######## mmio_fabric ########
<file path="config.mk">
export PLATFORM = sky130hd
export DESIGN_NAME = mmio_fabric
export DESIGN_NICKNAME = d
export VERILOG_FILES = /design/src/rtl/mmio_fabric.sv
export SDC_FILE = /design/constraint.sdc
export NUM_CORES = 1
export LEC_CHECK = 0
export CAP_MARGIN = 15
export CORE_AREA = 5 5 177 179
export CTS_CLUSTER_SIZE = 8
export DETAILED_ROUTE_END_ITERATION = 10
export DIE_AREA = 0 0 182 184
export MAX_ROUTING_LAYER = met4
export PLACE_DENSITY_LB_ADDON = 0.1
export SLEW_MARGIN = 20
export SYNTH_ARGS = -nofsm -noshare
export SYNTH_HDL_FRONTEND = slang
export SYNTH_SLANG_ARGS = --single-unit
</file>
<file path="constraint.sdc">
create_clock -name clk -period 5.1 [get_ports clk]
set_clock_uncertainty 0.2 [all_clocks]
set_input_delay 0.765 -clock clk [delete_from_list [all_inputs] [get_ports clk]]
set_output_delay 0.765 -clock clk [all_outputs]
set_load 0.01 [all_outputs]
</file>
<file path="src/rtl/mmio_fabric.sv">
// mmio_fabric: memory-mapped I/O interconnect between the CPU data port and
// N peripheral slots. Decodes the slot from the byte address, drives a
// one-hot select, waits for the selected slot's ack (bounded by a timeout),
// and returns a one-cycle completion pulse with read data or an error flag.
// Failed accesses are counted (saturating) and their address is logged.
module mmio_fabric #(
    parameter int          N_SLOTS   = 8,
    parameter int          DATA_W    = 32,
    parameter logic [31:0] BASE_ADDR = 32'h10010000,
    parameter int          SLOT_BITS = 12,
    parameter int          TIMEOUT   = 15
) (
    input  logic                        clk,
    input  logic                        reset,
    input  logic [31:0]                 m_addr,
    input  logic [DATA_W-1:0]           m_wdata,
    input  logic                        m_we,
    input  logic                        m_re,
    output logic [DATA_W-1:0]           m_rdata,
    output logic                        m_ready,
    output logic                        m_err,
    output logic [N_SLOTS-1:0]          s_sel,
    output logic                        s_we,
    output logic [SLOT_BITS-1:0]        s_off,
    output logic [DATA_W-1:0]           s_wdata,
    input  logic [N_SLOTS*DATA_W-1:0]   s_rdata,
    input  logic [N_SLOTS-1:0]          s_ack,
    output logic [7:0]                  err_count,
    output logic [31:0]                 err_addr
);

    typedef enum logic [1:0] {
        IDLE = 2'd0,
        WAIT = 2'd1,
        RESP = 2'd2
    } state_t;

    state_t             state;
    logic [31:0]        addr_q;
    logic [7:0]         wait_cnt;

    logic [31:0]        req_off;
    logic [31:0]        req_slot;
    logic               req_miss;
    logic [N_SLOTS-1:0] req_onehot;

    logic               ack_hit;
    logic [DATA_W-1:0]  sel_rdata;

    // Address decode of the incoming request: slot offset, slot index and miss detection
    always_comb begin
        req_off  = m_addr - BASE_ADDR;
        req_slot = req_off >> SLOT_BITS;
        req_miss = (m_addr < BASE_ADDR) || (req_slot >= 32'(N_SLOTS));
        for (int k = 0; k < N_SLOTS; k++) begin
            req_onehot[k] = (req_slot == 32'(k));
        end
    end

    // Only the currently selected slot's ack and read word are visible to the FSM
    always_comb begin
        ack_hit   = |(s_ack & s_sel);
        sel_rdata = '0;
        for (int k = 0; k < N_SLOTS; k++) begin
            if (s_sel[k]) begin
                sel_rdata = sel_rdata | s_rdata[k*DATA_W +: DATA_W];
            end
        end
    end

    // Access FSM with registered master/slave outputs and error logging
    always_ff @(posedge clk) begin
        if (reset) begin
            state     <= IDLE;
            addr_q    <= '0;
            wait_cnt  <= '0;
            m_rdata   <= '0;
            m_ready   <= 1'b0;
            m_err     <= 1'b0;
            s_sel     <= '0;
            s_we      <= 1'b0;
            s_off     <= '0;
            s_wdata   <= '0;
            err_count <= '0;
            err_addr  <= '0;
        end else begin
            case (state)
                IDLE: begin
                    m_ready <= 1'b0;
                    m_err   <= 1'b0;
                    m_rdata <= '0;
                    if (m_we || m_re) begin
                        addr_q <= m_addr;
                        if (req_miss) begin
                            state    <= RESP;
                            m_ready  <= 1'b1;
                            m_err    <= 1'b1;
                            err_addr <= m_addr;
                            if (err_count != 8'hFF) begin
                                err_count <= err_count + 8'd1;
                            end
                        end else begin
                            state    <= WAIT;
                            wait_cnt <= '0;
                            s_sel    <= req_onehot;
                            s_we     <= m_we;
                            s_off    <= req_off[SLOT_BITS-1:0];
                            s_wdata  <= m_wdata;
                        end
                    end
                end

                WAIT: begin
                    if (ack_hit) begin
                        state   <= RESP;
                        m_ready <= 1'b1;
                        m_err   <= 1'b0;
                        m_rdata <= s_we ? '0 : sel_rdata;
                        s_sel   <= '0;
                        s_we    <= 1'b0;
                        s_off   <= '0;
                        s_wdata <= '0;
                    end else if (wait_cnt == 8'(TIMEOUT - 1)) begin
                        state    <= RESP;
                        m_ready  <= 1'b1;
                        m_err    <= 1'b1;
                        m_rdata  <= '0;
                        s_sel    <= '0;
                        s_we     <= 1'b0;
                        s_off    <= '0;
                        s_wdata  <= '0;
                        err_addr <= addr_q;
                        if (err_count != 8'hFF) begin
                            err_count <= err_count + 8'd1;
                        end
                    end else begin
                        wait_cnt <= wait_cnt + 8'd1;
                    end
                end

                RESP: begin
                    state   <= IDLE;
                    m_ready <= 1'b0;
                    m_err   <= 1'b0;
                    m_rdata <= '0;
                end

                default: begin
                    state <= IDLE;
                end
            endcase
        end
    end

endmodule

</file>
######## fifo_wr_ptr_full ########
[src/rtl/fifo_wr_ptr_full.sv]
// Async FIFO write-side pointer, Gray publisher and full/level status.
// Optional: define FIFO_OVF_DETECT_EN to build the sticky OVERFLOW flag.
module fifo_wr_ptr_full #(
  parameter int unsigned ADDR_WIDTH   = 3,
  parameter int unsigned AF_THRESHOLD = 6
) (
  input  logic                  CLK,
  input  logic                  RST,
  input  logic                  W_INC,
  input  logic [ADDR_WIDTH:0]   RQ2_PTR,
  output logic [ADDR_WIDTH-1:0] W_ADDR,
  output logic                  W_EN,
  output logic [ADDR_WIDTH:0]   W_PTR,
  output logic                  FULL,
  output logic                  ALMOST_FULL,
  output logic [ADDR_WIDTH:0]   W_LEVEL,
  output logic                  OVERFLOW
);

  localparam int unsigned PW = ADDR_WIDTH + 1;
  // Inverting the top two Gray bits of the read pointer gives the full pattern.
  localparam logic [PW-1:0] FULL_MASK = PW'(3) << (PW - 2);

  logic [PW-1:0] wbin_q, wbin_next;
  logic [PW-1:0] gray_q, gray_next;
  logic [PW-1:0] rbin_sync;
  logic [PW-1:0] level_q, level_next;
  logic          full_q, full_next;
  logic          af_q, af_next;
  logic          accept;

  assign accept = W_INC & ~full_q & ~RST;

  // Next-state: pointer advance, Gray conversion, status from next pointer.
  always_comb begin
    wbin_next  = wbin_q;
    gray_next  = gray_q;
    rbin_sync  = '0;
    level_next = '0;
    full_next  = 1'b0;
    af_next    = 1'b0;
    if (accept) begin
      wbin_next = wbin_q + PW'(1);
    end
    gray_next = wbin_next ^ (wbin_next >> 1);
    for (int i = 0; i < int'(PW); i++) begin
      rbin_sync[i] = ^(RQ2_PTR >> i);
    end
    level_next = wbin_next - rbin_sync;
    full_next  = (gray_next == (RQ2_PTR ^ FULL_MASK));
    af_next    = (level_next >= PW'(AF_THRESHOLD));
  end

  always_ff @(posedge CLK) begin
    if (RST) begin
      wbin_q  <= '0;
      gray_q  <= '0;
      level_q <= '0;
      full_q  <= 1'b0;
      af_q    <= 1'b0;
    end else begin
      wbin_q  <= wbin_next;
      gray_q  <= gray_next;
      level_q <= level_next;
      full_q  <= full_next;
      af_q    <= af_next;
    end
  end

`ifdef FIFO_OVF_DETECT_EN
  logic ovf_q;

  // Sticky until reset: any write attempt while full.
  always_ff @(posedge CLK) begin
    if (RST) begin
      ovf_q <= 1'b0;
    end else if (W_INC && full_q) begin
      ovf_q <= 1'b1;
    end
  end

  assign OVERFLOW = ovf_q;
`else
  assign OVERFLOW = 1'b0;
`endif

  assign W_EN        = accept;
  assign W_ADDR      = wbin_q[ADDR_WIDTH-1:0];
  assign W_PTR       = gray_q;
  assign FULL        = full_q;
  assign ALMOST_FULL = af_q;
  assign W_LEVEL     = level_q;

endmodule

[config.mk]
export PLATFORM = sky130hd
export DESIGN_NAME = fifo_wr_ptr_full
export DESIGN_NICKNAME = d
export VERILOG_FILES = /design/src/rtl/fifo_wr_ptr_full.sv
export SDC_FILE = /design/constraint.sdc
export NUM_CORES = 1
export LEC_CHECK = 0
export ABC_AREA = 1
export CORE_MARGIN = 10
export CORE_UTILIZATION = 40
export CTS_CLUSTER_DIAMETER = 80
export CTS_CLUSTER_SIZE = 28
export DETAILED_ROUTE_END_ITERATION = 8
export HOLD_SLACK_MARGIN = 0.12
export PLACE_DENSITY = 0.7
export SETUP_SLACK_MARGIN = 0.05
export SLEW_MARGIN = 30
export SYNTH_ARGS = -nofsm -noshare
export SYNTH_HDL_FRONTEND = slang
export SYNTH_SLANG_ARGS = --single-unit
[constraint.sdc]
create_clock -name CLK -period 1.9 [get_ports CLK]
set_input_delay 0.38 -clock CLK [delete_from_list [all_inputs] [get_ports CLK]]
set_output_delay 0.38 -clock CLK [all_outputs]
set_load 0.02 [all_outputs]

==> layout pictures side by side <==
Clock routing.
panel A
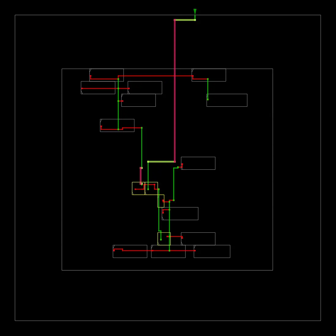
panel B
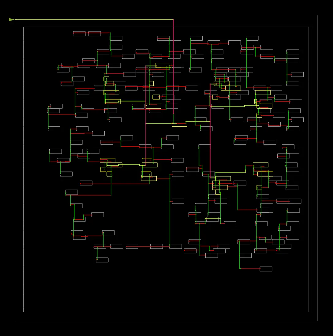
mmio_fabric -> panel B
fifo_wr_ptr_full -> panel A
Of these, most clock buffers: panel B
Of these, most sequential cells: panel B

fifo_wr_ptr_full, routed clock nets over the placement:
Scale: 8 px per µm.
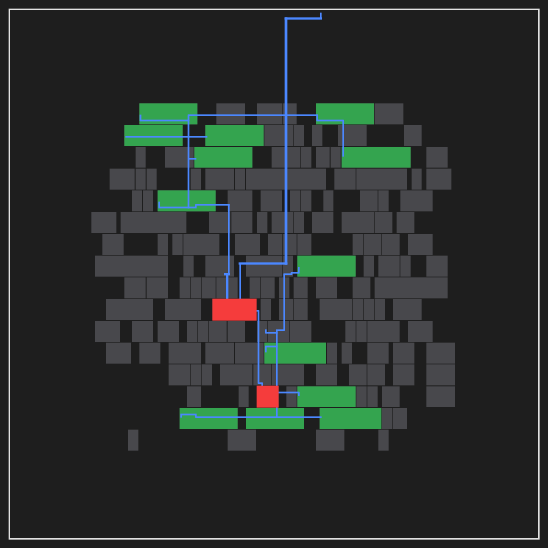
[red] cells driving clock nets | count: 3
[blue] clock wires | length: 189 µm
[green] flip-flops | count: 13
routed clock nets	4
clock network fraction of total power: 17.2%
Clock group: 0.168 mW
clk latency late pin: 270 ps
Setup Skew: 7.89 ps

==> flow_summary_export.csv, fifo_wr_ptr_full <==
group,metric,value,unit
status,outcome,"complete, no violations",
power_and_ir_drop,combPwrFrac,48.8,%
global_route,antenna_found_initial,0,
routing,wire_per_inst,11.7,µm
layout,final_layout_size_suffix_gt1_share,36.3,%
critical_path,crit_fanout,3,
sta,tns,0,ps
layout,syn2layout_area_growth,56.6,%
clock_network,hold_buffers,0,
run,cap_viol_max_count,0,
yosys,ys_area,847,µm²
critical_path,crit_buf_inv,2,
placement,hpwlAfterDp,1.75,mm
clock_network,htreeDepth,1,
yosys,syn_inst,113,
sta,max_freq,565,MHz
global_route,top_usage_layer,"met2",
yosys,topCellsByArea,"dfxtp_1 (31%), nand2_1 (11%), nand2_4 (8.0%)",
power_and_ir_drop,power_density,736,nW/µm²
critical_path,critPathKind,"input pin to register",
yosys,syn_nets,125,
clock_network,cts_buffers,3,
fifo_wr_ptr_full: final timing paths:
path / startpoint / slack, ps / cells past startpoint / to
worst max-delay path: RQ2_PTR[3] / 130 / 9 / ALMOST_FULL
worst min-delay path: RQ2_PTR[2] / 670 / 5 / FULL
worst max register to register: wbin_q[1] / 160 / 13 / ALMOST_FULL
worst min register to register: wbin_q[3] / 700 / 4 / wbin_q[3]
fifo_wr_ptr_full: sequential cells by signal, summed over array words and instances (netlist names):
signal,cells
W_PTR,3
wbin_q,4
ALMOST_FULL,1
W_LEVEL,4
FULL,1
mmio_fabric, routed clock nets over the placement:
Scale: 3 px per µm.
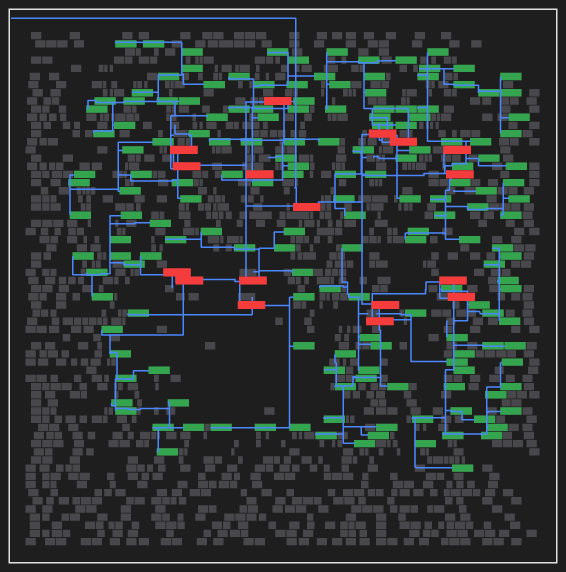
[green] flip-flops | count: 169
[red] cells driving clock nets | count: 17
[blue] clock wires | length: 2,350 µm
routed clock nets	18
flops lie	all over the die

==> flow_summary_export.csv, mmio_fabric <==
group,metric,value,unit
status,outcome,"complete, no violations",
clock_network,hold_buffers,0,
yosys,topCellsByArea,"dfxtp_1 (43%), a22oi_1 (13%), a21oi_1 (7.0%)",
routing,dr_total_vias,8897,
power_and_ir_drop,seqPwrFrac,42.2,%
floorplan,io_pins,459,
floorplan,die_h,184,µm
layout,seq_share,25.3,%
sta,max_freq,298,MHz
global_route,grt_pass1_wl,56.1,mm
clock_network,cts_sinks,169,
power_and_ir_drop,clock_net_power,1.27,mW
clock_network,clk_pin_slew,70,ps
layout,fill_cells,2888,
layout,final_cells,1719,
clock_network,clockBufferDepth,2,
yosys,synthArstFlopShare,0,%
layout,nets,1652,
global_route,grt_pass1_vias,9057,
clock_network,cts_resized,0,
sta,holdWs,251,ps
layout,n_antenna_cell,3,
clock_network,htreeDepth,4,
power_and_ir_drop,finalPower,3.38,mW
placement,post_dp_cell_area,12800,µm²
yosys,syn_nets,1244,
layout,fin_area,13400,µm²
layout,sh_comb_area,31.2,%
sta,drv_slew,0,
routing,totalWireLength,37.8,mm
critical_path,crit_cells,7,
[mmio_fabric: cell families after synthesis]
group / count (synthesis) / synth area share, %
AOI/OAI and AO/OA: 358 / 31.6
and+or+nand+nor: 236 / 14.7
DFF: 169 / 42.8
buffers and inverters: 98 / 4.93
muxes: 37 / 4.77
adders and majority gates: 7 / 1.11
[mmio_fabric: how the worst min path moves through the flow]
stage,end,slack (ps),cells after the start
global placement,m_rdata[3],240,2
finish,m_rdata[19],250,2
CTS,m_rdata[19],250,2
floorplan,addr_q[0],240,2
global route,addr_q[1],270,2
detailed placement,m_rdata[19],240,2

######## alu_result_stage ########
alu_result_stage, placement by cell class:
Scale: 1.5 px per µm. Fill, decap, tap and diode cells in gray.
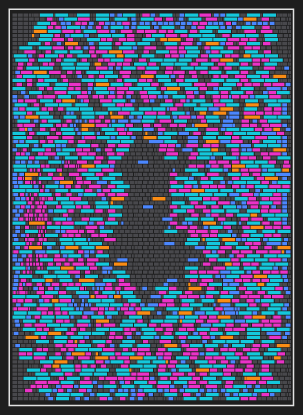

$ cat src/rtl/alu_result_stage.sv
// alu_result_stage: registered FIFO stage behind the 64-bit ALU, with sticky flags and a saturating op counter
module alu_result_stage #(
  parameter int DEPTH = 4,
  parameter int CNT_W = 16
) (
  input  logic                     clk,
  input  logic                     rst,
  input  logic                     in_valid,
  output logic                     in_ready,
  input  logic [5:0]               in_sel,
  input  logic [63:0]              in_result,
  input  logic [63:0]              in_upper,
  input  logic [6:0]               in_flags,
  output logic                     out_valid,
  input  logic                     out_ready,
  output logic [5:0]               out_sel,
  output logic [63:0]              out_result,
  output logic [63:0]              out_upper,
  output logic [6:0]               out_flags,
  input  logic                     stat_clr,
  output logic [6:0]               sticky_flags,
  output logic [CNT_W-1:0]         op_count,
  output logic [$clog2(DEPTH):0]   level
);
  localparam int PW = $clog2(DEPTH);
  localparam int LW = PW + 1;
  localparam int EW = 6 + 64 + 64 + 7;
  logic [EW-1:0]    mem_q [DEPTH];
  logic [PW-1:0]    wr_ptr_q, rd_ptr_q;
  logic [LW-1:0]    level_q, level_d;
  logic [6:0]       sticky_q, sticky_d;
  logic [CNT_W-1:0] cnt_q, cnt_d, cnt_base;
  logic             push, pop;
  // in_ready depends only on registered occupancy, so a full FIFO refuses even when popping
  assign in_ready     = level_q != LW'(DEPTH);
  assign out_valid    = level_q != '0;
  assign push         = in_valid && in_ready;
  assign pop          = out_valid && out_ready;
  assign {out_sel, out_result, out_upper, out_flags} = mem_q[rd_ptr_q];
  assign sticky_flags = sticky_q;
  assign op_count     = cnt_q;
  assign level        = level_q;
  // clear takes effect before a coincident push is accounted
  always_comb begin
    level_d  = level_q + LW'(push) - LW'(pop);
    sticky_d = (stat_clr ? '0 : sticky_q) | (push ? in_flags : '0);
    cnt_base = stat_clr ? '0 : cnt_q;
    cnt_d    = (push && !(&cnt_base)) ? cnt_base + CNT_W'(1) : cnt_base;
  end
  always_ff @(posedge clk or posedge rst) begin
    if (rst) begin
      for (int i = 0; i < DEPTH; i++) mem_q[i] <= '0;
      wr_ptr_q <= '0;
      rd_ptr_q <= '0;
      level_q  <= '0;
      sticky_q <= '0;
      cnt_q    <= '0;
    end else begin
      if (push) begin
        mem_q[wr_ptr_q] <= {in_sel, in_result, in_upper, in_flags};
        wr_ptr_q        <= wr_ptr_q + PW'(1);
      end
      if (pop) rd_ptr_q <= rd_ptr_q + PW'(1);
      level_q  <= level_d;
      sticky_q <= sticky_d;
      cnt_q    <= cnt_d;
    end
  end
endmodule

$ cat config.mk
export PLATFORM = sky130hd
export DESIGN_NAME = alu_result_stage
export DESIGN_NICKNAME = d
export VERILOG_FILES = /design/src/rtl/alu_result_stage.sv
export SDC_FILE = /design/constraint.sdc
export NUM_CORES = 1
export LEC_CHECK = 0
export CAP_MARGIN = 20
export CORE_ASPECT_RATIO = 1.4
export CORE_UTILIZATION = 57
export DETAILED_ROUTE_END_ITERATION = 12
export GPL_TIMING_DRIVEN = 0
export PLACE_DENSITY = 0.81
export SLEW_MARGIN = 30
export SYNTH_ARGS = -nofsm -noshare
export SYNTH_HDL_FRONTEND = slang
export SYNTH_SLANG_ARGS = --single-unit
$ cat constraint.sdc
create_clock -name clk -period 26.2 [get_ports clk]
set_input_delay 6.55 -clock clk [delete_from_list [all_inputs] [get_ports clk]]
set_output_delay 6.55 -clock clk [all_outputs]
set_load 0.05 [all_outputs]
######## manual_drive_ctrl ########
===== src/rtl/manual_drive_ctrl.sv =====
// manual_drive_ctrl: manual-driving state sequencer with motion/turn/indicator decode.
// Define TURN_BLINK_EN for blinking indicators; otherwise the indicators follow the turn commands steadily.
module manual_drive_ctrl #(
    parameter int HOLD_CYCLES  = 100_000_000,
    parameter int BLINK_CYCLES = 50_000_000
) (
    input  logic       clk,
    input  logic       rst_n,
    input  logic       power_on,
    input  logic       power_off,
    input  logic       throttle,
    input  logic       clutch,
    input  logic       brake,
    input  logic       reverse,
    input  logic       left,
    input  logic       right,
    output logic [1:0] state,
    output logic       power_led,
    output logic       move_forward,
    output logic       move_backward,
    output logic       turn_left,
    output logic       turn_right,
    output logic       ind_left,
    output logic       ind_right
);
    typedef enum logic [1:0] {OFF = 2'b00, NOT_STARTING = 2'b01, STARTING = 2'b10, MOVING = 2'b11} state_t;
    localparam int HW = (HOLD_CYCLES > 1) ? $clog2(HOLD_CYCLES) : 1;
    state_t st, st_nxt;
    logic [HW-1:0] hold_cnt;
    logic reverse_q, left_q, right_q, rev_tgl, hold_done;
    assign rev_tgl   = reverse ^ reverse_q;
    assign hold_done = power_on && hold_cnt == HW'(HOLD_CYCLES - 1);
    // Lever samples load the live inputs even in reset so release never sees a false toggle.
    always_ff @(posedge clk) begin
        reverse_q <= reverse;
        left_q    <= left;
        right_q   <= right;
        if (!rst_n) begin
            st       <= OFF;
            hold_cnt <= '0;
        end else begin
            st       <= st_nxt;
            hold_cnt <= (power_on && st == OFF) ? (hold_done ? hold_cnt : hold_cnt + 1'b1) : '0;
        end
    end
    always_comb begin
        st_nxt = st;
        if (power_off)
            st_nxt = OFF;
        else
            case (st)
                OFF:          st_nxt = hold_done ? NOT_STARTING : OFF;
                NOT_STARTING: st_nxt = (throttle && !clutch) ? OFF :
                                       (throttle && clutch && !brake) ? STARTING : NOT_STARTING;
                STARTING:     st_nxt = brake ? NOT_STARTING :
                                       (throttle && !clutch) ? MOVING : STARTING;
                MOVING:       st_nxt = brake ? NOT_STARTING :
                                       (rev_tgl && !clutch) ? OFF :
                                       (clutch || !throttle) ? STARTING : MOVING;
                default:      st_nxt = OFF;
            endcase
    end
    assign state         = st;
    assign power_led     = st != OFF;
    assign move_forward  = st == MOVING && !reverse_q;
    assign move_backward = st == MOVING && reverse_q;
    assign turn_left     = st != OFF && left_q && !right_q;
    assign turn_right    = st != OFF && right_q && !left_q;
`ifdef TURN_BLINK_EN
    localparam int BW = (BLINK_CYCLES > 1) ? $clog2(BLINK_CYCLES) : 1;
    logic [BW-1:0] blink_cnt;
    logic blink_ph, blink_wrap;
    assign blink_wrap = blink_cnt == BW'(BLINK_CYCLES - 1);
    // Idle clears the phase so every new turn starts with the lamp lit.
    always_ff @(posedge clk) begin
        if (!rst_n || !(turn_left || turn_right)) begin
            blink_cnt <= '0;
            blink_ph  <= 1'b0;
        end else begin
            blink_cnt <= blink_wrap ? '0 : blink_cnt + 1'b1;
            blink_ph  <= blink_ph ^ blink_wrap;
        end
    end
    assign ind_left  = turn_left && !blink_ph;
    assign ind_right = turn_right && !blink_ph;
`else
    assign ind_left  = turn_left;
    assign ind_right = turn_right;
`endif
endmodule


===== config.mk =====
export PLATFORM = sky130hd
export DESIGN_NAME = manual_drive_ctrl
export DESIGN_NICKNAME = d
export VERILOG_FILES = /design/src/rtl/manual_drive_ctrl.sv
export SDC_FILE = /design/constraint.sdc
export NUM_CORES = 1
export LEC_CHECK = 0
export CAP_MARGIN = 20
export CORE_AREA = 2 2 73 82
export CTS_BUF_LIST = sky130_fd_sc_hd__clkbuf_2 sky130_fd_sc_hd__clkbuf_4 sky130_fd_sc_hd__clkbuf_8
export CTS_CLUSTER_DIAMETER = 80
export DETAILED_ROUTE_END_ITERATION = 16
export DIE_AREA = 0 0 75 84
export HOLD_SLACK_MARGIN = 0.1
export PLACE_DENSITY_LB_ADDON = 0.05
export SLEW_MARGIN = 20
export SYNTH_ARGS = -nofsm -noshare
export SYNTH_HDL_FRONTEND = slang
export SYNTH_SLANG_ARGS = --single-unit

===== constraint.sdc =====
create_clock -name clk -period 2 [get_ports clk]
set_input_delay 0.4 -clock clk [delete_from_list [all_inputs] [get_ports clk]]
set_output_delay 0.4 -clock clk [all_outputs]
set_load 0.01 [all_outputs]


## Gallery

Signal wires on met2.
image #1
Scale: 1.5 px per µm.
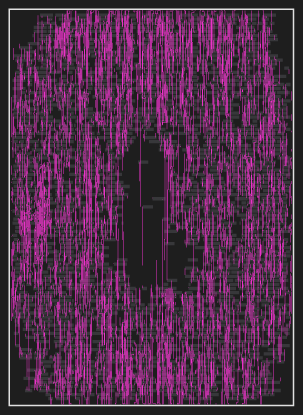
image #2
Scale: 4 px per µm.
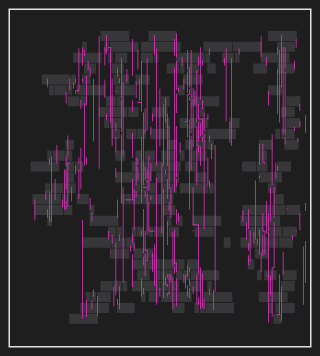
- largest die: image #1
image #1 -> alu_result_stage
image #2 -> manual_drive_ctrl

manual_drive_ctrl, I/O pins on the die edge:
Scale: 3 px per µm. Pins as bars across the die edge, other pins in gray.
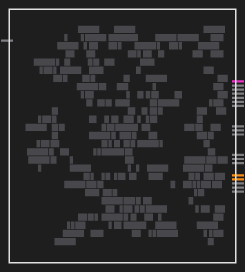
color	port	pins	direction	edge
magenta	left	1	input	right
orange	state	2	output	right
all pins by edge	18 right, 1 left
die y size: 84 µm
overall die width: 75 µm

manual_drive_ctrl, routed clock nets over the placement:
Scale: 6 px per µm.
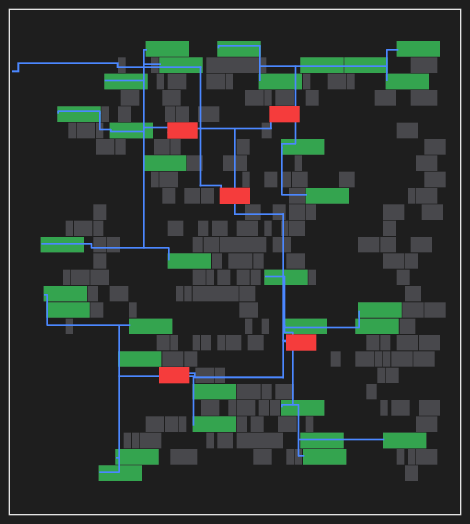
[green] flip-flops | count: 32
[blue] clock wires | length: 453 µm
[red] cells driving clock nets | count: 5
flops lie	all over the die
routed clock nets	6

==> flow_summary_export.csv, manual_drive_ctrl <==
group,metric,value,unit
layout,fill_cells,582,
floorplan,initial_core_util,28.7,%
critical_path,cp_cell_sequence,"clkdlybuf4s50_1 > or3b_2 > nor4_4 > buf_4 > a21boi_2 > a311oi_1",
clock_network,clk_pin_slew,50,ps
layout,layout.cells.most_common,"dfxtp_1",
routing,drt_iter0_markers,33,
yosys,syn_nets,188,
hold_path,hold_start,"hold_cnt[7]",
placement,post_dp_cell_area,1930,µm²
layout,final_cells,284,
floorplan,tap_cells,77,
critical_path,endpoint_kind,"register",
placement,hpwlAfterDp,2.78,mm
critical_path,crit_required,2190,ps
layout,comb_area,922,µm²
yosys,ys_seq_share,40.3,%
status,outcome,"complete, no violations",
clock_network,postCtsSetupBuffers,0,
layout,inverters,4,
-- manual_drive_ctrl: routing by layer --
layer | GRT usage, % | part of all wire (%)
met5 | 0 | 0
met4 | 4.38 | 1.2
met1 | 16.7 | 48
met2 | 20.5 | 46
met3 | 4.47 | 4.9
-- manual_drive_ctrl: flip-flops by register name (all words and copies together) (netlist names) --
signal / flops
hold_cnt: 27
state: 2
left_q: 1
reverse_q: 1
right_q: 1
alu_result_stage, I/O pins on the die edge:
Scale: 1 px per µm. Pins as bars across the die edge, other pins in gray.
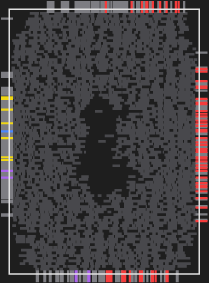
color	port	pins	direction	edge
blue	stat_clr	1	input	left
red	in_upper	64	input	36 right, 18 bottom, 10 top
yellow	in_flags	7	input	left
purple	in_sel	6	input	4 bottom, 2 left
overall die width: 189 µm
die y size: 263 µm
IO Port Bufs: 314

About 'placement by cell class' of alu_result_stage:
color	class	cells	share of their area
blue	other buffers and delay cells	417	13%
magenta	all other logic	826	36%
orange	clock drivers and dummy loads	97	5.7%
cyan	flip-flops	594	45%

==> flow_summary_export.csv, alu_result_stage <==
group,metric,value,unit
floorplan,dieArea,49600,µm²
layout,comb_area,11800,µm²
layout,final_layout_size_suffix_gt1_share,46.0,%
critical_path,cp_data_arrival_time,3770,ps
placement,pre_cts_ws,16470,ps
layout,clk_share,5.61,%
critical_path,crit_required,19650,ps
yosys,synth.area.mux_share,39.4,%
status,outcome,"complete, no violations",
critical_path,start_kind,"register",
critical_path,endpoint,"out_sel[4]",
critical_path,endpoint_kind,"primary output",
routing,via_per_inst,5.76,
clock_network,cts_buffers,57,
yosys,syn-cell-area,27800,µm²
yosys,synthAoiAreaFrac,0.703,%
hold_path,hold_depth,1,
sta,worst_slew_pin_slew,862,ps
routing,wl_met3,3.22,mm
critical_path,r2r_end,"level[2]",
yosys,synth_cell_types,49,
floorplan,core_area,48000,µm²
routing,totalWireLength,61.6,mm
sta,post-route-period-util,39.4,%
floorplan,row_count,95,
yosys,syn_nets,1671,
routing,wire_per_inst,24.0,µm
global_route,grt_usage,25.8,%
yosys,ys_sh_simple,1.48,%
[alu_result_stage: registers in the layout, summed over array words and instances (netlist names)]
name,flops
rd_ptr_q,2
sticky_flags,7
op_count,16
wr_ptr_q,2
level,3
mem_q,564
[alu_result_stage: worst max-delay path: cells and delay by family (launching register included)]
kind / cells / cell delay, ps
buffers and inverters: 4 / 2500
multiplexers: 1 / 330
flip-flops: 1 / 330
[alu_result_stage: per-stage QoR]
step / instances / setup TNS (ps)
finish: 2570 / 0
global route: 2570 / 0
CTS: 2564 / 0
detailed placement: 2467 / 0
global placement: 2461 / -1383580
floorplan: 1517 / 0

######## noc_crossbar_switch_inner ########
noc_crossbar_switch_inner, I/O pins on the die edge:
Scale: 2 px per µm. Pins as bars across the die edge, other pins in gray.
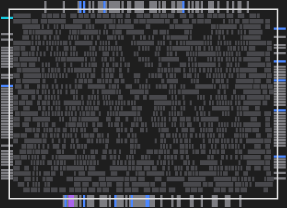

[src/rtl/noc_crossbar_switch_inner.sv]
// 5x5 NoC crossbar datapath: per-input demux, per-output mux, registered outputs.
// An output receives an input's flit only when the two selects name each other.
module noc_crossbar_switch_inner #(
    parameter int DATA_WIDTH = 16
) (
    input  logic                  clk_i,
    input  logic                  rst_i,
    input  logic [DATA_WIDTH-1:0] n_cs_i,
    input  logic [DATA_WIDTH-1:0] s_cs_i,
    input  logic [DATA_WIDTH-1:0] w_cs_i,
    input  logic [DATA_WIDTH-1:0] e_cs_i,
    input  logic [DATA_WIDTH-1:0] l_cs_i,
    input  logic [2:0]            n_cs_sel_demux_i,
    input  logic [2:0]            s_cs_sel_demux_i,
    input  logic [2:0]            w_cs_sel_demux_i,
    input  logic [2:0]            e_cs_sel_demux_i,
    input  logic [2:0]            l_cs_sel_demux_i,
    input  logic [2:0]            n_cs_sel_mux_i,
    input  logic [2:0]            s_cs_sel_mux_i,
    input  logic [2:0]            w_cs_sel_mux_i,
    input  logic [2:0]            e_cs_sel_mux_i,
    input  logic [2:0]            l_cs_sel_mux_i,
    output logic [DATA_WIDTH-1:0] n_cs_o,
    output logic [DATA_WIDTH-1:0] s_cs_o,
    output logic [DATA_WIDTH-1:0] w_cs_o,
    output logic [DATA_WIDTH-1:0] e_cs_o,
    output logic [DATA_WIDTH-1:0] l_cs_o
);

    localparam int NUM_PORTS = 5;

    logic [DATA_WIDTH-1:0] in_data   [NUM_PORTS];
    logic [2:0]            demux_sel [NUM_PORTS];
    logic [2:0]            mux_sel   [NUM_PORTS];
    logic [DATA_WIDTH-1:0] lane      [NUM_PORTS][NUM_PORTS];
    logic [DATA_WIDTH-1:0] next_out  [NUM_PORTS];
    logic [DATA_WIDTH-1:0] out_q     [NUM_PORTS];

    // Port index order matches the direction encoding: N, S, W, E, L.
    assign in_data[0] = n_cs_i;
    assign in_data[1] = s_cs_i;
    assign in_data[2] = w_cs_i;
    assign in_data[3] = e_cs_i;
    assign in_data[4] = l_cs_i;

    assign demux_sel[0] = n_cs_sel_demux_i;
    assign demux_sel[1] = s_cs_sel_demux_i;
    assign demux_sel[2] = w_cs_sel_demux_i;
    assign demux_sel[3] = e_cs_sel_demux_i;
    assign demux_sel[4] = l_cs_sel_demux_i;

    assign mux_sel[0] = n_cs_sel_mux_i;
    assign mux_sel[1] = s_cs_sel_mux_i;
    assign mux_sel[2] = w_cs_sel_mux_i;
    assign mux_sel[3] = e_cs_sel_mux_i;
    assign mux_sel[4] = l_cs_sel_mux_i;

    // Invalid codes (5..7) never match a lane index, so they yield zero.
    always_comb begin
        for (int x = 0; x < NUM_PORTS; x++) begin
            for (int d = 0; d < NUM_PORTS; d++) begin
                lane[x][d] = '0;
                if (demux_sel[x] == 3'(d)) begin
                    lane[x][d] = in_data[x];
                end
            end
        end
        for (int d = 0; d < NUM_PORTS; d++) begin
            next_out[d] = '0;
            for (int s = 0; s < NUM_PORTS; s++) begin
                if (mux_sel[d] == 3'(s)) begin
                    next_out[d] = lane[s][d];
                end
            end
        end
    end

    always_ff @(posedge clk_i or posedge rst_i) begin
        if (rst_i) begin
            for (int d = 0; d < NUM_PORTS; d++) begin
                out_q[d] <= '0;
            end
        end else begin
            for (int d = 0; d < NUM_PORTS; d++) begin
                out_q[d] <= next_out[d];
            end
        end
    end

    assign n_cs_o = out_q[0];
    assign s_cs_o = out_q[1];
    assign w_cs_o = out_q[2];
    assign e_cs_o = out_q[3];
    assign l_cs_o = out_q[4];

endmodule

[config.mk]
export PLATFORM = sky130hd
export DESIGN_NAME = noc_crossbar_switch_inner
export DESIGN_NICKNAME = d
export VERILOG_FILES = /design/src/rtl/noc_crossbar_switch_inner.sv
export SDC_FILE = /design/constraint.sdc
export NUM_CORES = 1
export LEC_CHECK = 0
export ABC_AREA = 1
export CAP_MARGIN = 20
export CORE_ASPECT_RATIO = 0.7
export CORE_UTILIZATION = 48
export CTS_BUF_LIST = sky130_fd_sc_hd__clkbuf_4
export DETAILED_ROUTE_END_ITERATION = 7
export PLACE_DENSITY_LB_ADDON = 0.05
export SLEW_MARGIN = 20
export SYNTH_ARGS = -nofsm -noshare
export SYNTH_HDL_FRONTEND = slang
export SYNTH_SLANG_ARGS = --single-unit
[constraint.sdc]
create_clock -name clk_i -period 3 [get_ports clk_i]
set_input_delay 0.6 -clock clk_i [delete_from_list [all_inputs] [get_ports clk_i]]
set_output_delay 0.6 -clock clk_i [all_outputs]
set_load 0.1 [all_outputs]
######## instr_fetch_queue ########
`src/rtl/fetch_pkg.sv`:
```
// Shared types and constants for the instruction fetch queue.
package fetch_pkg;

   typedef enum logic [1:0] {
      S_FETCH,
      S_FULL,
      S_FLUSH
   } fetch_state_t;

   localparam int DEF_ADDR_W    = 32;
   localparam int DEF_INSTR_W   = 32;
   localparam int PC_STEP       = 4;
   localparam int PC_ALIGN_BITS = 2;

   typedef struct packed {
      logic [DEF_ADDR_W-1:0]  pc;
      logic [DEF_INSTR_W-1:0] instr;
   } fetch_entry_t;

endpackage

```
`src/rtl/fetch_fifo.sv`:
```
// Synchronous FIFO of fetched {pc, instr} entries; flush has priority over push.
module fetch_fifo
   import fetch_pkg::*;
#(
   parameter int  DEPTH   = 4,
   parameter type entry_t = fetch_entry_t,
   localparam int PW      = $clog2(DEPTH),
   localparam int CW      = PW + 1
) (
   input  logic          clk,
   input  logic          rst,
   input  logic          push_i,
   input  entry_t        entry_i,
   input  logic          pop_i,
   input  logic          flush_i,
   output logic [CW-1:0] count_o,
   output entry_t        head_o
);

   entry_t        mem_q [DEPTH];
   logic [PW-1:0] wr_ptr_q, rd_ptr_q;
   logic [CW-1:0] count_q;

   always_ff @(posedge clk) begin
      if (rst) begin
         wr_ptr_q <= '0;
         rd_ptr_q <= '0;
         count_q  <= '0;
      end else if (flush_i) begin
         wr_ptr_q <= '0;
         rd_ptr_q <= '0;
         count_q  <= '0;
      end else begin
         if (push_i) wr_ptr_q <= wr_ptr_q + PW'(1);
         if (pop_i)  rd_ptr_q <= rd_ptr_q + PW'(1);
         count_q <= count_q + CW'(push_i) - CW'(pop_i);
      end
   end

   // Storage is not reset; count alone decides what is valid.
   always_ff @(posedge clk) begin
      if (push_i && !flush_i) mem_q[wr_ptr_q] <= entry_i;
   end

   always_ff @(posedge clk) begin
      if (!rst) begin
         assert (!(push_i && count_q == CW'(DEPTH)));
         assert (!(pop_i && count_q == '0));
      end
   end

   assign count_o = count_q;
   assign head_o  = mem_q[rd_ptr_q];

endmodule

```
`src/rtl/instr_fetch_queue.sv`:
```
// Fetch PC generation, credit-based instruction memory requests and redirect
// kill logic in front of a small queue feeding decode.
module instr_fetch_queue
   import fetch_pkg::*;
#(
   parameter int                    ADDR_WIDTH  = 32,
   parameter int                    INSTR_WIDTH = 32,
   parameter int                    DEPTH       = 4,
   parameter logic [ADDR_WIDTH-1:0] RESET_PC    = '0
) (
   input  logic                   clk,
   input  logic                   rst,
   output logic                   imem_req_o,
   output logic [ADDR_WIDTH-1:0]  imem_addr_o,
   input  logic [INSTR_WIDTH-1:0] imem_rdata_i,
   input  logic                   redirect_i,
   input  logic [ADDR_WIDTH-1:0]  redirect_pc_i,
   output logic                   valid_o,
   input  logic                   ready_i,
   output logic [INSTR_WIDTH-1:0] instr_o,
   output logic [ADDR_WIDTH-1:0]  pc_o,
   output logic [ADDR_WIDTH-1:0]  pcplus4_o
);

   localparam int                    CW    = $clog2(DEPTH) + 1;
   localparam logic [ADDR_WIDTH-1:0] STEP  = ADDR_WIDTH'(PC_STEP);
   localparam logic [ADDR_WIDTH-1:0] AMASK = ~ADDR_WIDTH'((1 << PC_ALIGN_BITS) - 1);

   typedef struct packed {
      logic [ADDR_WIDTH-1:0]  pc;
      logic [INSTR_WIDTH-1:0] instr;
   } entry_t;

   fetch_state_t          state_q, state_d;
   logic [ADDR_WIDTH-1:0] fetch_pc_q, fetch_pc_d;
   logic [ADDR_WIDTH-1:0] req_pc_q;
   logic                  inflight_q;
   logic [CW-1:0]         count, count_d;
   logic                  credit, kill, push, pop;
   entry_t                head, push_entry;

   // Credit uses registered state only, so ready/redirect never reach the request.
   assign credit = (count + CW'(inflight_q)) < CW'(DEPTH);
   // The response landing in the cycle after a redirect belongs to the old path.
   assign kill   = (state_q == S_FLUSH);
   assign push   = !rst && inflight_q && !kill;
   assign pop    = valid_o && ready_i;

   assign push_entry = '{pc: req_pc_q, instr: imem_rdata_i};

   always_comb begin
      state_d    = state_q;
      fetch_pc_d = fetch_pc_q;
      count_d    = count + CW'(push) - CW'(pop);
      if (credit) fetch_pc_d = fetch_pc_q + STEP;
      if (redirect_i) begin
         state_d    = S_FLUSH;
         count_d    = '0;
         fetch_pc_d = redirect_pc_i & AMASK;
      end else if (state_q == S_FLUSH) begin
         state_d = S_FETCH;
      end else if ((count_d + CW'(credit)) >= CW'(DEPTH)) begin
         state_d = S_FULL;
      end else begin
         state_d = S_FETCH;
      end
   end

   always_ff @(posedge clk) begin
      if (rst) begin
         state_q    <= S_FETCH;
         fetch_pc_q <= RESET_PC;
         inflight_q <= 1'b0;
         req_pc_q   <= '0;
      end else begin
         state_q    <= state_d;
         fetch_pc_q <= fetch_pc_d;
         inflight_q <= credit;
         req_pc_q   <= fetch_pc_q;
      end
   end

   fetch_fifo #(
      .DEPTH   (DEPTH),
      .entry_t (entry_t)
   ) u_fifo (
      .clk     (clk),
      .rst     (rst),
      .push_i  (push),
      .entry_i (push_entry),
      .pop_i   (pop),
      .flush_i (redirect_i),
      .count_o (count),
      .head_o  (head)
   );

   assign imem_req_o  = !rst && credit;
   assign imem_addr_o = rst ? '0 : fetch_pc_q;
   assign valid_o     = !rst && (count != '0);
   assign instr_o     = rst ? '0 : head.instr;
   assign pc_o        = rst ? '0 : head.pc;
   assign pcplus4_o   = rst ? '0 : head.pc + STEP;

endmodule

```
`config.mk`:
```
export PLATFORM = sky130hd
export DESIGN_NAME = instr_fetch_queue
export DESIGN_NICKNAME = d
export VERILOG_FILES = /design/src/rtl/fetch_pkg.sv /design/src/rtl/fetch_fifo.sv /design/src/rtl/instr_fetch_queue.sv
export SDC_FILE = /design/constraint.sdc
export NUM_CORES = 1
export LEC_CHECK = 0
export CORE_MARGIN = 2
export CORE_UTILIZATION = 54
export DETAILED_ROUTE_END_ITERATION = 10
export PLACE_DENSITY = 0.85
export SLEW_MARGIN = 20
export SYNTH_ARGS = -nofsm -noshare
export SYNTH_HDL_FRONTEND = slang
export SYNTH_SLANG_ARGS = --single-unit
```
`constraint.sdc`:
```
create_clock -name clk -period 4.4 [get_ports clk]
set_input_delay 0.88 -clock clk [delete_from_list [all_inputs] [get_ports clk]]
set_output_delay 0.88 -clock clk [all_outputs]
set_load 0.02 [all_outputs]
```
instr_fetch_queue, clock routing:
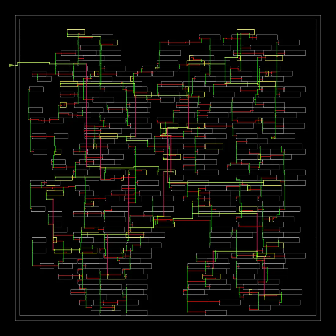
Num CTS Buffers: 31
Seq Cell Count: 320
Clock group: 2.40 mW
Clock Sinks: 320
clk latency late pin: 550 ps

==> flow_summary_export.csv, instr_fetch_queue <==
group,metric,value,unit
global_route,antenna_found_initial,0,
layout,layout.nonclk_buf_share,12.8,%
sta,worst_slew_pin_slew,1110,ps
power_and_ir_drop,p_int,4.84,mW
global_route,grt_overflow,0,
power_and_ir_drop,p_seq,3.34,mW
critical_path,endpoint_kind,"primary output",
sta,min_period,4260,ps
layout,nMultiInputCombCells,456,
critical_path,endpoint,"pcplus4_o[17]",
hold_path,min_path_type,"register to register",
yosys,ys_warn_count,0,
yosys,synth_cell_types,50,
layout,comb_area,3930,µm²
yosys,ys_sh_simple,12.0,%
clock_network,clk_pin_slew,60,ps
yosys,synth.area.mux_share,11.0,%
critical_path,critPathMaxStageDelay,630,ps
power_and_ir_drop,switchingPower,1.32,mW
sta,post-route-period-util,96.8,%
global_route,top_usage_layer,"met2",
layout,regArea,8900,µm²
yosys,ys_seq_share,67.8,%
critical_path,critical-path-slowest-cell,"mux4_2",
power_and_ir_drop,p_leak,5.38,nW
yosys,logic_family,"simple AND/OR/NAND/NOR gates",
clock_network,htreeDepth,1,
floorplan,core_area,24000,µm²
clock_network,clockRootBuffer,"clkbuf_16",
status,outcome,"complete, no violations",
yosys,largest_area_cell,"edfxtp_1",
critical_path,r2r_end,"state_q[0]",
sta,slew_headroom,25.4,%
floorplan,io_pins,198,
critical_path,path_delay_family,"simple AND/OR/NAND/NOR gates",
yosys,top_cell,"edfxtp_1",
yosys,syn-cell-area,13100,µm²
hold_path,hold_depth,0,
clock_network,cts_resized,2,
layout,largestClassByArea,"registers",
critical_path,cp_cell_sequence,"mux4_2 > and4_2 > and4b_2 > nor2b_1 > xnor2_1 > nor2_1 > clkdlybuf4s50_1",
clock_network,tritoncts,"done",
global_route,use_met2,36.2,%
power_and_ir_drop,power_density,378,nW/µm²
floorplan,fp.dieW,160,µm
clock_network,clockBufferDepth,3,
power_and_ir_drop,combPwrFrac,6.7,%
instr_fetch_queue: through the flow:
| step | hold slack, ps | std cells | area, µm² | worst slack (ps) | power [mW] |
|---|---|---|---|---|---|
| final | 470 | 1375 | 16300 | 142 | 6.16 |
| after global placement | 447 | 1317 | 15400 | 517 | 3.81 |
| after global routing | 500 | 1375 | 16300 | 14.1 | 6.37 |
| after floorplan | 438 | 836 | 13100 | 974 | 3.61 |
| after CTS | 469 | 1375 | 16300 | 3.17 | 6.21 |
| after detailed placement | 467 | 1317 | 15400 | 458 | 3.82 |
noc_crossbar_switch_inner, placement by cell class:
Scale: 3 px per µm. Fill, decap, tap and diode cells in gray.
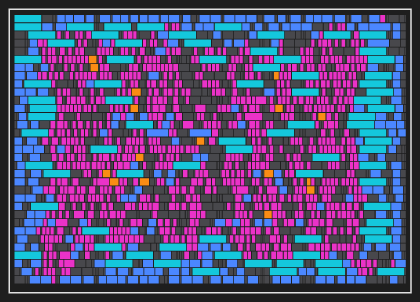
color	class	cells	share of their area
blue	other buffers and delay cells	240	27%
orange	clock drivers and dummy loads	16	1.5%
magenta	all other logic	871	46%
cyan	flip-flops	80	25%
CORE AREA: 11,700 µm²
FP Rows: 33
fraction of area in registers: 24.6%

Notes on 'I/O pins on the die edge' of noc_crossbar_switch_inner above:
color	port	pins	direction	edge
purple	l_cs_sel_demux_i	3	input	bottom
blue	s_cs_o	16	output	6 bottom, 5 right, 4 top, 1 left
cyan	clk_i	1	input	left
all pins by edge	53 top, 53 bottom, 44 left, 42 right
die y size: 94.0 µm
IO Port Bufs: 191
overall die width: 133 µm

==> flow_summary_export.csv, noc_crossbar_switch_inner <==
group,metric,value,unit
routing,drt_iter0_markers,1244,
placement,post-place-cells,1348,
global_route,antenna_found_initial,0,
clock_network,hold_buffers,0,
yosys,logic_family,"simple AND/OR/NAND/NOR gates",
global_route,top_usage_layer,"met2",
sta,min_period,2180,ps
clock_network,htreeDepth,3,
sta,drv_slew,0,
layout,n_antenna_cell,0,
yosys,synth-edff-count,0,
routing,wire_per_inst,18.8,µm
yosys,synthAoiAreaFrac,0.172,%
yosys,yosysTopAreaCellShare,34.5,%
status,outcome,"complete, no violations",
critical_path,endpoint_kind,"register",
floorplan,io_pins,192,
yosys,ys_cells,975,
placement,pre_cts_ws,396,ps
critical_path,cp_data_arrival_time,2580,ps
floorplan,initial_core_util,49.5,%
critical_path,crit_fanout,14,
yosys,flop_cell,"dfrtp_1",
layout,lay_top_cells,"nor2_1 (410), nand3_1 (159), buf_4 (125)",
yosys,ys_seq_share,34.5,%
critical_path,cp_cell_sequence,"clkdlybuf4s50_1 > inv_1 > nand3_2 > inv_1 > nand2_2 > nor2_1 > nor2_1 > nand3_1",
yosys,common_cells,"nor2_1 (410), nand3_1 (159), nand2_1 (120), inv_1 (108), dfrtp_1 (80)",
layout,largestClassByArea,"combinational gates",
sta,worst_slew_pin_slew,740,ps
placement,post_dp_cell_area,8010,µm²
routing,drc_errors,0,
global_route,met3_usage,11.0,%
clock_network,clockRootBuffer,"clkbuf_4",
yosys,syn_inst,975,
global_route,grt_overflow,0,
layout,comb_area,3280,µm²
routing,wl_met3,3.80,mm
==> noc_crossbar_switch_inner: stage by stage <==
stage / util, % / hold WS (ps) / total power [mW]
finish: 69.3 / 480 / 2.53
floorplan: - / 733 / 1.54
CTS: 69.3 / 490 / 2.51
detailed placement: 68.3 / 989 / 1.91
global route: 69.3 / 508 / 2.62
global placement: 68.3 / 985 / 1.91
==> noc_crossbar_switch_inner: worst min-delay path, stage by stage <==
cell             delay (ps)
clkdlybuf4s50_1         410
clkinv_2                 90
buf_12                  230

######## masked_affine_pipe_flat ########
masked_affine_pipe_flat, routed clock nets over the placement:
Scale: 2 px per µm.
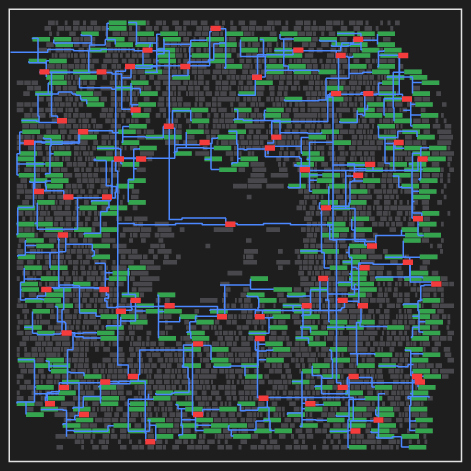

<file path="src/rtl/masked_affine_pipe_if.sv">
// Handshake and share bus for masked_affine_pipe.
// The slave modport is the pipe's view; the master modport is the driver's view.
interface masked_affine_pipe_if #(
  parameter int NIBBLES = 16
) ();
  localparam int W = 4 * NIBBLES;

  logic           in_valid;
  logic           in_ready;
  logic [1:0]     mode;
  logic [W-1:0]   x1;
  logic [W-1:0]   x2;
  logic [W-1:0]   x3;
  logic [2*W-1:0] rnd;
  logic           out_valid;
  logic           out_ready;
  logic [W-1:0]   y1;
  logic [W-1:0]   y2;
  logic [W-1:0]   y3;

  modport master (
    output in_valid, mode, x1, x2, x3, rnd, out_ready,
    input  in_ready, out_valid, y1, y2, y3
  );

  modport slave (
    input  in_valid, mode, x1, x2, x3, rnd, out_ready,
    output in_ready, out_valid, y1, y2, y3
  );
endinterface

</file>
<file path="src/rtl/masked_affine_pipe.sv">
// Pipelined 3-share masked affine layer for GIFT-style 4-bit S-box lanes.
// Stage 1 captures the affine result of each share (optionally re-masked with
// fresh randomness); further stages are plain stallable registers. Each share
// is processed on its own path and shares are never combined with each other.
module masked_affine_pipe #(
  parameter int NIBBLES = 16,
  parameter int STAGES  = 2,
  parameter int REFRESH = 1
) (
  input  logic                clk,
  input  logic                rst_n,
  masked_affine_pipe_if.slave bus
);
  localparam int W = 4 * NIBBLES;

  // Affine of one nibble; c is the constant injected into share 1 only.
  function automatic logic [3:0] affine_nib(input logic [3:0] x, input logic [1:0] m,
                                            input logic c);
    logic [3:0] o;
    case (m)
      2'd1:    o = {x[2] ^ x[1] ^ c, x[3] ^ x[0], x[0] ^ x[2] ^ c, x[1]};
      2'd2:    o = {x[3] ^ x[0] ^ c, x[2], x[3] ^ x[1], x[3] ^ c};
      default: o = x;  // identity, and reserved mode 3
    endcase
    return o;
  endfunction

  // Applies the nibble affine across all lanes of one share.
  function automatic logic [W-1:0] affine_vec(input logic [W-1:0] x, input logic [1:0] m,
                                              input logic c);
    logic [W-1:0] v;
    v = '0;
    for (int i = 0; i < NIBBLES; i++) begin
      v[4*i +: 4] = affine_nib(x[4*i +: 4], m, c);
    end
    return v;
  endfunction

  logic [W-1:0]        r1_s, r2_s;
  logic [W-1:0]        a1_s, a2_s, a3_s;
  logic [W-1:0]        s1_s, s2_s, s3_s;
  logic [STAGES-1:0]   load_s;
  logic                chain_s;
  logic [STAGES-1:0]   valid_d, valid_q;
  logic [W-1:0]        y1_d [STAGES];
  logic [W-1:0]        y2_d [STAGES];
  logic [W-1:0]        y3_d [STAGES];
  logic [W-1:0]        y1_q [STAGES];
  logic [W-1:0]        y2_q [STAGES];
  logic [W-1:0]        y3_q [STAGES];

  // Per-share affine followed by the optional share refresh for stage 1.
  always_comb begin
    r1_s = bus.rnd[W-1:0];
    r2_s = bus.rnd[2*W-1:W];
    a1_s = affine_vec(bus.x1, bus.mode, 1'b1);
    a2_s = affine_vec(bus.x2, bus.mode, 1'b0);
    a3_s = affine_vec(bus.x3, bus.mode, 1'b0);
    if (REFRESH != 0) begin
      s1_s = a1_s ^ r1_s;
      s2_s = a2_s ^ r2_s;
      s3_s = (a3_s ^ r1_s) ^ r2_s;
    end else begin
      s1_s = a1_s;
      s2_s = a2_s;
      s3_s = a3_s;
    end
  end

  // Combinational ready chain: a stage loads when empty or when it drains.
  always_comb begin
    load_s  = '0;
    chain_s = ~valid_q[STAGES-1] | bus.out_ready;
    load_s[STAGES-1] = chain_s;
    for (int k = STAGES - 2; k >= 0; k--) begin
      chain_s   = ~valid_q[k] | chain_s;
      load_s[k] = chain_s;
    end
  end

  assign bus.in_ready  = load_s[0];
  assign bus.out_valid = valid_q[STAGES-1];
  assign bus.y1        = y1_q[STAGES-1];
  assign bus.y2        = y2_q[STAGES-1];
  assign bus.y3        = y3_q[STAGES-1];

  // Next-state of every stage; vacated stages drop valid but keep their data.
  always_comb begin
    valid_d = valid_q;
    y1_d    = y1_q;
    y2_d    = y2_q;
    y3_d    = y3_q;
    if (load_s[0]) begin
      valid_d[0] = bus.in_valid;
      if (bus.in_valid) begin
        y1_d[0] = s1_s;
        y2_d[0] = s2_s;
        y3_d[0] = s3_s;
      end else begin
        y1_d[0] = y1_q[0];
        y2_d[0] = y2_q[0];
        y3_d[0] = y3_q[0];
      end
    end else begin
      valid_d[0] = valid_q[0];
    end
    for (int k = 1; k < STAGES; k++) begin
      if (load_s[k]) begin
        valid_d[k] = valid_q[k-1];
        if (valid_q[k-1]) begin
          y1_d[k] = y1_q[k-1];
          y2_d[k] = y2_q[k-1];
          y3_d[k] = y3_q[k-1];
        end else begin
          y1_d[k] = y1_q[k];
          y2_d[k] = y2_q[k];
          y3_d[k] = y3_q[k];
        end
      end else begin
        valid_d[k] = valid_q[k];
      end
    end
  end

  // Stage registers; reset discards all in-flight beats and zeroes the data.
  always_ff @(posedge clk or negedge rst_n) begin
    if (!rst_n) begin
      valid_q <= '0;
      for (int k = 0; k < STAGES; k++) begin
        y1_q[k] <= '0;
        y2_q[k] <= '0;
        y3_q[k] <= '0;
      end
    end else begin
      valid_q <= valid_d;
      for (int k = 0; k < STAGES; k++) begin
        y1_q[k] <= y1_d[k];
        y2_q[k] <= y2_d[k];
        y3_q[k] <= y3_d[k];
      end
    end
  end
endmodule

</file>
<file path="src/flat_wrapper.sv">
// flat-port wrapper written by rule: the top's interface ports become plain ports
module masked_affine_pipe_flat 
#(
  parameter int NIBBLES = 16,
  parameter int STAGES  = 2,
  parameter int REFRESH = 1
)
  (clk, rst_n, bus_in_valid, bus_mode, bus_x1, bus_x2, bus_x3, bus_rnd, bus_out_ready, bus_in_ready, bus_out_valid, bus_y1, bus_y2, bus_y3);
  masked_affine_pipe_if #(.NIBBLES(NIBBLES)) bus_i ();
  input  logic clk;
  input  logic rst_n;
  input wire logic [$bits(bus_i.in_valid)-1:0] bus_in_valid;
  input wire logic [$bits(bus_i.mode)-1:0] bus_mode;
  input wire logic [$bits(bus_i.x1)-1:0] bus_x1;
  input wire logic [$bits(bus_i.x2)-1:0] bus_x2;
  input wire logic [$bits(bus_i.x3)-1:0] bus_x3;
  input wire logic [$bits(bus_i.rnd)-1:0] bus_rnd;
  input wire logic [$bits(bus_i.out_ready)-1:0] bus_out_ready;
  output wire logic [$bits(bus_i.in_ready)-1:0] bus_in_ready;
  output wire logic [$bits(bus_i.out_valid)-1:0] bus_out_valid;
  output wire logic [$bits(bus_i.y1)-1:0] bus_y1;
  output wire logic [$bits(bus_i.y2)-1:0] bus_y2;
  output wire logic [$bits(bus_i.y3)-1:0] bus_y3;
  assign bus_i.in_valid = bus_in_valid;
  assign bus_i.mode = bus_mode;
  assign bus_i.x1 = bus_x1;
  assign bus_i.x2 = bus_x2;
  assign bus_i.x3 = bus_x3;
  assign bus_i.rnd = bus_rnd;
  assign bus_i.out_ready = bus_out_ready;
  assign bus_in_ready = bus_i.in_ready;
  assign bus_out_valid = bus_i.out_valid;
  assign bus_y1 = bus_i.y1;
  assign bus_y2 = bus_i.y2;
  assign bus_y3 = bus_i.y3;
  masked_affine_pipe #(.NIBBLES(NIBBLES), .STAGES(STAGES), .REFRESH(REFRESH)) u_core (.clk(clk), .rst_n(rst_n), .bus(bus_i));
endmodule
</file>
<file path="config.mk">
export PLATFORM = sky130hd
export DESIGN_NAME = masked_affine_pipe_flat
export DESIGN_NICKNAME = d
export VERILOG_FILES = /design/src/rtl/masked_affine_pipe_if.sv /design/src/rtl/masked_affine_pipe.sv /design/src/flat_wrapper.sv
export SDC_FILE = /design/constraint.sdc
export NUM_CORES = 1
export LEC_CHECK = 0
export CORE_MARGIN = 3
export CORE_UTILIZATION = 48
export CTS_BUF_LIST = sky130_fd_sc_hd__clkbuf_4 sky130_fd_sc_hd__clkbuf_8
export DETAILED_ROUTE_END_ITERATION = 12
export PLACE_DENSITY = 0.8
export SLEW_MARGIN = 15
export SYNTH_ARGS = -nofsm -noshare
export SYNTH_HDL_FRONTEND = slang
export SYNTH_SLANG_ARGS = --single-unit
</file>
<file path="constraint.sdc">
create_clock -name clk -period 1.5 [get_ports clk]
set_input_delay 0.225 -clock clk [delete_from_list [all_inputs] [get_ports clk]]
set_output_delay 0.225 -clock clk [all_outputs]
set_load 0.03 [all_outputs]
</file>
######## sseg_scan_disp ########
$ cat config.mk
export PLATFORM = sky130hd
export DESIGN_NAME = sseg_scan_disp
export DESIGN_NICKNAME = d
export VERILOG_FILES = /design/src/rtl/sseg_scan_disp.sv
export SDC_FILE = /design/constraint.sdc
export NUM_CORES = 1
export LEC_CHECK = 0
export ABC_AREA = 1
export CAP_MARGIN = 10
export CELL_PAD_IN_SITES_DETAIL_PLACEMENT = 1
export CELL_PAD_IN_SITES_GLOBAL_PLACEMENT = 1
export CORE_UTILIZATION = 25
export DETAILED_ROUTE_END_ITERATION = 10
export PLACE_DENSITY_LB_ADDON = 0.1
export SETUP_SLACK_MARGIN = 0.2
export SYNTH_ARGS = -nofsm -noshare
export SYNTH_HDL_FRONTEND = slang
export SYNTH_SLANG_ARGS = --single-unit
$ cat constraint.sdc
create_clock -name clk -period 2.1 [get_ports clk]
set_clock_uncertainty 0.05 [all_clocks]
set_input_delay 0.42 -clock clk [delete_from_list [all_inputs] [get_ports clk]]
set_output_delay 0.42 -clock clk [all_outputs]
set_load 0.05 [all_outputs]
$ cat src/rtl/sseg_scan_disp.sv
// sseg_scan_disp: multiplexed seven-segment driver with frame-aligned image commit, blink and leading-zero blanking
module sseg_scan_disp #(
  parameter int DIGITS    = 4,
  parameter int SCAN_DIV  = 50000,
  parameter int GUARD     = 16,
  parameter int BLINK_DIV = 25000000
) (
  input  logic                clk,
  input  logic                rst,
  input  logic                load,
  input  logic [4*DIGITS-1:0] data,
  input  logic [DIGITS-1:0]   dp,
  input  logic [DIGITS-1:0]   en_mask,
  input  logic [DIGITS-1:0]   blink_mask,
  input  logic                lzb,
  output logic [7:0]          led,
  output logic [DIGITS-1:0]   dig_sel,
  output logic                frame_start,
  output logic                pending
);
  localparam int CW = SCAN_DIV > 1 ? $clog2(SCAN_DIV) : 1;
  localparam int IW = DIGITS > 1 ? $clog2(DIGITS) : 1;
  localparam int BW = BLINK_DIV > 1 ? $clog2(BLINK_DIV) : 1;
  localparam logic [16*7-1:0] GLYPHS = {
    7'h71, 7'h79, 7'h5E, 7'h58, 7'h7C, 7'h77, 7'h6F, 7'h7F,
    7'h27, 7'h7D, 7'h6D, 7'h66, 7'h4F, 7'h5B, 7'h06, 7'h3F
  };
  typedef struct packed {
    logic [4*DIGITS-1:0] data;
    logic [DIGITS-1:0]   dp;
    logic [DIGITS-1:0]   en;
    logic [DIGITS-1:0]   blink;
    logic                lzb;
  } img_t;
  img_t in_img, shadow, active;
  logic [CW-1:0] cnt;
  logic [IW-1:0] idx;
  logic [BW-1:0] bcnt;
  logic phase, slot_end, wrap, guard, off, lz, dpe;
  logic [3:0] nib;
  logic [6:0] seg;
  logic [4*DIGITS-1:0] upper;
  assign in_img   = {data, dp, en_mask, blink_mask, lzb};
  assign slot_end = cnt == CW'(SCAN_DIV - 1);
  assign wrap     = slot_end && idx == IW'(DIGITS - 1);
  assign guard    = cnt < CW'(GUARD);
  always_comb begin
    nib   = active.data[4*idx +: 4];
    upper = active.data >> (4*idx);
    lz    = active.lzb && idx != '0 && upper == '0;
    off   = !active.en[idx] || (active.blink[idx] && phase);
    seg   = (off || lz) ? 7'h00 : GLYPHS[7*nib +: 7];
    dpe   = off ? 1'b0 : active.dp[idx];
  end
  always_ff @(posedge clk) begin
    if (rst) begin
      cnt         <= '0;
      idx         <= '0;
      bcnt        <= '0;
      phase       <= 1'b0;
      shadow      <= '0;
      active      <= '0;
      pending     <= 1'b0;
      led         <= 8'hFF;
      dig_sel     <= '1;
      frame_start <= 1'b0;
    end else begin
      cnt         <= slot_end ? '0 : cnt + 1'b1;
      idx         <= wrap ? '0 : slot_end ? idx + 1'b1 : idx;
      bcnt        <= bcnt == BW'(BLINK_DIV - 1) ? '0 : bcnt + 1'b1;
      phase       <= bcnt == BW'(BLINK_DIV - 1) ? ~phase : phase;
      shadow      <= load ? in_img : shadow;
      active      <= wrap ? (load ? in_img : pending ? shadow : active) : active;
      pending     <= wrap ? 1'b0 : load ? 1'b1 : pending;
      led         <= guard ? 8'hFF : ~{dpe, seg};
      dig_sel     <= guard ? '1 : ~(DIGITS'(1) << idx);
      frame_start <= idx == '0 && cnt == '0;
    end
  end
endmodule
######## me_pixel_feeder ########
===== src/rtl/me_pixel_feeder.sv =====
// me_pixel_feeder: serves need_cur / need_ref by fetching MEM_W-bit beats over one
// shared read port and assembling CUR_W / REF_W words. Define ME_FEED_STATS_EN for word counters.
module me_pixel_feeder #(
   parameter int unsigned       PIX_W    = 8,
   parameter int unsigned       MEM_W    = 32,
   parameter int unsigned       CUR_W    = 32,
   parameter int unsigned       REF_W    = 64,
   parameter int unsigned       ADDR_W   = 32,
   parameter logic [ADDR_W-1:0] CUR_BASE = '0,
   parameter int unsigned       CUR_SIZE = 8294400,
   parameter logic [ADDR_W-1:0] REF_BASE = ADDR_W'(8388608),
   parameter int unsigned       REF_SIZE = 23945760,
   parameter int unsigned       ARB_MODE = 0
) (
   input  logic              clk,
   input  logic              rst,
   input  logic              need_cur,
   input  logic              need_ref,
   output logic [CUR_W-1:0]  cur_in,
   output logic              cur_valid,
   output logic [REF_W-1:0]  ref_in,
   output logic              ref_valid,
   output logic              mem_req,
   output logic [ADDR_W-1:0] mem_addr,
   input  logic              mem_gnt,
   input  logic [MEM_W-1:0]  mem_rdata,
   input  logic              mem_rvalid,
   output logic              req_ovf,
   output logic [31:0]       cur_cnt,
   output logic [31:0]       ref_cnt
);

   localparam int unsigned CUR_BEATS  = CUR_W / MEM_W;
   localparam int unsigned REF_BEATS  = REF_W / MEM_W;
   localparam int unsigned MAX_BEATS  = (CUR_BEATS > REF_BEATS) ? CUR_BEATS : REF_BEATS;
   localparam int unsigned BEAT_W     = (MAX_BEATS > 1) ? $clog2(MAX_BEATS) : 1;
   localparam int unsigned STAGE_W    = (CUR_W > REF_W) ? CUR_W : REF_W;
   localparam int unsigned BEAT_BYTES = MEM_W / PIX_W;
   localparam int unsigned CUR_BYTES  = CUR_W / PIX_W;
   localparam int unsigned REF_BYTES  = REF_W / PIX_W;

   localparam logic [BEAT_W-1:0] CUR_LAST = BEAT_W'(CUR_BEATS - 1);
   localparam logic [BEAT_W-1:0] REF_LAST = BEAT_W'(REF_BEATS - 1);
   localparam logic [ADDR_W-1:0] CUR_WRAP = CUR_BASE + ADDR_W'(CUR_SIZE) - ADDR_W'(CUR_BYTES);
   localparam logic [ADDR_W-1:0] REF_WRAP = REF_BASE + ADDR_W'(REF_SIZE) - ADDR_W'(REF_BYTES);

   typedef enum logic [1:0] {IDLE, REQ, WAIT} state_t;

   state_t              state, state_nxt;
   logic                pend_cur, pend_ref;
   logic                sel_ref, last_ref;
   logic                start, grant_ref;
   logic [BEAT_W-1:0]   beat;
   logic [STAGE_W-1:0]  stage, stage_mrg;
   logic [ADDR_W-1:0]   cur_addr, ref_addr, stream_addr, beat_off;
   logic                last_beat, beat_ack, word_done;

   // Memory handshake: mem_req/mem_addr stay stable until the cycle mem_gnt is high
   // (that cycle is the transfer); one beat is outstanding until its mem_rvalid cycle.
   assign stream_addr = sel_ref ? ref_addr : cur_addr;
   assign beat_off    = ADDR_W'(beat) * ADDR_W'(BEAT_BYTES);
   assign mem_req     = (state == REQ);
   assign mem_addr    = mem_req ? stream_addr + beat_off : '0;
   assign last_beat   = (beat == (sel_ref ? REF_LAST : CUR_LAST));
   assign beat_ack    = (state == WAIT) && mem_rvalid;
   assign word_done   = beat_ack && last_beat;

   always_comb begin
      stage_mrg = stage;
      stage_mrg[int'(beat) * MEM_W +: MEM_W] = mem_rdata;
   end

   always_comb begin
      state_nxt = state;
      start     = 1'b0;
      grant_ref = 1'b0;
      case (state)
         IDLE: begin
            if (pend_cur || pend_ref) begin
               start     = 1'b1;
               state_nxt = REQ;
               if (ARB_MODE == 1 && pend_cur && pend_ref)
                  grant_ref = ~last_ref;
               else
                  grant_ref = ~pend_cur;
            end
         end
         REQ:     if (mem_gnt) state_nxt = WAIT;
         WAIT:    if (mem_rvalid) state_nxt = last_beat ? IDLE : REQ;
         default: state_nxt = IDLE;
      endcase
   end

   always_ff @(posedge clk or negedge rst) begin
      if (!rst) begin
         state     <= IDLE;
         pend_cur  <= 1'b0;
         pend_ref  <= 1'b0;
         sel_ref   <= 1'b0;
         last_ref  <= 1'b1;
         beat      <= '0;
         stage     <= '0;
         cur_addr  <= CUR_BASE;
         ref_addr  <= REF_BASE;
         cur_in    <= '0;
         ref_in    <= '0;
         cur_valid <= 1'b0;
         ref_valid <= 1'b0;
         req_ovf   <= 1'b0;
      end else begin
         state     <= state_nxt;
         cur_valid <= 1'b0;
         ref_valid <= 1'b0;

         // A pulse that finds its flag already set is dropped, even on the completing edge.
         pend_cur <= (pend_cur & ~(word_done & ~sel_ref)) | (need_cur & ~pend_cur);
         pend_ref <= (pend_ref & ~(word_done & sel_ref)) | (need_ref & ~pend_ref);
         if ((need_cur && pend_cur) || (need_ref && pend_ref))
            req_ovf <= 1'b1;

         if (start) begin
            sel_ref  <= grant_ref;
            last_ref <= grant_ref;
            beat     <= '0;
         end

         if (beat_ack) begin
            stage <= stage_mrg;
            if (!last_beat)
               beat <= beat + BEAT_W'(1);
         end

         if (word_done) begin
            if (sel_ref) begin
               ref_in    <= stage_mrg[REF_W-1:0];
               ref_valid <= 1'b1;
               ref_addr  <= (ref_addr == REF_WRAP) ? REF_BASE : ref_addr + ADDR_W'(REF_BYTES);
            end else begin
               cur_in    <= stage_mrg[CUR_W-1:0];
               cur_valid <= 1'b1;
               cur_addr  <= (cur_addr == CUR_WRAP) ? CUR_BASE : cur_addr + ADDR_W'(CUR_BYTES);
            end
         end
      end
   end

`ifdef ME_FEED_STATS_EN
   always_ff @(posedge clk or negedge rst) begin
      if (!rst) begin
         cur_cnt <= '0;
         ref_cnt <= '0;
      end else begin
         if (word_done && !sel_ref) cur_cnt <= cur_cnt + 32'd1;
         if (word_done && sel_ref)  ref_cnt <= ref_cnt + 32'd1;
      end
   end
`else
   assign cur_cnt = '0;
   assign ref_cnt = '0;
`endif

endmodule


===== config.mk =====
export PLATFORM = sky130hd
export DESIGN_NAME = me_pixel_feeder
export DESIGN_NICKNAME = d
export VERILOG_FILES = /design/src/rtl/me_pixel_feeder.sv
export SDC_FILE = /design/constraint.sdc
export NUM_CORES = 1
export LEC_CHECK = 0
export CORE_MARGIN = 5
export CORE_UTILIZATION = 50
export CTS_CLUSTER_DIAMETER = 60
export DETAILED_ROUTE_END_ITERATION = 12
export GPL_ROUTABILITY_DRIVEN = 0
export GPL_TIMING_DRIVEN = 1
export PLACE_DENSITY = 0.78
export SYNTH_ARGS = -nofsm -noshare
export SYNTH_HDL_FRONTEND = slang
export SYNTH_SLANG_ARGS = --single-unit

===== constraint.sdc =====
create_clock -name clk -period 7.05 [get_ports clk]
set_input_delay 1.41 -clock clk [delete_from_list [all_inputs] [get_ports clk]]
set_output_delay 1.41 -clock clk [all_outputs]
set_load 0.02 [all_outputs]

me_pixel_feeder, placement by cell class:
Scale: 2 px per µm. Fill, decap, tap and diode cells in gray.
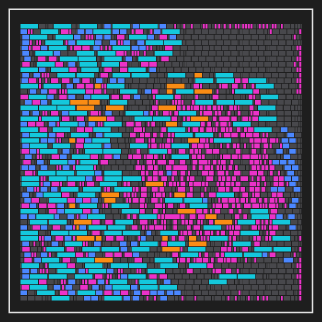
color	class	cells	share of their area
magenta	all other logic	705	39%
blue	other buffers and delay cells	174	15%
orange	clock drivers and dummy loads	32	5.1%
cyan	flip-flops	196	42%
FP Rows: 51
final instance area: 12,100 µm²

==> flow_summary_export.csv, me_pixel_feeder <==
group,metric,value,unit
yosys,largest_area_cell,"dfrtp_1",
floorplan,die_h,151,µm
layout,final_layout_size_suffix_gt1_share,14.6,%
floorplan,core_area,19500,µm²
critical_path,rr_worst_depth,5,
sta,post-route-period-util,76.7,%
yosys,ys_cells,949,
critical_path,endpoint_kind,"primary output",
layout,nets,1136,
layout,syn2layout_area_growth,22.1,%
clock_network,clockRootBuffer,"clkbuf_16",
status,outcome,"complete, no violations",
power_and_ir_drop,power_density,328,nW/µm²
sta,slew_headroom,24.7,%
power_and_ir_drop,p_int,2.55,mW
sta,rsz0062_at_grt,"false",
layout,sh_comb_area,37.3,%
run,cap_viol_max_count,0,
power_and_ir_drop,power_leader,"registers",
critical_path,crit_required,5640,ps
placement,post_dp_cell_area,11500,µm²
layout,buffers,174,
layout,layout.nonclk_buf_share,14.3,%
yosys,synthXorXnorAreaFrac,5.82,%
hold_path,hold_depth,2,
critical_path,r2r_end,"ref_addr[9]",
sta,drv_slew,0,
sta,fin_ws,1650,ps
power_and_ir_drop,combinationalPower,1.37,mW
routing,dr_total_vias,7412,
floorplan,io_pins,234,
yosys,numSynthFlops,196,
critical_path,endpoint,"mem_addr[22]",
power_and_ir_drop,switchingPower,1.42,mW
layout,layout.cells.most_common,"dfrtp_1",
yosys,synth_cell_types,71,
clock_network,worstSkewPairLatency,440,ps
placement,io_buffers,167,
clock_network,clockBufferDepth,2,
yosys,ys_seq_share,49.4,%
power_and_ir_drop,swShare,35.7,%
layout,comb_area,4520,µm²
layout,clkbuf_count,18,
power_and_ir_drop,clock_net_power,0.978,mW
placement,hpwlAfterDp,17.4,mm
yosys,ys_warn_count,0,
clock_network,hold_buffers,0,
power_and_ir_drop,p_clk_share,24.6,%
==> me_pixel_feeder: routing by layer <==
metal  up-vias  track usage [%]
met5         -                0
met4         0             5.30
met3        44             8.80
met2       312             35.0
met1      3629             27.9
li1       3427                -
==> me_pixel_feeder: registers in the layout (all words and copies together), names as in the netlist, 2 cells and up <==
name	count
ref_in	64
cur_in	32
stage	32
cur_addr	30
ref_addr	29
state	2
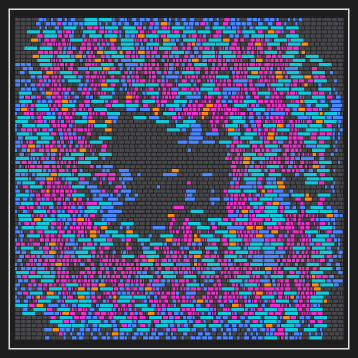
masked_affine_pipe_flat: placement by cell class
Scale: 1.5 px per µm. Fill, decap, tap and diode cells in gray.
color	class	cells	share of their area
cyan	flip-flops	386	31%
blue	other buffers and delay cells	876	27%
orange	clock drivers and dummy loads	118	4.7%
magenta	all other logic	1,602	38%

## Picture notes: 'routed clock nets over the placement' of masked_affine_pipe_flat
[red] cells driving clock nets | count: 69
[blue] clock wires | length: 5,930 µm
[green] flip-flops | count: 386
routed clock nets	70

==> flow_summary_export.csv, masked_affine_pipe_flat <==
group,metric,value,unit
layout,seq_share,30.1,%
layout,layout.cells.most_common,"dfrtp_1",
critical_path,critPathMaxStageDelay,410,ps
sta,finalClockSkew,22.7,ps
status,outcome,"finished with violations",
routing,dr_total_vias,21200,
sta,worst_slew_pin_slew,476,ps
layout,fin_area,32100,µm²
routing,met1_length,35.1,mm
clock_network,tritoncts,"done",
sta,max_freq,614,MHz
sta,setup_viol_count_final,253,
sta,post-route-period-util,109,%
power_and_ir_drop,swShare,36.9,%
critical_path,cp_data_arrival_time,2130,ps
routing,wire_per_inst,24.7,µm
critical_path,path_common_cell,"buf_12",
floorplan,fp.dieW,225,µm
yosys,synth_cell_types,36,
run,tool_warnings,31,
sta,fin_ws,-128,ps
critical_path,cp_cell_sequence,"buf_4 > nand2b_4 > nand2_8 > buf_12 > buf_12 > mux2_2",
layout,utilization,68.3,%
yosys,synthAoiAreaFrac,15.2,%
yosys,ys_warn_count,0,
yosys,ys_cells,2317,
layout,largestClassByArea,"combinational gates",
status,violations,"negative setup slack",
sta,finalHoldViolations,0,
critical_path,critPathKind,"register to register",
clock_network,htreeDepth,3,
sta,drv_slew,0,
==> masked_affine_pipe_flat: power by group through the flow <==
| stage | logic [mW] | registers [mW] | clock network [mW] |
|---|---|---|---|
| after global placement | 15.4 | 14.9 | 0 |
| final | 15.5 | 14.9 | 10.7 |
| after global routing | 16.3 | 15.2 | 11.3 |
| after detailed placement | 15.7 | 15.0 | 0 |
| after floorplan | 10.9 | 14.2 | 0 |
| after CTS | 14.9 | 14.9 | 10.9 |
sseg_scan_disp, routed clock nets over the placement:
Scale: 4 px per µm.
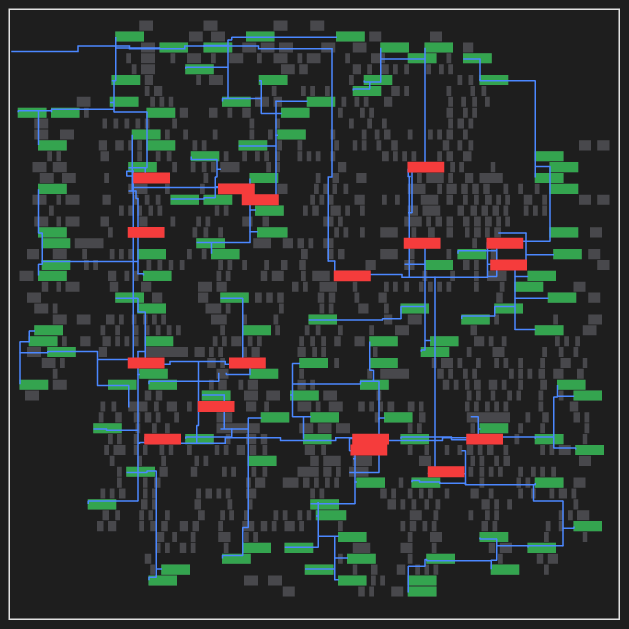
[green] flip-flops | count: 116
[red] cells driving clock nets | count: 17
[blue] clock wires | length: 1,900 µm
flops lie	all over the die
clock network fraction of total power: 55.0%
clk latency late pin: 420 ps

==> flow_summary_export.csv, sseg_scan_disp <==
group,metric,value,unit
placement,pre_cts_ws,122,ps
yosys,avgSynthCellArea,6.88,µm²
clock_network,cts_sinks,116,
routing,maxUsedRoutingLayer,"met4",
status,violations,"design-rule violations",
sta,holdWs,277,ps
sta,setup_viol_count_final,0,
floorplan,fp.dieW,152,µm
hold_path,min_path_type,"input pin to register",
routing,totalWireLength,16.5,mm
routing,dr_total_vias,5194,
status,outcome,"finished with violations",
routing,drc_errors,3,
hold_path,hold_depth,3,
layout,ff_count,116,
power_and_ir_drop,finalPower,5.63,mW
yosys,common_cells,"nand2_1 (212), nor2_1 (153), dfxtp_1 (116), inv_1 (104), nand3_1 (43)",
clock_network,postCtsSetupBuffers,2,
yosys,logic_family,"simple AND/OR/NAND/NOR gates",
critical_path,endpoint,"bcnt[18]",
global_route,antenna_found_initial,0,
sseg_scan_disp: worst max-delay path, stage by stage (launching register included):
cell and delay [ps]:
dfxtp_1 350, ha_1 170, nand2_1 90, nor2_2 180
nand2_1 180, inv_1 140, nand3_1 180, nor2_1 180
nand2_1 70, nand2_1 60, nor2_1 40
sseg_scan_disp: report_power, final:
part / total [mW] / internal [mW] / switching [mW]
Combinational: 0.264 / 0.120 / 0.145
Sequential: 2.27 / 2.25 / 0.0172
Clock: 3.10 / 2.05 / 1.05

######## mult_issuer ########
==> src/rtl/mult_issuer.sv <==
// mult_issuer: queues operand pairs in a small FIFO and feeds them, one at a
// time, to a downstream sequential multiplier using a start/ready handshake.
// The product is held on out_product until the consumer accepts it.
//
// Optional build macro: MULT_ISSUER_COUNT_EN
//   defined   -> op_count counts accepted results (wraps at 2^16)
//   undefined -> op_count is tied to 0 and no counter register exists
module mult_issuer #(
  parameter int N     = 4,
  parameter int DEPTH = 4
) (
  input  logic           clock,
  input  logic           reset_n,
  input  logic           in_valid,
  output logic           in_ready,
  input  logic [N-1:0]   in_a,
  input  logic [N-1:0]   in_b,
  output logic           mul_start,
  output logic [N-1:0]   mul_multiplicand,
  output logic [N-1:0]   mul_multiplier,
  input  logic           mul_ready,
  input  logic [2*N-1:0] mul_product,
  output logic           out_valid,
  input  logic           out_ready,
  output logic [2*N-1:0] out_product,
  output logic [15:0]    op_count
);

  localparam int AW = (DEPTH > 1) ? $clog2(DEPTH) : 1;
  localparam int CW = $clog2(DEPTH + 1);
  localparam logic [CW-1:0] FULL_COUNT = CW'(DEPTH);

  localparam logic [1:0] ST_IDLE  = 2'd0;
  localparam logic [1:0] ST_ISSUE = 2'd1;
  localparam logic [1:0] ST_WAIT  = 2'd2;
  localparam logic [1:0] ST_HOLD  = 2'd3;

  logic [1:0]     state_q, state_d;
  logic [AW-1:0]  wr_ptr_q, wr_ptr_d;
  logic [AW-1:0]  rd_ptr_q, rd_ptr_d;
  logic [CW-1:0]  count_q, count_d;
  logic [2*N-1:0] mem_q [DEPTH];
  logic           head_avail_q;  // FIFO was non-empty on the previous cycle
  logic           alive_q;       // low only until the first edge after reset
  logic           wait_seen_q;   // previous cycle was already WAIT
  logic [N-1:0]   opa_q, opb_q;
  logic [2*N-1:0] product_q;

  logic push, pop, capture, release_res, fifo_empty, fifo_full;
  logic [N-1:0] head_a, head_b;

  assign fifo_empty  = (count_q == '0);
  assign fifo_full   = (count_q == FULL_COUNT);
  assign in_ready    = alive_q && !fifo_full;
  assign push        = in_valid && in_ready;
  // The FSM pops only once the entry has been visible for a full cycle, so a
  // freshly written pair never races straight through to the operand regs.
  assign pop         = (state_q == ST_IDLE) && head_avail_q && !fifo_empty;
  // The first WAIT cycle still sees the ready level left from the previous
  // operation, so mul_ready is only trusted from the second WAIT cycle on.
  assign capture     = (state_q == ST_WAIT) && wait_seen_q && mul_ready;
  assign release_res = (state_q == ST_HOLD) && out_ready;
  assign {head_a, head_b} = mem_q[rd_ptr_q];

  // Next-state logic for the issue FSM and the FIFO bookkeeping.
  always_comb begin
    // NOTE: every always_comb output gets a default first so no path can
    // leave it unassigned and infer a latch.
    state_d  = state_q;
    wr_ptr_d = push ? wr_ptr_q + AW'(1) : wr_ptr_q;
    rd_ptr_d = pop  ? rd_ptr_q + AW'(1) : rd_ptr_q;
    case ({push, pop})
      2'b10:   count_d = count_q + CW'(1);
      2'b01:   count_d = count_q - CW'(1);
      default: count_d = count_q;
    endcase
    case (state_q)
      ST_IDLE:  if (pop) state_d = ST_ISSUE;
      ST_ISSUE: state_d = ST_WAIT;
      ST_WAIT:  if (capture) state_d = ST_HOLD;
      ST_HOLD:  if (release_res) state_d = ST_IDLE;
      default:  state_d = ST_IDLE;
    endcase
  end

  // FIFO storage: written on push, deliberately not reset.
  always_ff @(posedge clock) begin
    // NOTE: storage needs no reset; an empty count makes stale contents
    // unreachable, and leaving it out keeps the array plain RAM.
    if (push) mem_q[wr_ptr_q] <= {in_a, in_b};
  end

  // Control, operand and result registers with asynchronous reset.
  always_ff @(posedge clock or negedge reset_n) begin
    // NOTE: state registers use non-blocking assignments so every register
    // samples the pre-edge values regardless of statement order.
    if (!reset_n) begin
      state_q      <= ST_IDLE;
      wr_ptr_q     <= '0;
      rd_ptr_q     <= '0;
      count_q      <= '0;
      head_avail_q <= 1'b0;
      alive_q      <= 1'b0;
      wait_seen_q  <= 1'b0;
      opa_q        <= '0;
      opb_q        <= '0;
      product_q    <= '0;
    end else begin
      state_q      <= state_d;
      wr_ptr_q     <= wr_ptr_d;
      rd_ptr_q     <= rd_ptr_d;
      count_q      <= count_d;
      head_avail_q <= !fifo_empty;
      alive_q      <= 1'b1;
      wait_seen_q  <= (state_q == ST_WAIT);
      if (pop) begin
        opa_q <= head_a;
        opb_q <= head_b;
      end
      if (capture) product_q <= mul_product;
    end
  end

  assign mul_start        = (state_q == ST_ISSUE);
  assign out_valid        = (state_q == ST_HOLD);
  assign mul_multiplicand = opa_q;
  assign mul_multiplier   = opb_q;
  assign out_product      = product_q;

`ifdef MULT_ISSUER_COUNT_EN
  logic [15:0] op_count_q;

  // Completed-result counter, stepped on every accepted result.
  always_ff @(posedge clock or negedge reset_n) begin
    if (!reset_n)         op_count_q <= '0;
    else if (release_res) op_count_q <= op_count_q + 16'd1;
  end

  assign op_count = op_count_q;
`else
  assign op_count = 16'd0;
`endif

endmodule

==> config.mk <==
export PLATFORM = sky130hd
export DESIGN_NAME = mult_issuer
export DESIGN_NICKNAME = d
export VERILOG_FILES = /design/src/rtl/mult_issuer.sv
export SDC_FILE = /design/constraint.sdc
export NUM_CORES = 1
export LEC_CHECK = 0
export ABC_CLOCK_PERIOD_IN_PS = 5390
export CAP_MARGIN = 20
export CORE_MARGIN = 3
export CORE_UTILIZATION = 54
export DETAILED_ROUTE_END_ITERATION = 8
export MAX_ROUTING_LAYER = met4
export PLACE_DENSITY = 0.89
export SLEW_MARGIN = 20
export SYNTH_ARGS = -nofsm -noshare
export SYNTH_HDL_FRONTEND = slang
export SYNTH_SLANG_ARGS = --single-unit
==> constraint.sdc <==
create_clock -name clock -period 5.39 [get_ports clock]
set_clock_uncertainty 0.2 [all_clocks]
set_input_delay 0.8085 -clock clock [delete_from_list [all_inputs] [get_ports clock]]
set_output_delay 0.8085 -clock clock [all_outputs]
set_load 0.02 [all_outputs]
######## inst_buffer ########
`config.mk`:
```
export PLATFORM = sky130hd
export DESIGN_NAME = inst_buffer
export DESIGN_NICKNAME = d
export VERILOG_FILES = /design/src/rtl/inst_buffer.sv
export SDC_FILE = /design/constraint.sdc
export NUM_CORES = 1
export LEC_CHECK = 0
export CAP_MARGIN = 5
export CORE_MARGIN = 4
export CORE_UTILIZATION = 29
export CTS_BUF_LIST = sky130_fd_sc_hd__clkbuf_16
export CTS_CLUSTER_DIAMETER = 60
export DETAILED_ROUTE_END_ITERATION = 16
export SETUP_SLACK_MARGIN = 0.5
export SYNTH_ARGS = -nofsm -noshare
export SYNTH_HDL_FRONTEND = slang
export SYNTH_SLANG_ARGS = --single-unit
```
`constraint.sdc`:
```
create_clock -name clk -period 3.3 [get_ports clk]
set_input_delay 0.495 -clock clk [delete_from_list [all_inputs] [get_ports clk]]
set_output_delay 0.495 -clock clk [all_outputs]
set_load 0.02 [all_outputs]
```
`src/rtl/inst_buffer.sv`:
```
// Instruction buffer between IF and ID: a DEPTH-entry FIFO with taken-branch truncation and flush.
// Define IBUF_BR_PAIR_EN to hold a branch at the head until its delay slot is buffered.
module inst_buffer #(
  parameter int DEPTH  = 4,
  parameter int DATA_W = 64
) (
  input  logic                       clk,
  input  logic                       resetn,
  input  logic                       fs_valid,
  input  logic [DATA_W-1:0]          fs_data,
  input  logic                       fs_is_br,
  output logic                       fs_allowin,
  output logic                       ds_valid,
  output logic [DATA_W-1:0]          ds_data,
  output logic                       ds_is_br,
  input  logic                       ds_allowin,
  input  logic                       ds_br_taken,
  input  logic                       flush,
  output logic [$clog2(DEPTH+1)-1:0] count
);

  localparam int PTR_W = (DEPTH > 1) ? $clog2(DEPTH) : 1;
  localparam int CNT_W = $clog2(DEPTH+1);

  logic [DATA_W-1:0] mem_data [DEPTH];
  logic              mem_br   [DEPTH];
  logic [PTR_W-1:0]  rd_ptr;
  logic [PTR_W-1:0]  wr_ptr;
  logic              hold;
  logic              enq;
  logic              deq;
  logic              trunc;
  logic              wr_en;

  assign fs_allowin = (count != CNT_W'(DEPTH));
  assign ds_data    = mem_data[rd_ptr];
  assign ds_is_br   = mem_br[rd_ptr];

`ifdef IBUF_BR_PAIR_EN
  // A lone branch at the head stays hidden until its delay slot arrives.
  assign hold = ds_is_br & (count == CNT_W'(1));
`else
  assign hold = 1'b0;
`endif

  assign ds_valid = (count != '0) & ~hold;
  assign enq      = fs_valid & fs_allowin;
  assign deq      = ds_valid & ds_allowin;
  // With a single entry the normal path already keeps a same-cycle delay slot.
  assign trunc    = deq & ds_br_taken & (count >= CNT_W'(2));
  assign wr_en    = enq & ~flush & ~trunc;

  always_ff @(posedge clk) begin
    if (wr_en) begin
      mem_data[wr_ptr] <= fs_data;
      mem_br[wr_ptr]   <= fs_is_br;
    end
  end

  always_ff @(posedge clk or negedge resetn) begin
    if (!resetn) begin
      rd_ptr <= '0;
      wr_ptr <= '0;
      count  <= '0;
    end else if (flush) begin
      rd_ptr <= '0;
      wr_ptr <= '0;
      count  <= '0;
    end else if (trunc) begin
      // Keep only the delay slot; younger wrong-path entries are dropped.
      rd_ptr <= rd_ptr + PTR_W'(1);
      wr_ptr <= rd_ptr + PTR_W'(2);
      count  <= CNT_W'(1);
    end else begin
      if (deq) rd_ptr <= rd_ptr + PTR_W'(1);
      if (enq) wr_ptr <= wr_ptr + PTR_W'(1);
      count <= count + CNT_W'(enq) - CNT_W'(deq);
    end
  end

endmodule

```
######## axi_lite_interconnect ########
File: src/rtl/axi_lite_pkg.sv
// Shared definitions for the AXI4-lite interconnect: FSM encoding, prot values and
// the default system memory map.
package axi_lite_pkg;

    typedef enum logic [2:0] {
        StIdle,
        StWFwd,
        StWResp,
        StRFwd,
        StRResp,
        StMB,
        StMR
    } axi_state_e;

    localparam logic [2:0] AXI_PROT_DEFAULT    = 3'b000;
    localparam logic [2:0] AXI_PROT_PRIV       = 3'b001;
    localparam logic [2:0] AXI_PROT_NONSECURE  = 3'b010;
    localparam logic [2:0] AXI_PROT_INSTR      = 3'b100;

    localparam logic [31:0] ROM_BASE  = 32'h0000_0000;
    localparam logic [31:0] RAM_BASE  = 32'h1000_0000;
    localparam logic [31:0] UART_BASE = 32'h2000_0000;
    localparam logic [31:0] GPIO_BASE = 32'h3000_0000;
    localparam logic [31:0] MAP_MASK  = 32'hF000_0000;

    localparam logic [127:0] DEFAULT_BASE_ADDRS = {GPIO_BASE, UART_BASE, RAM_BASE, ROM_BASE};
    localparam logic [127:0] DEFAULT_ADDR_MASKS = {4{MAP_MASK}};

endpackage

File: src/rtl/axi_lite_addr_decode.sv
// Combinational address decoder: lowest-index matching region wins, no match flags a miss.
module axi_lite_addr_decode
    import axi_lite_pkg::*;
#(
    parameter int unsigned              N_SLAVES   = 4,
    parameter logic [N_SLAVES*32-1:0]   BASE_ADDRS = DEFAULT_BASE_ADDRS,
    parameter logic [N_SLAVES*32-1:0]   ADDR_MASKS = DEFAULT_ADDR_MASKS
) (
    input  logic [31:0]          i_addr,
    output logic [N_SLAVES-1:0]  o_sel,
    output logic                 o_miss
);

    always_comb begin
        o_sel  = '0;
        o_miss = 1'b1;
        for (int unsigned i = 0; i < N_SLAVES; i++) begin
            if (o_miss && ((i_addr & ADDR_MASKS[i*32 +: 32]) == BASE_ADDRS[i*32 +: 32])) begin
                o_sel[i] = 1'b1;
                o_miss   = 1'b0;
            end
        end
    end

endmodule

File: src/rtl/axi_lite_interconnect.sv
// Single-master, N-slave AXI4-lite router with one outstanding transaction,
// unmapped-address completion, hung-slave timeout and error capture.
module axi_lite_interconnect
    import axi_lite_pkg::*;
#(
    parameter int unsigned              N_SLAVES      = 4,
    parameter logic [N_SLAVES*32-1:0]   BASE_ADDRS    = DEFAULT_BASE_ADDRS,
    parameter logic [N_SLAVES*32-1:0]   ADDR_MASKS    = DEFAULT_ADDR_MASKS,
    parameter int unsigned              TIMEOUT       = 1023,
    parameter logic [31:0]              DEFAULT_RDATA = 32'hDEAD_BEEF
) (
    input  logic                    CLK,
    input  logic                    RST,
    input  logic                    m_awvalid,
    output logic                    m_awready,
    input  logic [31:0]             m_awaddr,
    input  logic [2:0]              m_awprot,
    input  logic                    m_wvalid,
    output logic                    m_wready,
    input  logic [31:0]             m_wdata,
    input  logic [3:0]              m_wstrb,
    output logic                    m_bvalid,
    input  logic                    m_bready,
    input  logic                    m_arvalid,
    output logic                    m_arready,
    input  logic [31:0]             m_araddr,
    input  logic [2:0]              m_arprot,
    output logic                    m_rvalid,
    input  logic                    m_rready,
    output logic [31:0]             m_rdata,
    output logic [N_SLAVES-1:0]     s_awvalid,
    input  logic [N_SLAVES-1:0]     s_awready,
    output logic [31:0]             s_awaddr,
    output logic [2:0]              s_awprot,
    output logic [N_SLAVES-1:0]     s_wvalid,
    input  logic [N_SLAVES-1:0]     s_wready,
    output logic [31:0]             s_wdata,
    output logic [3:0]              s_wstrb,
    input  logic [N_SLAVES-1:0]     s_bvalid,
    output logic [N_SLAVES-1:0]     s_bready,
    output logic [N_SLAVES-1:0]     s_arvalid,
    input  logic [N_SLAVES-1:0]     s_arready,
    output logic [31:0]             s_araddr,
    output logic [2:0]              s_arprot,
    input  logic [N_SLAVES-1:0]     s_rvalid,
    output logic [N_SLAVES-1:0]     s_rready,
    input  logic [N_SLAVES*32-1:0]  s_rdata,
    output logic                    err_decode,
    output logic                    err_timeout,
    output logic [31:0]             err_addr
);

    localparam int unsigned TW = $clog2(TIMEOUT + 2);

    axi_state_e             r_state, w_state_nxt;
    logic [31:0]            r_addr, r_wdata, r_rdata, r_err_addr;
    logic [2:0]             r_prot;
    logic [3:0]             r_wstrb;
    logic [N_SLAVES-1:0]    r_sel;
    logic                   r_aw_pend, r_w_pend;
    logic [TW-1:0]          r_tcnt;
    logic                   r_err_decode, r_err_timeout;

    logic                   w_acc_wr, w_acc_rd, w_dec_miss, w_in_slave, w_timeout;
    logic                   w_aw_hs, w_w_hs, w_b_hs, w_ar_hs, w_r_hs;
    logic [31:0]            w_dec_addr, w_rdata_sel;
    logic [N_SLAVES-1:0]    w_dec_sel;

    // Writes win over reads; nothing is accepted while reset is held.
    assign w_acc_wr   = (r_state == StIdle) && !RST && m_awvalid && m_wvalid;
    assign w_acc_rd   = (r_state == StIdle) && !RST && !(m_awvalid && m_wvalid) && m_arvalid;
    assign w_dec_addr = w_acc_wr ? m_awaddr : m_araddr;

    axi_lite_addr_decode #(
        .N_SLAVES   (N_SLAVES),
        .BASE_ADDRS (BASE_ADDRS),
        .ADDR_MASKS (ADDR_MASKS)
    ) u_addr_decode (
        .i_addr (w_dec_addr),
        .o_sel  (w_dec_sel),
        .o_miss (w_dec_miss)
    );

    assign w_in_slave = (r_state == StWFwd) || (r_state == StWResp) ||
                        (r_state == StRFwd) || (r_state == StRResp);
    assign w_timeout  = (TIMEOUT != 0) && w_in_slave && (r_tcnt == TW'(TIMEOUT));

    // Abandoning a hung slave drops its valid/ready in the same cycle the timeout fires.
    always_comb begin
        s_awvalid = '0;
        s_wvalid  = '0;
        s_bready  = '0;
        s_arvalid = '0;
        s_rready  = '0;
        if (!w_timeout) begin
            if (r_state == StWFwd && r_aw_pend) s_awvalid = r_sel;
            if (r_state == StWFwd && r_w_pend)  s_wvalid  = r_sel;
            if (r_state == StWResp)             s_bready  = r_sel;
            if (r_state == StRFwd)              s_arvalid = r_sel;
            if (r_state == StRResp)             s_rready  = r_sel;
        end
    end

    assign w_aw_hs = |(s_awvalid & s_awready);
    assign w_w_hs  = |(s_wvalid & s_wready);
    assign w_b_hs  = |(s_bready & s_bvalid);
    assign w_ar_hs = |(s_arvalid & s_arready);
    assign w_r_hs  = |(s_rready & s_rvalid);

    always_comb begin
        w_rdata_sel = '0;
        for (int unsigned i = 0; i < N_SLAVES; i++) begin
            if (r_sel[i]) w_rdata_sel = w_rdata_sel | s_rdata[i*32 +: 32];
        end
    end

    always_comb begin
        w_state_nxt = r_state;
        case (r_state)
            StIdle: begin
                if (w_acc_wr)      w_state_nxt = w_dec_miss ? StMB : StWFwd;
                else if (w_acc_rd) w_state_nxt = w_dec_miss ? StMR : StRFwd;
            end
            StWFwd: begin
                if (w_timeout) w_state_nxt = StMB;
                else if ((!r_aw_pend || w_aw_hs) && (!r_w_pend || w_w_hs)) w_state_nxt = StWResp;
            end
            StWResp: if (w_timeout || w_b_hs)  w_state_nxt = StMB;
            StRFwd: begin
                if (w_timeout)    w_state_nxt = StMR;
                else if (w_ar_hs) w_state_nxt = StRResp;
            end
            StRResp: if (w_timeout || w_r_hs)  w_state_nxt = StMR;
            StMB:    if (m_bready)             w_state_nxt = StIdle;
            StMR:    if (m_rready)             w_state_nxt = StIdle;
            default:                           w_state_nxt = StIdle;
        endcase
    end

    always_ff @(posedge CLK) begin
        if (RST) begin
            r_state       <= StIdle;
            r_addr        <= '0;
            r_wdata       <= '0;
            r_wstrb       <= '0;
            r_prot        <= '0;
            r_rdata       <= '0;
            r_err_addr    <= '0;
            r_sel         <= '0;
            r_aw_pend     <= 1'b0;
            r_w_pend      <= 1'b0;
            r_tcnt        <= '0;
            r_err_decode  <= 1'b0;
            r_err_timeout <= 1'b0;
        end else begin
            r_state       <= w_state_nxt;
            r_err_decode  <= 1'b0;
            r_err_timeout <= 1'b0;
            if (w_acc_wr || w_acc_rd) begin
                r_addr    <= w_dec_addr;
                r_prot    <= w_acc_wr ? m_awprot : m_arprot;
                r_sel     <= w_dec_sel;
                r_aw_pend <= w_acc_wr;
                r_w_pend  <= w_acc_wr;
                r_tcnt    <= '0;
                if (w_acc_wr) begin
                    r_wdata <= m_wdata;
                    r_wstrb <= m_wstrb;
                end
                if (w_dec_miss) begin
                    r_err_decode <= 1'b1;
                    r_err_addr   <= w_dec_addr;
                    r_rdata      <= DEFAULT_RDATA;
                end
            end else begin
                if (w_in_slave) r_tcnt    <= r_tcnt + TW'(1);
                if (w_aw_hs)    r_aw_pend <= 1'b0;
                if (w_w_hs)     r_w_pend  <= 1'b0;
                if (w_r_hs)     r_rdata   <= w_rdata_sel;
                if (w_timeout) begin
                    r_err_timeout <= 1'b1;
                    r_err_addr    <= r_addr;
                    r_rdata       <= DEFAULT_RDATA;
                end
            end
        end
    end

    assign m_awready   = w_acc_wr;
    assign m_wready    = w_acc_wr;
    assign m_arready   = w_acc_rd;
    assign m_bvalid    = (r_state == StMB);
    assign m_rvalid    = (r_state == StMR);
    assign m_rdata     = r_rdata;
    assign s_awaddr    = r_addr;
    assign s_araddr    = r_addr;
    assign s_awprot    = r_prot;
    assign s_arprot    = r_prot;
    assign s_wdata     = r_wdata;
    assign s_wstrb     = r_wstrb;
    assign err_decode  = r_err_decode;
    assign err_timeout = r_err_timeout;
    assign err_addr    = r_err_addr;

endmodule

File: config.mk
export PLATFORM = sky130hd
export DESIGN_NAME = axi_lite_interconnect
export DESIGN_NICKNAME = d
export VERILOG_FILES = /design/src/rtl/axi_lite_pkg.sv /design/src/rtl/axi_lite_addr_decode.sv /design/src/rtl/axi_lite_interconnect.sv
export SDC_FILE = /design/constraint.sdc
export NUM_CORES = 1
export LEC_CHECK = 0
export CAP_MARGIN = 5
export CORE_MARGIN = 10
export CORE_UTILIZATION = 30
export DETAILED_ROUTE_END_ITERATION = 8
export PLACE_DENSITY = 0.66
export SYNTH_ARGS = -nofsm -noshare
export SYNTH_HDL_FRONTEND = slang
export SYNTH_SLANG_ARGS = --single-unit
File: constraint.sdc
create_clock -name CLK -period 2.4 [get_ports CLK]
set_input_delay 0.24 -clock CLK [delete_from_list [all_inputs] [get_ports CLK]]
set_output_delay 0.24 -clock CLK [all_outputs]
set_load 0.005 [all_outputs]

==> screenshots <==
Routed clock nets over the placement.
(a)
Scale: 3 px per µm.
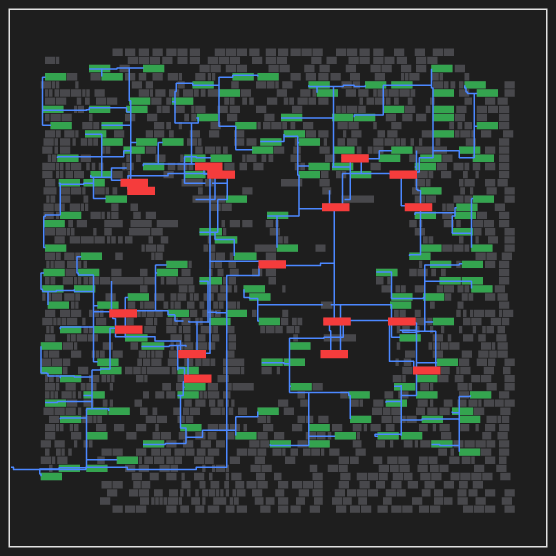
(b)
Scale: 3 px per µm.
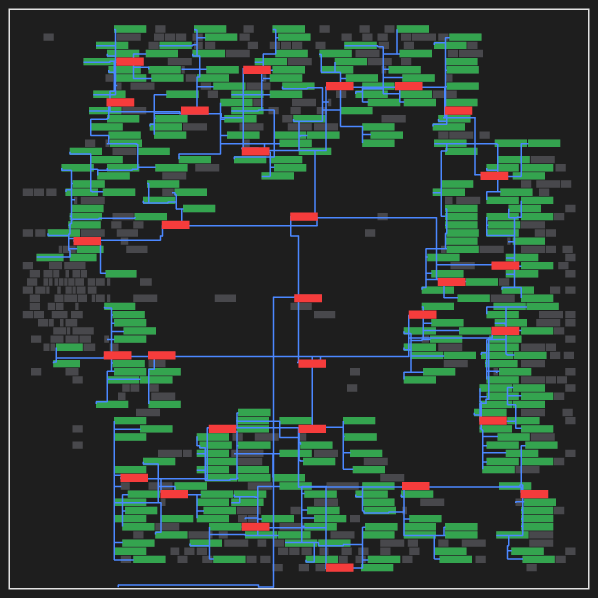
(c)
Scale: 8 px per µm.
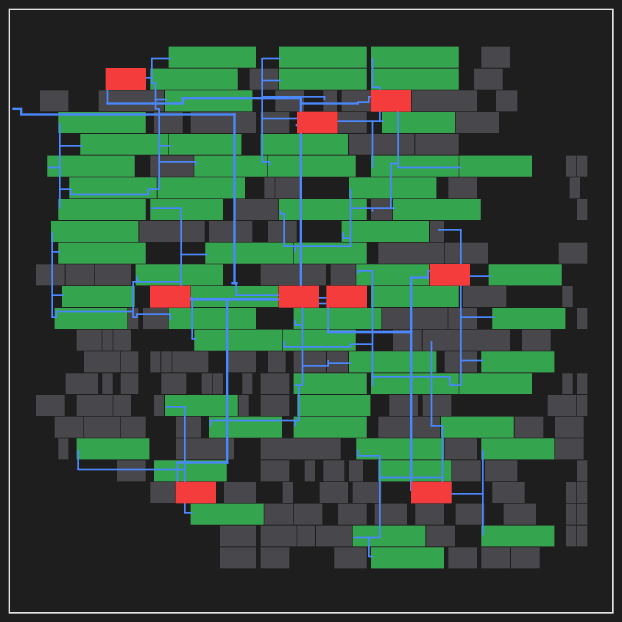
Of these, fewest sequential cells: (c)
(c) -> mult_issuer
(b) -> inst_buffer
(a) -> axi_lite_interconnect

Key to (b):
[green] flip-flops | count: 267
[red] cells driving clock nets | count: 29
[blue] clock wires | length: 3,120 µm
routed clock nets	30

mult_issuer, signal wires on met2:
Scale: 4 px per µm.
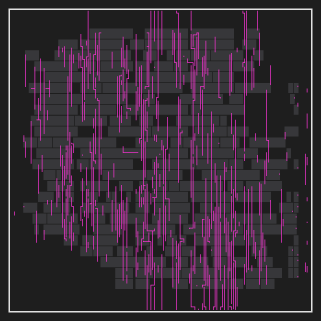
share of all routed wire	52%
nets with wire on the layer	207
main direction	vertical
wire length on this layer	2,270 µm
longest straight run	33.5 µm
met2 usage: 28.9%
WL final: 4.36 mm
Via Count: 1,330

mult_issuer, I/O pins on the die edge:
Scale: 4 px per µm. Pins as bars across the die edge, other pins in gray.
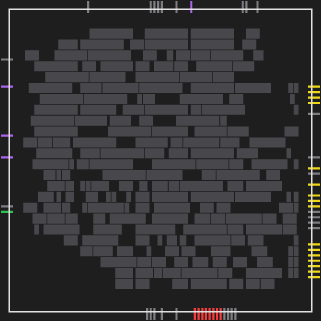
color	port	pins	direction	edge
purple	in_a	4	input	3 left, 1 top
yellow	op_count	16	output	right
red	mul_product	8	input	bottom
green	in_ready	1	output	left
all pins by edge	23 right, 17 bottom, 10 top, 6 left

==> flow_summary_export.csv, mult_issuer <==
group,metric,value,unit
power_and_ir_drop,p_leak,1.26,nW
layout,layout.cells.most_common,"clkdlybuf4s50_1",
yosys,ys_sh_simple,2.32,%
yosys,ys_seq_share,64.1,%
critical_path,critical-path-slowest-cell,"o311a_1",
layout,clkbuf_count,10,
hold_path,hold_start,"out_product[5]",
critical_path,cp_data_arrival_time,2960,ps
status,outcome,"complete, no violations",
floorplan,core_area,4500,µm²
clock_network,cts_sinks,60,
power_and_ir_drop,seqPwrFrac,40.5,%
power_and_ir_drop,swShare,32.9,%
power_and_ir_drop,clock_net_power,0.386,mW
layout,lay_top_cells,"clkdlybuf4s50_1 (39), edfxtp_1 (32), dfrtp_1 (28)",
## mult_issuer: cell usage after synthesis (2+ instances only)
cell type and n:
mux2_1 6, dfrtp_1 28, inv_1 8, mux4_2 8
mux2_2 5, buf_4 16, ha_1 9, xnor2_1 4
o311a_1 2, buf_6 2, and2_1 4, conb_1 2
edfxtp_1 32, nor2b_1 2, mux2_4 7, inv_2 2
xor2_1 2
## mult_issuer: stage by stage
stage | utilization, % | hold slack (ps)
CTS | 70.1 | 302
global placement | 65.8 | 275
detailed placement | 65.8 | 285
global route | 70.1 | 318
floorplan | - | 310
finish | 70.1 | 295
axi_lite_interconnect, signal wires on met2:
Scale: 2 px per µm.
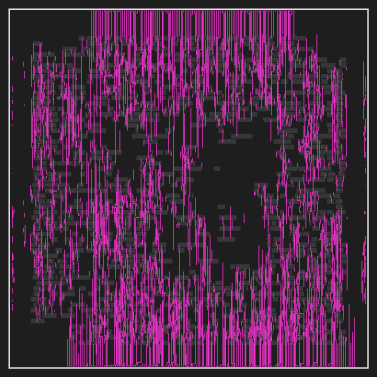
wire length on this layer	17,400 µm
share of all routed wire	50%
nets with wire on the layer	1,330

==> flow_summary_export.csv, axi_lite_interconnect <==
group,metric,value,unit
placement,io_buffers,457,
placement,pre_cts_ws,146,ps
clock_network,tritoncts,"done",
global_route,antenna_found_initial,2,
yosys,ys_area,7550,µm²
placement,post-place-cells,1601,
layout,syn2layout_area_growth,73.6,%
clock_network,cts_resized,32,
critical_path,path_delay_family,"simple AND/OR/NAND/NOR gates",
yosys,largest_area_cell,"dfxtp_1",
power_and_ir_drop,p_leak,4.93,nW
sta,post-route-period-util,96.1,%
floorplan,initial_core_util,30.8,%
layout,inverters,29,
routing,drt_iter0_markers,644,
yosys,numSynthFlops,157,
sta,slew_headroom,55.0,%
layout,comb_area,3730,µm²
clock_network,cts_buffers,17,
sta,setup_viol_count_final,0,
critical_path,critPathKind,"register to primary output",
power_and_ir_drop,vdd_drop_max,392,µV
layout,final_cells,1641,
critical_path,cp_cell_sequence,"and4_4 > nand4_1 > or3_4 > nand2_2 > nor2_1 > dlygate4sd2_1",
power_and_ir_drop,switchingPower,2.82,mW
sta,holdWs,342,ps
layout,final_layout_size_suffix_gt1_share,8.37,%
power_and_ir_drop,clock_net_power,3.02,mW
critical_path,crit_fanout,5,
global_route,met3_usage,6.87,%
routing,wl_met2,17.4,mm
power_and_ir_drop,combPwrFrac,33.9,%
status,outcome,"complete, no violations",
sta,tns,0,ps
sta,min_period,2310,ps
yosys,synth_cell_types,55,
routing,wire_per_inst,21.2,µm
layout,fill_cells,2325,
yosys,syn-cell-area,7550,µm²
layout,utilization,53.4,%
layout,seq_share,24.0,%
power_and_ir_drop,swShare,29.7,%
yosys,avgSynthCellArea,8.45,µm²
routing,wl_met3,3.02,mm
yosys,synth-edff-count,0,
global_route,grt_usage,20.5,%
layout,nets,1565,
global_route,use_met2,35.1,%
global_route,grt_overflow,0,
floorplan,row_count,57,
[axi_lite_interconnect: cells by family after synthesis]
logic type | Yosys count | share of synthesized area (%)
fa+ha+maj | 1 | 0.166
mux | 36 | 4.77
xor+xnor | 7 | 0.812
simple gates | 310 | 19.0
buf+inv | 148 | 9.76
flops | 157 | 41.6
compound gates | 234 | 23.9
[axi_lite_interconnect: state kept, by name, summed over array words and instances (netlist names)]
register,flops
s_wdata,32
err_decode,1
r_sel,4
r_aw_pend,1
s_wstrb,4
r_w_pend,1
err_addr,32
err_timeout,1
r_state,3
s_arprot,3
r_tcnt,11
m_rdata,32
s_araddr,32
inst_buffer, I/O pins on the die edge:
Scale: 1.5 px per µm. Pins as bars across the die edge, other pins in gray.
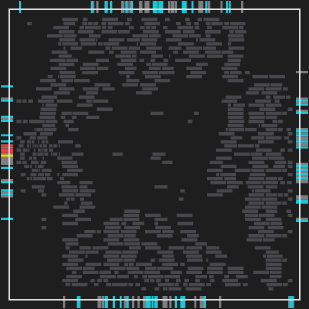
color	port	pins	direction	edge
cyan	fs_data	64	input	20 bottom, 19 top, 14 right, 11 left
red	count	3	output	left
yellow	ds_br_taken	1	input	left
all pins by edge	41 bottom, 41 top, 33 right, 26 left
overall die width: 193 µm
IO Port Bufs: 140
die y size: 193 µm

inst_buffer, clock routing:
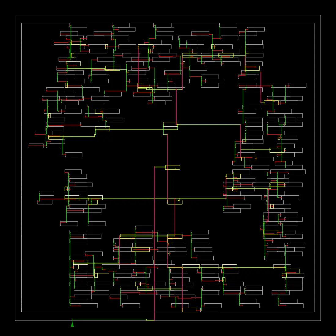
Num CTS Buffers: 29
Clock Sinks: 267
clk latency late pin: 530 ps
clock buffers: 29
Seq Cell Count: 267

==> flow_summary_export.csv, inst_buffer <==
group,metric,value,unit
yosys,avgSynthCellArea,25.0,µm²
floorplan,row_count,67,
routing,via_per_inst,4.39,
critical_path,cp_cell_sequence,"buf_12 > mux4_2 > clkdlybuf4s50_1",
critical_path,endpoint,"ds_data[54]",
routing,wl_met3,1.16,mm
critical_path,crit_buf_inv,2,
routing,met1_length,7.96,mm
floorplan,io_pins,141,
sta,tns,0,ps
placement,routabilityCongestion,0.683,
yosys,ys_cells,396,
layout,regMostFlops,"mem_data",
layout,largest_register_ffs,256,
routing,wire_per_inst,19.1,µm
layout,inverters,11,
placement,post_dp_cell_area,12000,µm²
critical_path,cp_data_arrival_time,2410,ps
critical_path,path_delay_family,"buffers and inverters",
layout,buffers,153,
global_route,use_met2,18.3,%
power_and_ir_drop,vdd_drop_max,464,µV
yosys,syn-cell-area,9890,µm²
clock_network,hold_buffers,0,
yosys,synth_cell_types,31,
layout,clk_share,7.18,%
clock_network,tritoncts,"done",
run,cap_viol_max_count,0,
sta,finalHoldViolations,0,
global_route,top_usage_layer,"met2",
yosys,top_cell,"edfxtp_1",
layout,reg.largest.list,"mem_data x256, mem_br x4, count x3",
sta,post-route-period-util,88.1,%
floorplan,dieArea,37100,µm²
global_route,grt_pass1_vias,5176,
critical_path,critPathKind,"register to primary output",
critical_path,crit_cells,3,
routing,ant_nets,0,
critical_path,crit_fanout,27,
power_and_ir_drop,combPwrFrac,27.2,%
power_and_ir_drop,seqPwrFrac,41.8,%
sta,setup_viol_count_final,0,
yosys,syn_nets,475,
hold_path,min_path_type,"input pin to async pin",
status,outcome,"complete, no violations",
sta,finalClockSkew,11.5,ps
layout,regArea,7990,µm²
layout,final_cells,1034,
yosys,synth-edff-count,260,
floorplan,core_area,33600,µm²
clock_network,cts_resized,11,
critical_path,start_kind,"register",
layout,seq_share,62.0,%
power_and_ir_drop,power_leader,"registers",
layout,nMultiInputCombCells,102,
yosys,ys_seq_share,80.7,%
run,tool_warnings,31,
## inst_buffer: logic make-up after synthesis
kind of cell / after synthesis / share of synthesized area [%]
DFF: 267 / 80.7
muxes: 65 / 14.8
buffers and inverters: 27 / 1.33
and+or+nand+nor: 16 / 0.949
AOI/OAI and AO/OA: 10 / 0.835
adders and majority gates: 8 / 1.09
xor gates and xnor gates: 3 / 0.266
## inst_buffer: worst reg2reg max path: cells and delay by family, from the launching register on
kind	cells	cell delay [ps]
AND/OR/NAND/NOR	3	910
XOR/XNOR	1	150
buffers and inverters	3	180
flip-flops	1	480
adder cells (fa/ha/maj)	3	740

######## mem_access_arbiter_flat ########
$ cat src/rtl/mem_arb_pkg.sv
// Shared state encoding and constants for mem_access_arbiter.
package mem_arb_pkg;

  typedef enum logic [1:0] {
    IDLE  = 2'd0,
    ISSUE = 2'd1,
    WAIT  = 2'd2,
    RESP  = 2'd3
  } arb_state_e;

  localparam int unsigned STATS_CNT_W = 16;

  localparam int unsigned MEM_LAT_MIN = 1;
  localparam int unsigned MEM_LAT_MAX = 4;
  localparam int unsigned WAIT_CNT_W  = $clog2(MEM_LAT_MAX);

  localparam int unsigned NUM_REQ_MIN = 2;
  localparam int unsigned NUM_REQ_MAX = 8;

endpackage

$ cat src/rtl/mem_access_arbiter_if.sv
// Requester and memory-side signals of mem_access_arbiter.
// master = arbiter view, slave = requesters plus memory array view.
interface mem_access_arbiter_if #(
  parameter int unsigned NUM_REQ = 4,
  parameter int unsigned ADDR_W  = 5,
  parameter int unsigned DATA_W  = 24
);

  logic [NUM_REQ-1:0]        req_valid;
  logic [NUM_REQ-1:0]        req_ready;
  logic [NUM_REQ-1:0]        req_write;
  logic [NUM_REQ*ADDR_W-1:0] req_addr;
  logic [NUM_REQ*DATA_W-1:0] req_wdata;
  logic [NUM_REQ-1:0]        rsp_valid;
  logic [DATA_W-1:0]         rsp_rdata;

  logic                      mem_cs;
  logic                      mem_we;
  logic [ADDR_W-1:0]         mem_addr;
  logic [DATA_W-1:0]         mem_wdata;
  logic [DATA_W-1:0]         mem_rdata;

  modport master (
    input  req_valid, req_write, req_addr, req_wdata, mem_rdata,
    output req_ready, rsp_valid, rsp_rdata,
    output mem_cs, mem_we, mem_addr, mem_wdata
  );

  modport slave (
    output req_valid, req_write, req_addr, req_wdata, mem_rdata,
    input  req_ready, rsp_valid, rsp_rdata,
    input  mem_cs, mem_we, mem_addr, mem_wdata
  );

endinterface

$ cat src/rtl/rr_pick.sv
// Combinational round-robin picker: first set request at or above ptr, with wrap.
module rr_pick #(
  parameter int unsigned NUM_REQ = 4,
  parameter int unsigned IDX_W   = $clog2(NUM_REQ)
) (
  input  logic [NUM_REQ-1:0] req,
  input  logic [IDX_W-1:0]   ptr,
  output logic [NUM_REQ-1:0] gnt,
  output logic [IDX_W-1:0]   idx,
  output logic               any_req
);

  always_comb begin
    int unsigned cand;
    gnt     = '0;
    idx     = '0;
    any_req = 1'b0;
    cand    = 0;
    for (int unsigned k = 0; k < NUM_REQ; k++) begin
      cand = (32'(ptr) + k) % NUM_REQ;
      if (!any_req && req[cand]) begin
        any_req   = 1'b1;
        gnt[cand] = 1'b1;
        idx       = IDX_W'(cand);
      end
    end
  end

endmodule

$ cat src/rtl/mem_access_arbiter.sv
// Round-robin arbiter sharing one single-port word memory among NUM_REQ requesters.
// Optional per-requester grant counters when MEM_ARB_STATS_EN is defined.
module mem_access_arbiter
  import mem_arb_pkg::*;
#(
  parameter int unsigned NUM_REQ = 4,
  parameter int unsigned ADDR_W  = 5,
  parameter int unsigned DATA_W  = 24,
  parameter int unsigned MEM_LAT = 1
) (
  input  logic clk,
  input  logic rst_n,
  mem_access_arbiter_if.master bus
`ifdef MEM_ARB_STATS_EN
  ,
  input  logic                             stats_clr,
  output logic [NUM_REQ*STATS_CNT_W-1:0]   grant_cnt
`endif
);

  localparam int unsigned IDX_W = $clog2(NUM_REQ);

  if (MEM_LAT < MEM_LAT_MIN || MEM_LAT > MEM_LAT_MAX) begin : g_bad_lat
    $error("mem_access_arbiter: MEM_LAT out of range");
  end
  if (NUM_REQ < NUM_REQ_MIN || NUM_REQ > NUM_REQ_MAX) begin : g_bad_num
    $error("mem_access_arbiter: NUM_REQ out of range");
  end

  arb_state_e state_q, state_d;

  logic [IDX_W-1:0]      rr_ptr_q;
  logic [IDX_W-1:0]      owner_q;
  logic                  write_q;
  logic [ADDR_W-1:0]     addr_q;
  logic [DATA_W-1:0]     wdata_q;
  logic [WAIT_CNT_W-1:0] wait_cnt_q;
  logic [DATA_W-1:0]     rdata_q;
  logic                  mem_cs_q;
  logic                  mem_we_q;

  logic [NUM_REQ-1:0]    pick_gnt;
  logic [IDX_W-1:0]      pick_idx;
  logic                  pick_any;
  logic                  pick_write;
  logic [ADDR_W-1:0]     pick_addr;
  logic [DATA_W-1:0]     pick_wdata;
  logic [IDX_W-1:0]      rr_ptr_next;

  logic [NUM_REQ-1:0]    req_ready_d;
  logic [NUM_REQ-1:0]    rsp_valid_d;

  rr_pick #(.NUM_REQ(NUM_REQ), .IDX_W(IDX_W)) u_pick (
    .req     (bus.req_valid),
    .ptr     (rr_ptr_q),
    .gnt     (pick_gnt),
    .idx     (pick_idx),
    .any_req (pick_any)
  );

  assign pick_write  = bus.req_write[pick_idx];
  assign pick_addr   = bus.req_addr[pick_idx*ADDR_W +: ADDR_W];
  assign pick_wdata  = bus.req_wdata[pick_idx*DATA_W +: DATA_W];
  assign rr_ptr_next = (pick_idx == IDX_W'(NUM_REQ-1)) ? '0 : pick_idx + IDX_W'(1);

  always_comb begin
    state_d = state_q;
    case (state_q)
      IDLE:    if (pick_any) state_d = ISSUE;
      ISSUE:   state_d = WAIT;
      WAIT:    if (wait_cnt_q == '0) state_d = RESP;
      RESP:    state_d = IDLE;
      default: state_d = IDLE;
    endcase
  end

  // ready is gated by rst_n so a requester holding valid through reset sees 0
  always_comb begin
    req_ready_d = '0;
    rsp_valid_d = '0;
    if (state_q == IDLE && rst_n) req_ready_d = pick_gnt;
    if (state_q == RESP) rsp_valid_d[owner_q] = 1'b1;
  end

  always_ff @(posedge clk or negedge rst_n) begin
    if (!rst_n) begin
      state_q    <= IDLE;
      rr_ptr_q   <= '0;
      owner_q    <= '0;
      write_q    <= 1'b0;
      addr_q     <= '0;
      wdata_q    <= '0;
      wait_cnt_q <= '0;
      rdata_q    <= '0;
      mem_cs_q   <= 1'b0;
      mem_we_q   <= 1'b0;
    end else begin
      state_q  <= state_d;
      mem_cs_q <= 1'b0;
      mem_we_q <= 1'b0;
      case (state_q)
        IDLE: begin
          if (pick_any) begin
            owner_q  <= pick_idx;
            write_q  <= pick_write;
            addr_q   <= pick_addr;
            wdata_q  <= pick_wdata;
            rr_ptr_q <= rr_ptr_next;
            mem_cs_q <= 1'b1;
            mem_we_q <= pick_write;
          end
        end
        ISSUE: wait_cnt_q <= WAIT_CNT_W'(MEM_LAT - 1);
        WAIT: begin
          if (wait_cnt_q != '0) wait_cnt_q <= wait_cnt_q - WAIT_CNT_W'(1);
          else                  rdata_q    <= write_q ? '0 : bus.mem_rdata;
        end
        default: ;
      endcase
    end
  end

  assign bus.req_ready = req_ready_d;
  assign bus.rsp_valid = rsp_valid_d;
  assign bus.rsp_rdata = rdata_q;
  assign bus.mem_cs    = mem_cs_q;
  assign bus.mem_we    = mem_we_q;
  assign bus.mem_addr  = addr_q;
  assign bus.mem_wdata = wdata_q;

  for (genvar g = 0; g < NUM_REQ; g++) begin : g_hold_chk
    a_valid_hold: assert property (
      @(posedge clk) disable iff (!rst_n)
      (bus.req_valid[g] && !bus.req_ready[g]) |=> bus.req_valid[g]
    );
  end

`ifdef MEM_ARB_STATS_EN
  logic [STATS_CNT_W-1:0] cnt_q [NUM_REQ];

  // clear takes priority over a same-cycle grant
  always_ff @(posedge clk or negedge rst_n) begin
    if (!rst_n) begin
      for (int unsigned i = 0; i < NUM_REQ; i++) cnt_q[i] <= '0;
    end else if (stats_clr) begin
      for (int unsigned i = 0; i < NUM_REQ; i++) cnt_q[i] <= '0;
    end else begin
      for (int unsigned i = 0; i < NUM_REQ; i++) begin
        if (req_ready_d[i] && cnt_q[i] != '1) cnt_q[i] <= cnt_q[i] + STATS_CNT_W'(1);
      end
    end
  end

  for (genvar g = 0; g < NUM_REQ; g++) begin : g_cnt_out
    assign grant_cnt[g*STATS_CNT_W +: STATS_CNT_W] = cnt_q[g];
  end
`endif

endmodule
$ cat src/flat_wrapper.sv
// flat-port wrapper written by rule: the top's interface ports become plain ports
module mem_access_arbiter_flat import mem_arb_pkg::*;
#(
  parameter int unsigned NUM_REQ = 4,
  parameter int unsigned ADDR_W  = 5,
  parameter int unsigned DATA_W  = 24,
  parameter int unsigned MEM_LAT = 1
)
  (clk, rst_n, bus_req_valid, bus_req_write, bus_req_addr, bus_req_wdata, bus_mem_rdata, bus_req_ready, bus_rsp_valid, bus_rsp_rdata, bus_mem_cs, bus_mem_we, bus_mem_addr, bus_mem_wdata);
  mem_access_arbiter_if #(.NUM_REQ(NUM_REQ), .ADDR_W(ADDR_W), .DATA_W(DATA_W)) bus_i ();
  input  logic clk;
  input  logic rst_n;
  input wire logic [$bits(bus_i.req_valid)-1:0] bus_req_valid;
  input wire logic [$bits(bus_i.req_write)-1:0] bus_req_write;
  input wire logic [$bits(bus_i.req_addr)-1:0] bus_req_addr;
  input wire logic [$bits(bus_i.req_wdata)-1:0] bus_req_wdata;
  input wire logic [$bits(bus_i.mem_rdata)-1:0] bus_mem_rdata;
  output wire logic [$bits(bus_i.req_ready)-1:0] bus_req_ready;
  output wire logic [$bits(bus_i.rsp_valid)-1:0] bus_rsp_valid;
  output wire logic [$bits(bus_i.rsp_rdata)-1:0] bus_rsp_rdata;
  output wire logic [$bits(bus_i.mem_cs)-1:0] bus_mem_cs;
  output wire logic [$bits(bus_i.mem_we)-1:0] bus_mem_we;
  output wire logic [$bits(bus_i.mem_addr)-1:0] bus_mem_addr;
  output wire logic [$bits(bus_i.mem_wdata)-1:0] bus_mem_wdata;
  assign bus_i.req_valid = bus_req_valid;
  assign bus_i.req_write = bus_req_write;
  assign bus_i.req_addr = bus_req_addr;
  assign bus_i.req_wdata = bus_req_wdata;
  assign bus_i.mem_rdata = bus_mem_rdata;
  assign bus_req_ready = bus_i.req_ready;
  assign bus_rsp_valid = bus_i.rsp_valid;
  assign bus_rsp_rdata = bus_i.rsp_rdata;
  assign bus_mem_cs = bus_i.mem_cs;
  assign bus_mem_we = bus_i.mem_we;
  assign bus_mem_addr = bus_i.mem_addr;
  assign bus_mem_wdata = bus_i.mem_wdata;
  mem_access_arbiter #(.NUM_REQ(NUM_REQ), .ADDR_W(ADDR_W), .DATA_W(DATA_W), .MEM_LAT(MEM_LAT)) u_core (.clk(clk), .rst_n(rst_n), .bus(bus_i));
endmodule
$ cat config.mk
export PLATFORM = sky130hd
export DESIGN_NAME = mem_access_arbiter_flat
export DESIGN_NICKNAME = d
export VERILOG_FILES = /design/src/rtl/mem_arb_pkg.sv /design/src/rtl/mem_access_arbiter_if.sv /design/src/rtl/rr_pick.sv /design/src/rtl/mem_access_arbiter.sv /design/src/flat_wrapper.sv
export SDC_FILE = /design/constraint.sdc
export NUM_CORES = 1
export LEC_CHECK = 0
export CORE_MARGIN = 2
export CORE_UTILIZATION = 39
export CTS_BUF_LIST = sky130_fd_sc_hd__clkbuf_2
export CTS_CLUSTER_SIZE = 16
export DETAILED_ROUTE_END_ITERATION = 8
export DONT_BUFFER_PORTS = 1
export GPL_TIMING_DRIVEN = 0
export PLACE_DENSITY = 0.61
export RECOVER_POWER = 100
export SYNTH_ARGS = -nofsm -noshare
export SYNTH_HDL_FRONTEND = slang
export SYNTH_SLANG_ARGS = --single-unit
export TNS_END_PERCENT = 50
$ cat constraint.sdc
create_clock -name clk -period 3.3 [get_ports clk]
set_clock_uncertainty 0.15 [all_clocks]
set_input_delay 0.66 -clock clk [delete_from_list [all_inputs] [get_ports clk]]
set_output_delay 0.66 -clock clk [all_outputs]
set_load 0.02 [all_outputs]
mem_access_arbiter_flat, placement by cell class:
Scale: 3 px per µm. Fill, decap, tap and diode cells in gray.
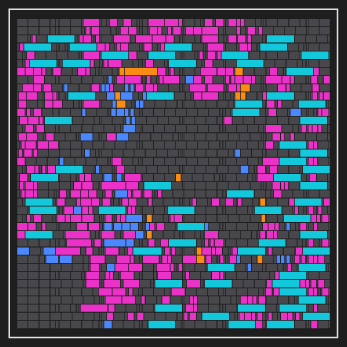
color	class	cells	share of their area
orange	clock drivers and dummy loads	16	2.5%
blue	other buffers and delay cells	55	7.9%
magenta	all other logic	353	55%
cyan	flip-flops	64	35%
Core Util, Final: 44.5%
FP Rows: 38

[cells by family after synthesis]
| logic type | synth area share [%] |
|---|---|
| flip-flops | 37.3 |
| AND/OR/NAND/NOR | 15.9 |
| multiplexers | 3.56 |
| AND-OR/OR-AND | 32.8 |
| adder cells (fa/ha/maj) | 3.79 |
| buffers and inverters | 6.35 |
| XOR/XNOR | 0.204 |
[where the power goes]
group	leakage (nW)	switching [mW]	total [mW]	internal [mW]
clock network	0.0660	0.329	0.503	0.174
logic	1.01	2.00	3.29	1.29
registers	0.768	0.652	1.80	1.15
==> flow_summary_export.csv <==
group,metric,value,unit
status,outcome,"finished with violations",
status,violations,"max-capacitance violations, max-slew violations, negative setup slack",
critical_path,crit_buf_inv,2,
layout,final_cells,631,
yosys,yosysTopAreaCellShare,37.3,%
run,cap_viol_max_count,1,
layout,regArea,1600,µm²
sta,setup_viol_count_final,3,
yosys,ys_area,4290,µm²
layout,nMultiInputCombCells,345,
sta,drv_slew,65,
global_route,met3_usage,8.01,%
sta,tns,-19.6,ps
critical_path,cp_cell_sequence,"buf_6 > inv_6 > ha_4 > mux4_2 > nor2b_4 > a22oi_2 > nor2_1 > a221oi_2 > nor2_2",
critical_path,crit_required,2490,ps
sta,max_freq,302,MHz
clock_network,hold_buffers,2,
yosys,syn_nets,623,
floorplan,core_area,10800,µm²
sta,fin_ws,-8.44,ps
routing,wl_met2,6.81,mm
routing,wire_per_inst,21.7,µm
critical_path,r2r_end,"u_core.bus.mem_wdata[3]",
clock_network,cts_buffers,9,
floorplan,die_h,109,µm
critical_path,r2r-start,"u_core.rr_ptr_q[0]",
hold_path,hold_depth,2,
critical_path,crit_fanout,5,
power_and_ir_drop,vdd_drop_max,480,µV
clock_network,clockRootBuffer,"clkbuf_2",
layout,fill_cells,1045,
global_route,grt_pass1_vias,3630,
placement,hpwlAfterDp,9.99,mm
routing,via_per_inst,5.76,
critical_path,path_delay_family,"simple AND/OR/NAND/NOR gates",
power_and_ir_drop,p_leak,1.84,nW
sta,worst_slew_pin_slew,1680,ps
yosys,synthArstFlopShare,100,%
clock_network,htreeDepth,3,


==> layout pictures side by side <==
Clock routing.
picture 1
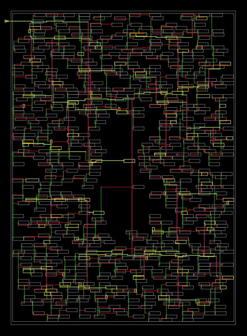
picture 2
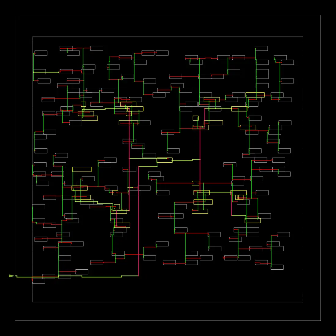
picture 3
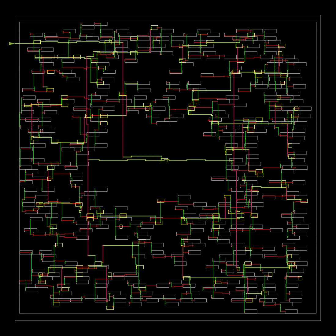
picture 4
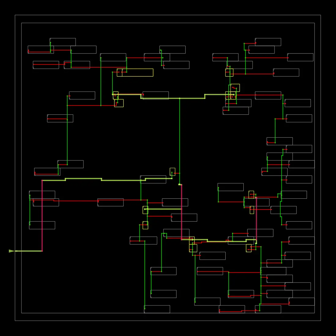
picture 5
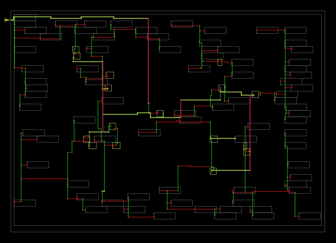
picture 6
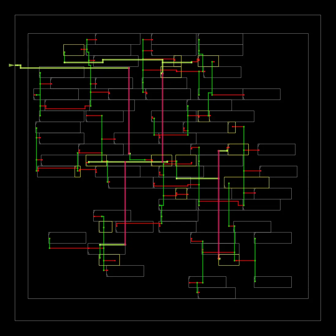
For alu_result_stage, see picture 1.
For masked_affine_pipe_flat, see picture 3.
For axi_lite_interconnect, see picture 2.
For mult_issuer, see picture 6.
For mem_access_arbiter_flat, see picture 4.
For noc_crossbar_switch_inner, see picture 5.
- most clock buffers: picture 3
- most sequential cells: picture 1


==> layout pictures side by side <==
I/O pins on the die edge.
shot_01.png
Scale: 1.5 px per µm. Pins as bars across the die edge, other pins in gray.
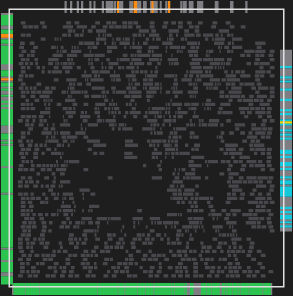
shot_02.png
Scale: 1.5 px per µm. Pins as bars across the die edge, other pins in gray.
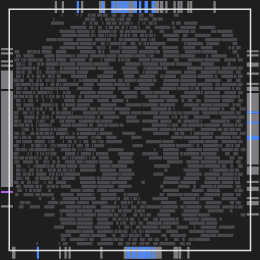
shot_03.png
Scale: 2 px per µm. Pins as bars across the die edge, other pins in gray.
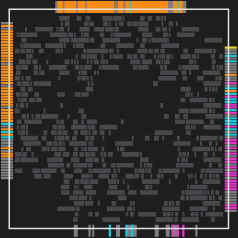
shot_04.png
Scale: 2 px per µm. Pins as bars across the die edge, other pins in gray.
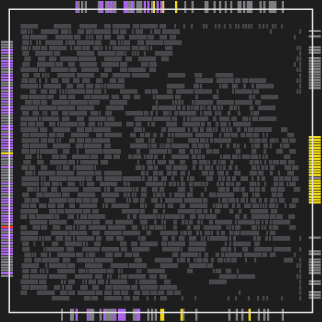
shot_05.png
Scale: 2 px per µm. Pins as bars across the die edge, other pins in gray.
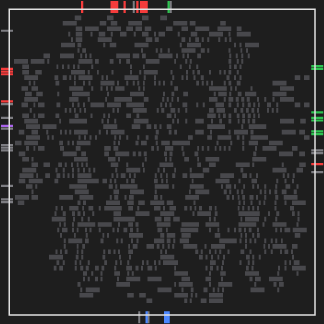
shot_06.png
Scale: 1 px per µm. Pins as bars across the die edge, other pins in gray.
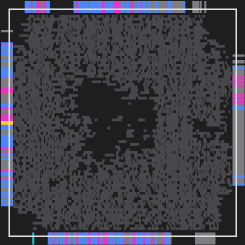
- shot_06.png = masked_affine_pipe_flat
- shot_05.png = sseg_scan_disp
- shot_03.png = mem_access_arbiter_flat
- shot_01.png = mmio_fabric
- shot_04.png = me_pixel_feeder
- shot_02.png = instr_fetch_queue
- smallest die: shot_03.png
- largest die: shot_06.png

Key to shot_05.png:
color	port	pins	direction	edge
red	data	16	input	11 top, 4 left, 1 right
green	led	8	output	7 right, 1 top
blue	blink_mask	4	input	bottom
purple	load	1	input	left
all pins by edge	15 left, 14 top, 11 right, 6 bottom

No activity file was given, so power comes from the tool's default toggle rates.
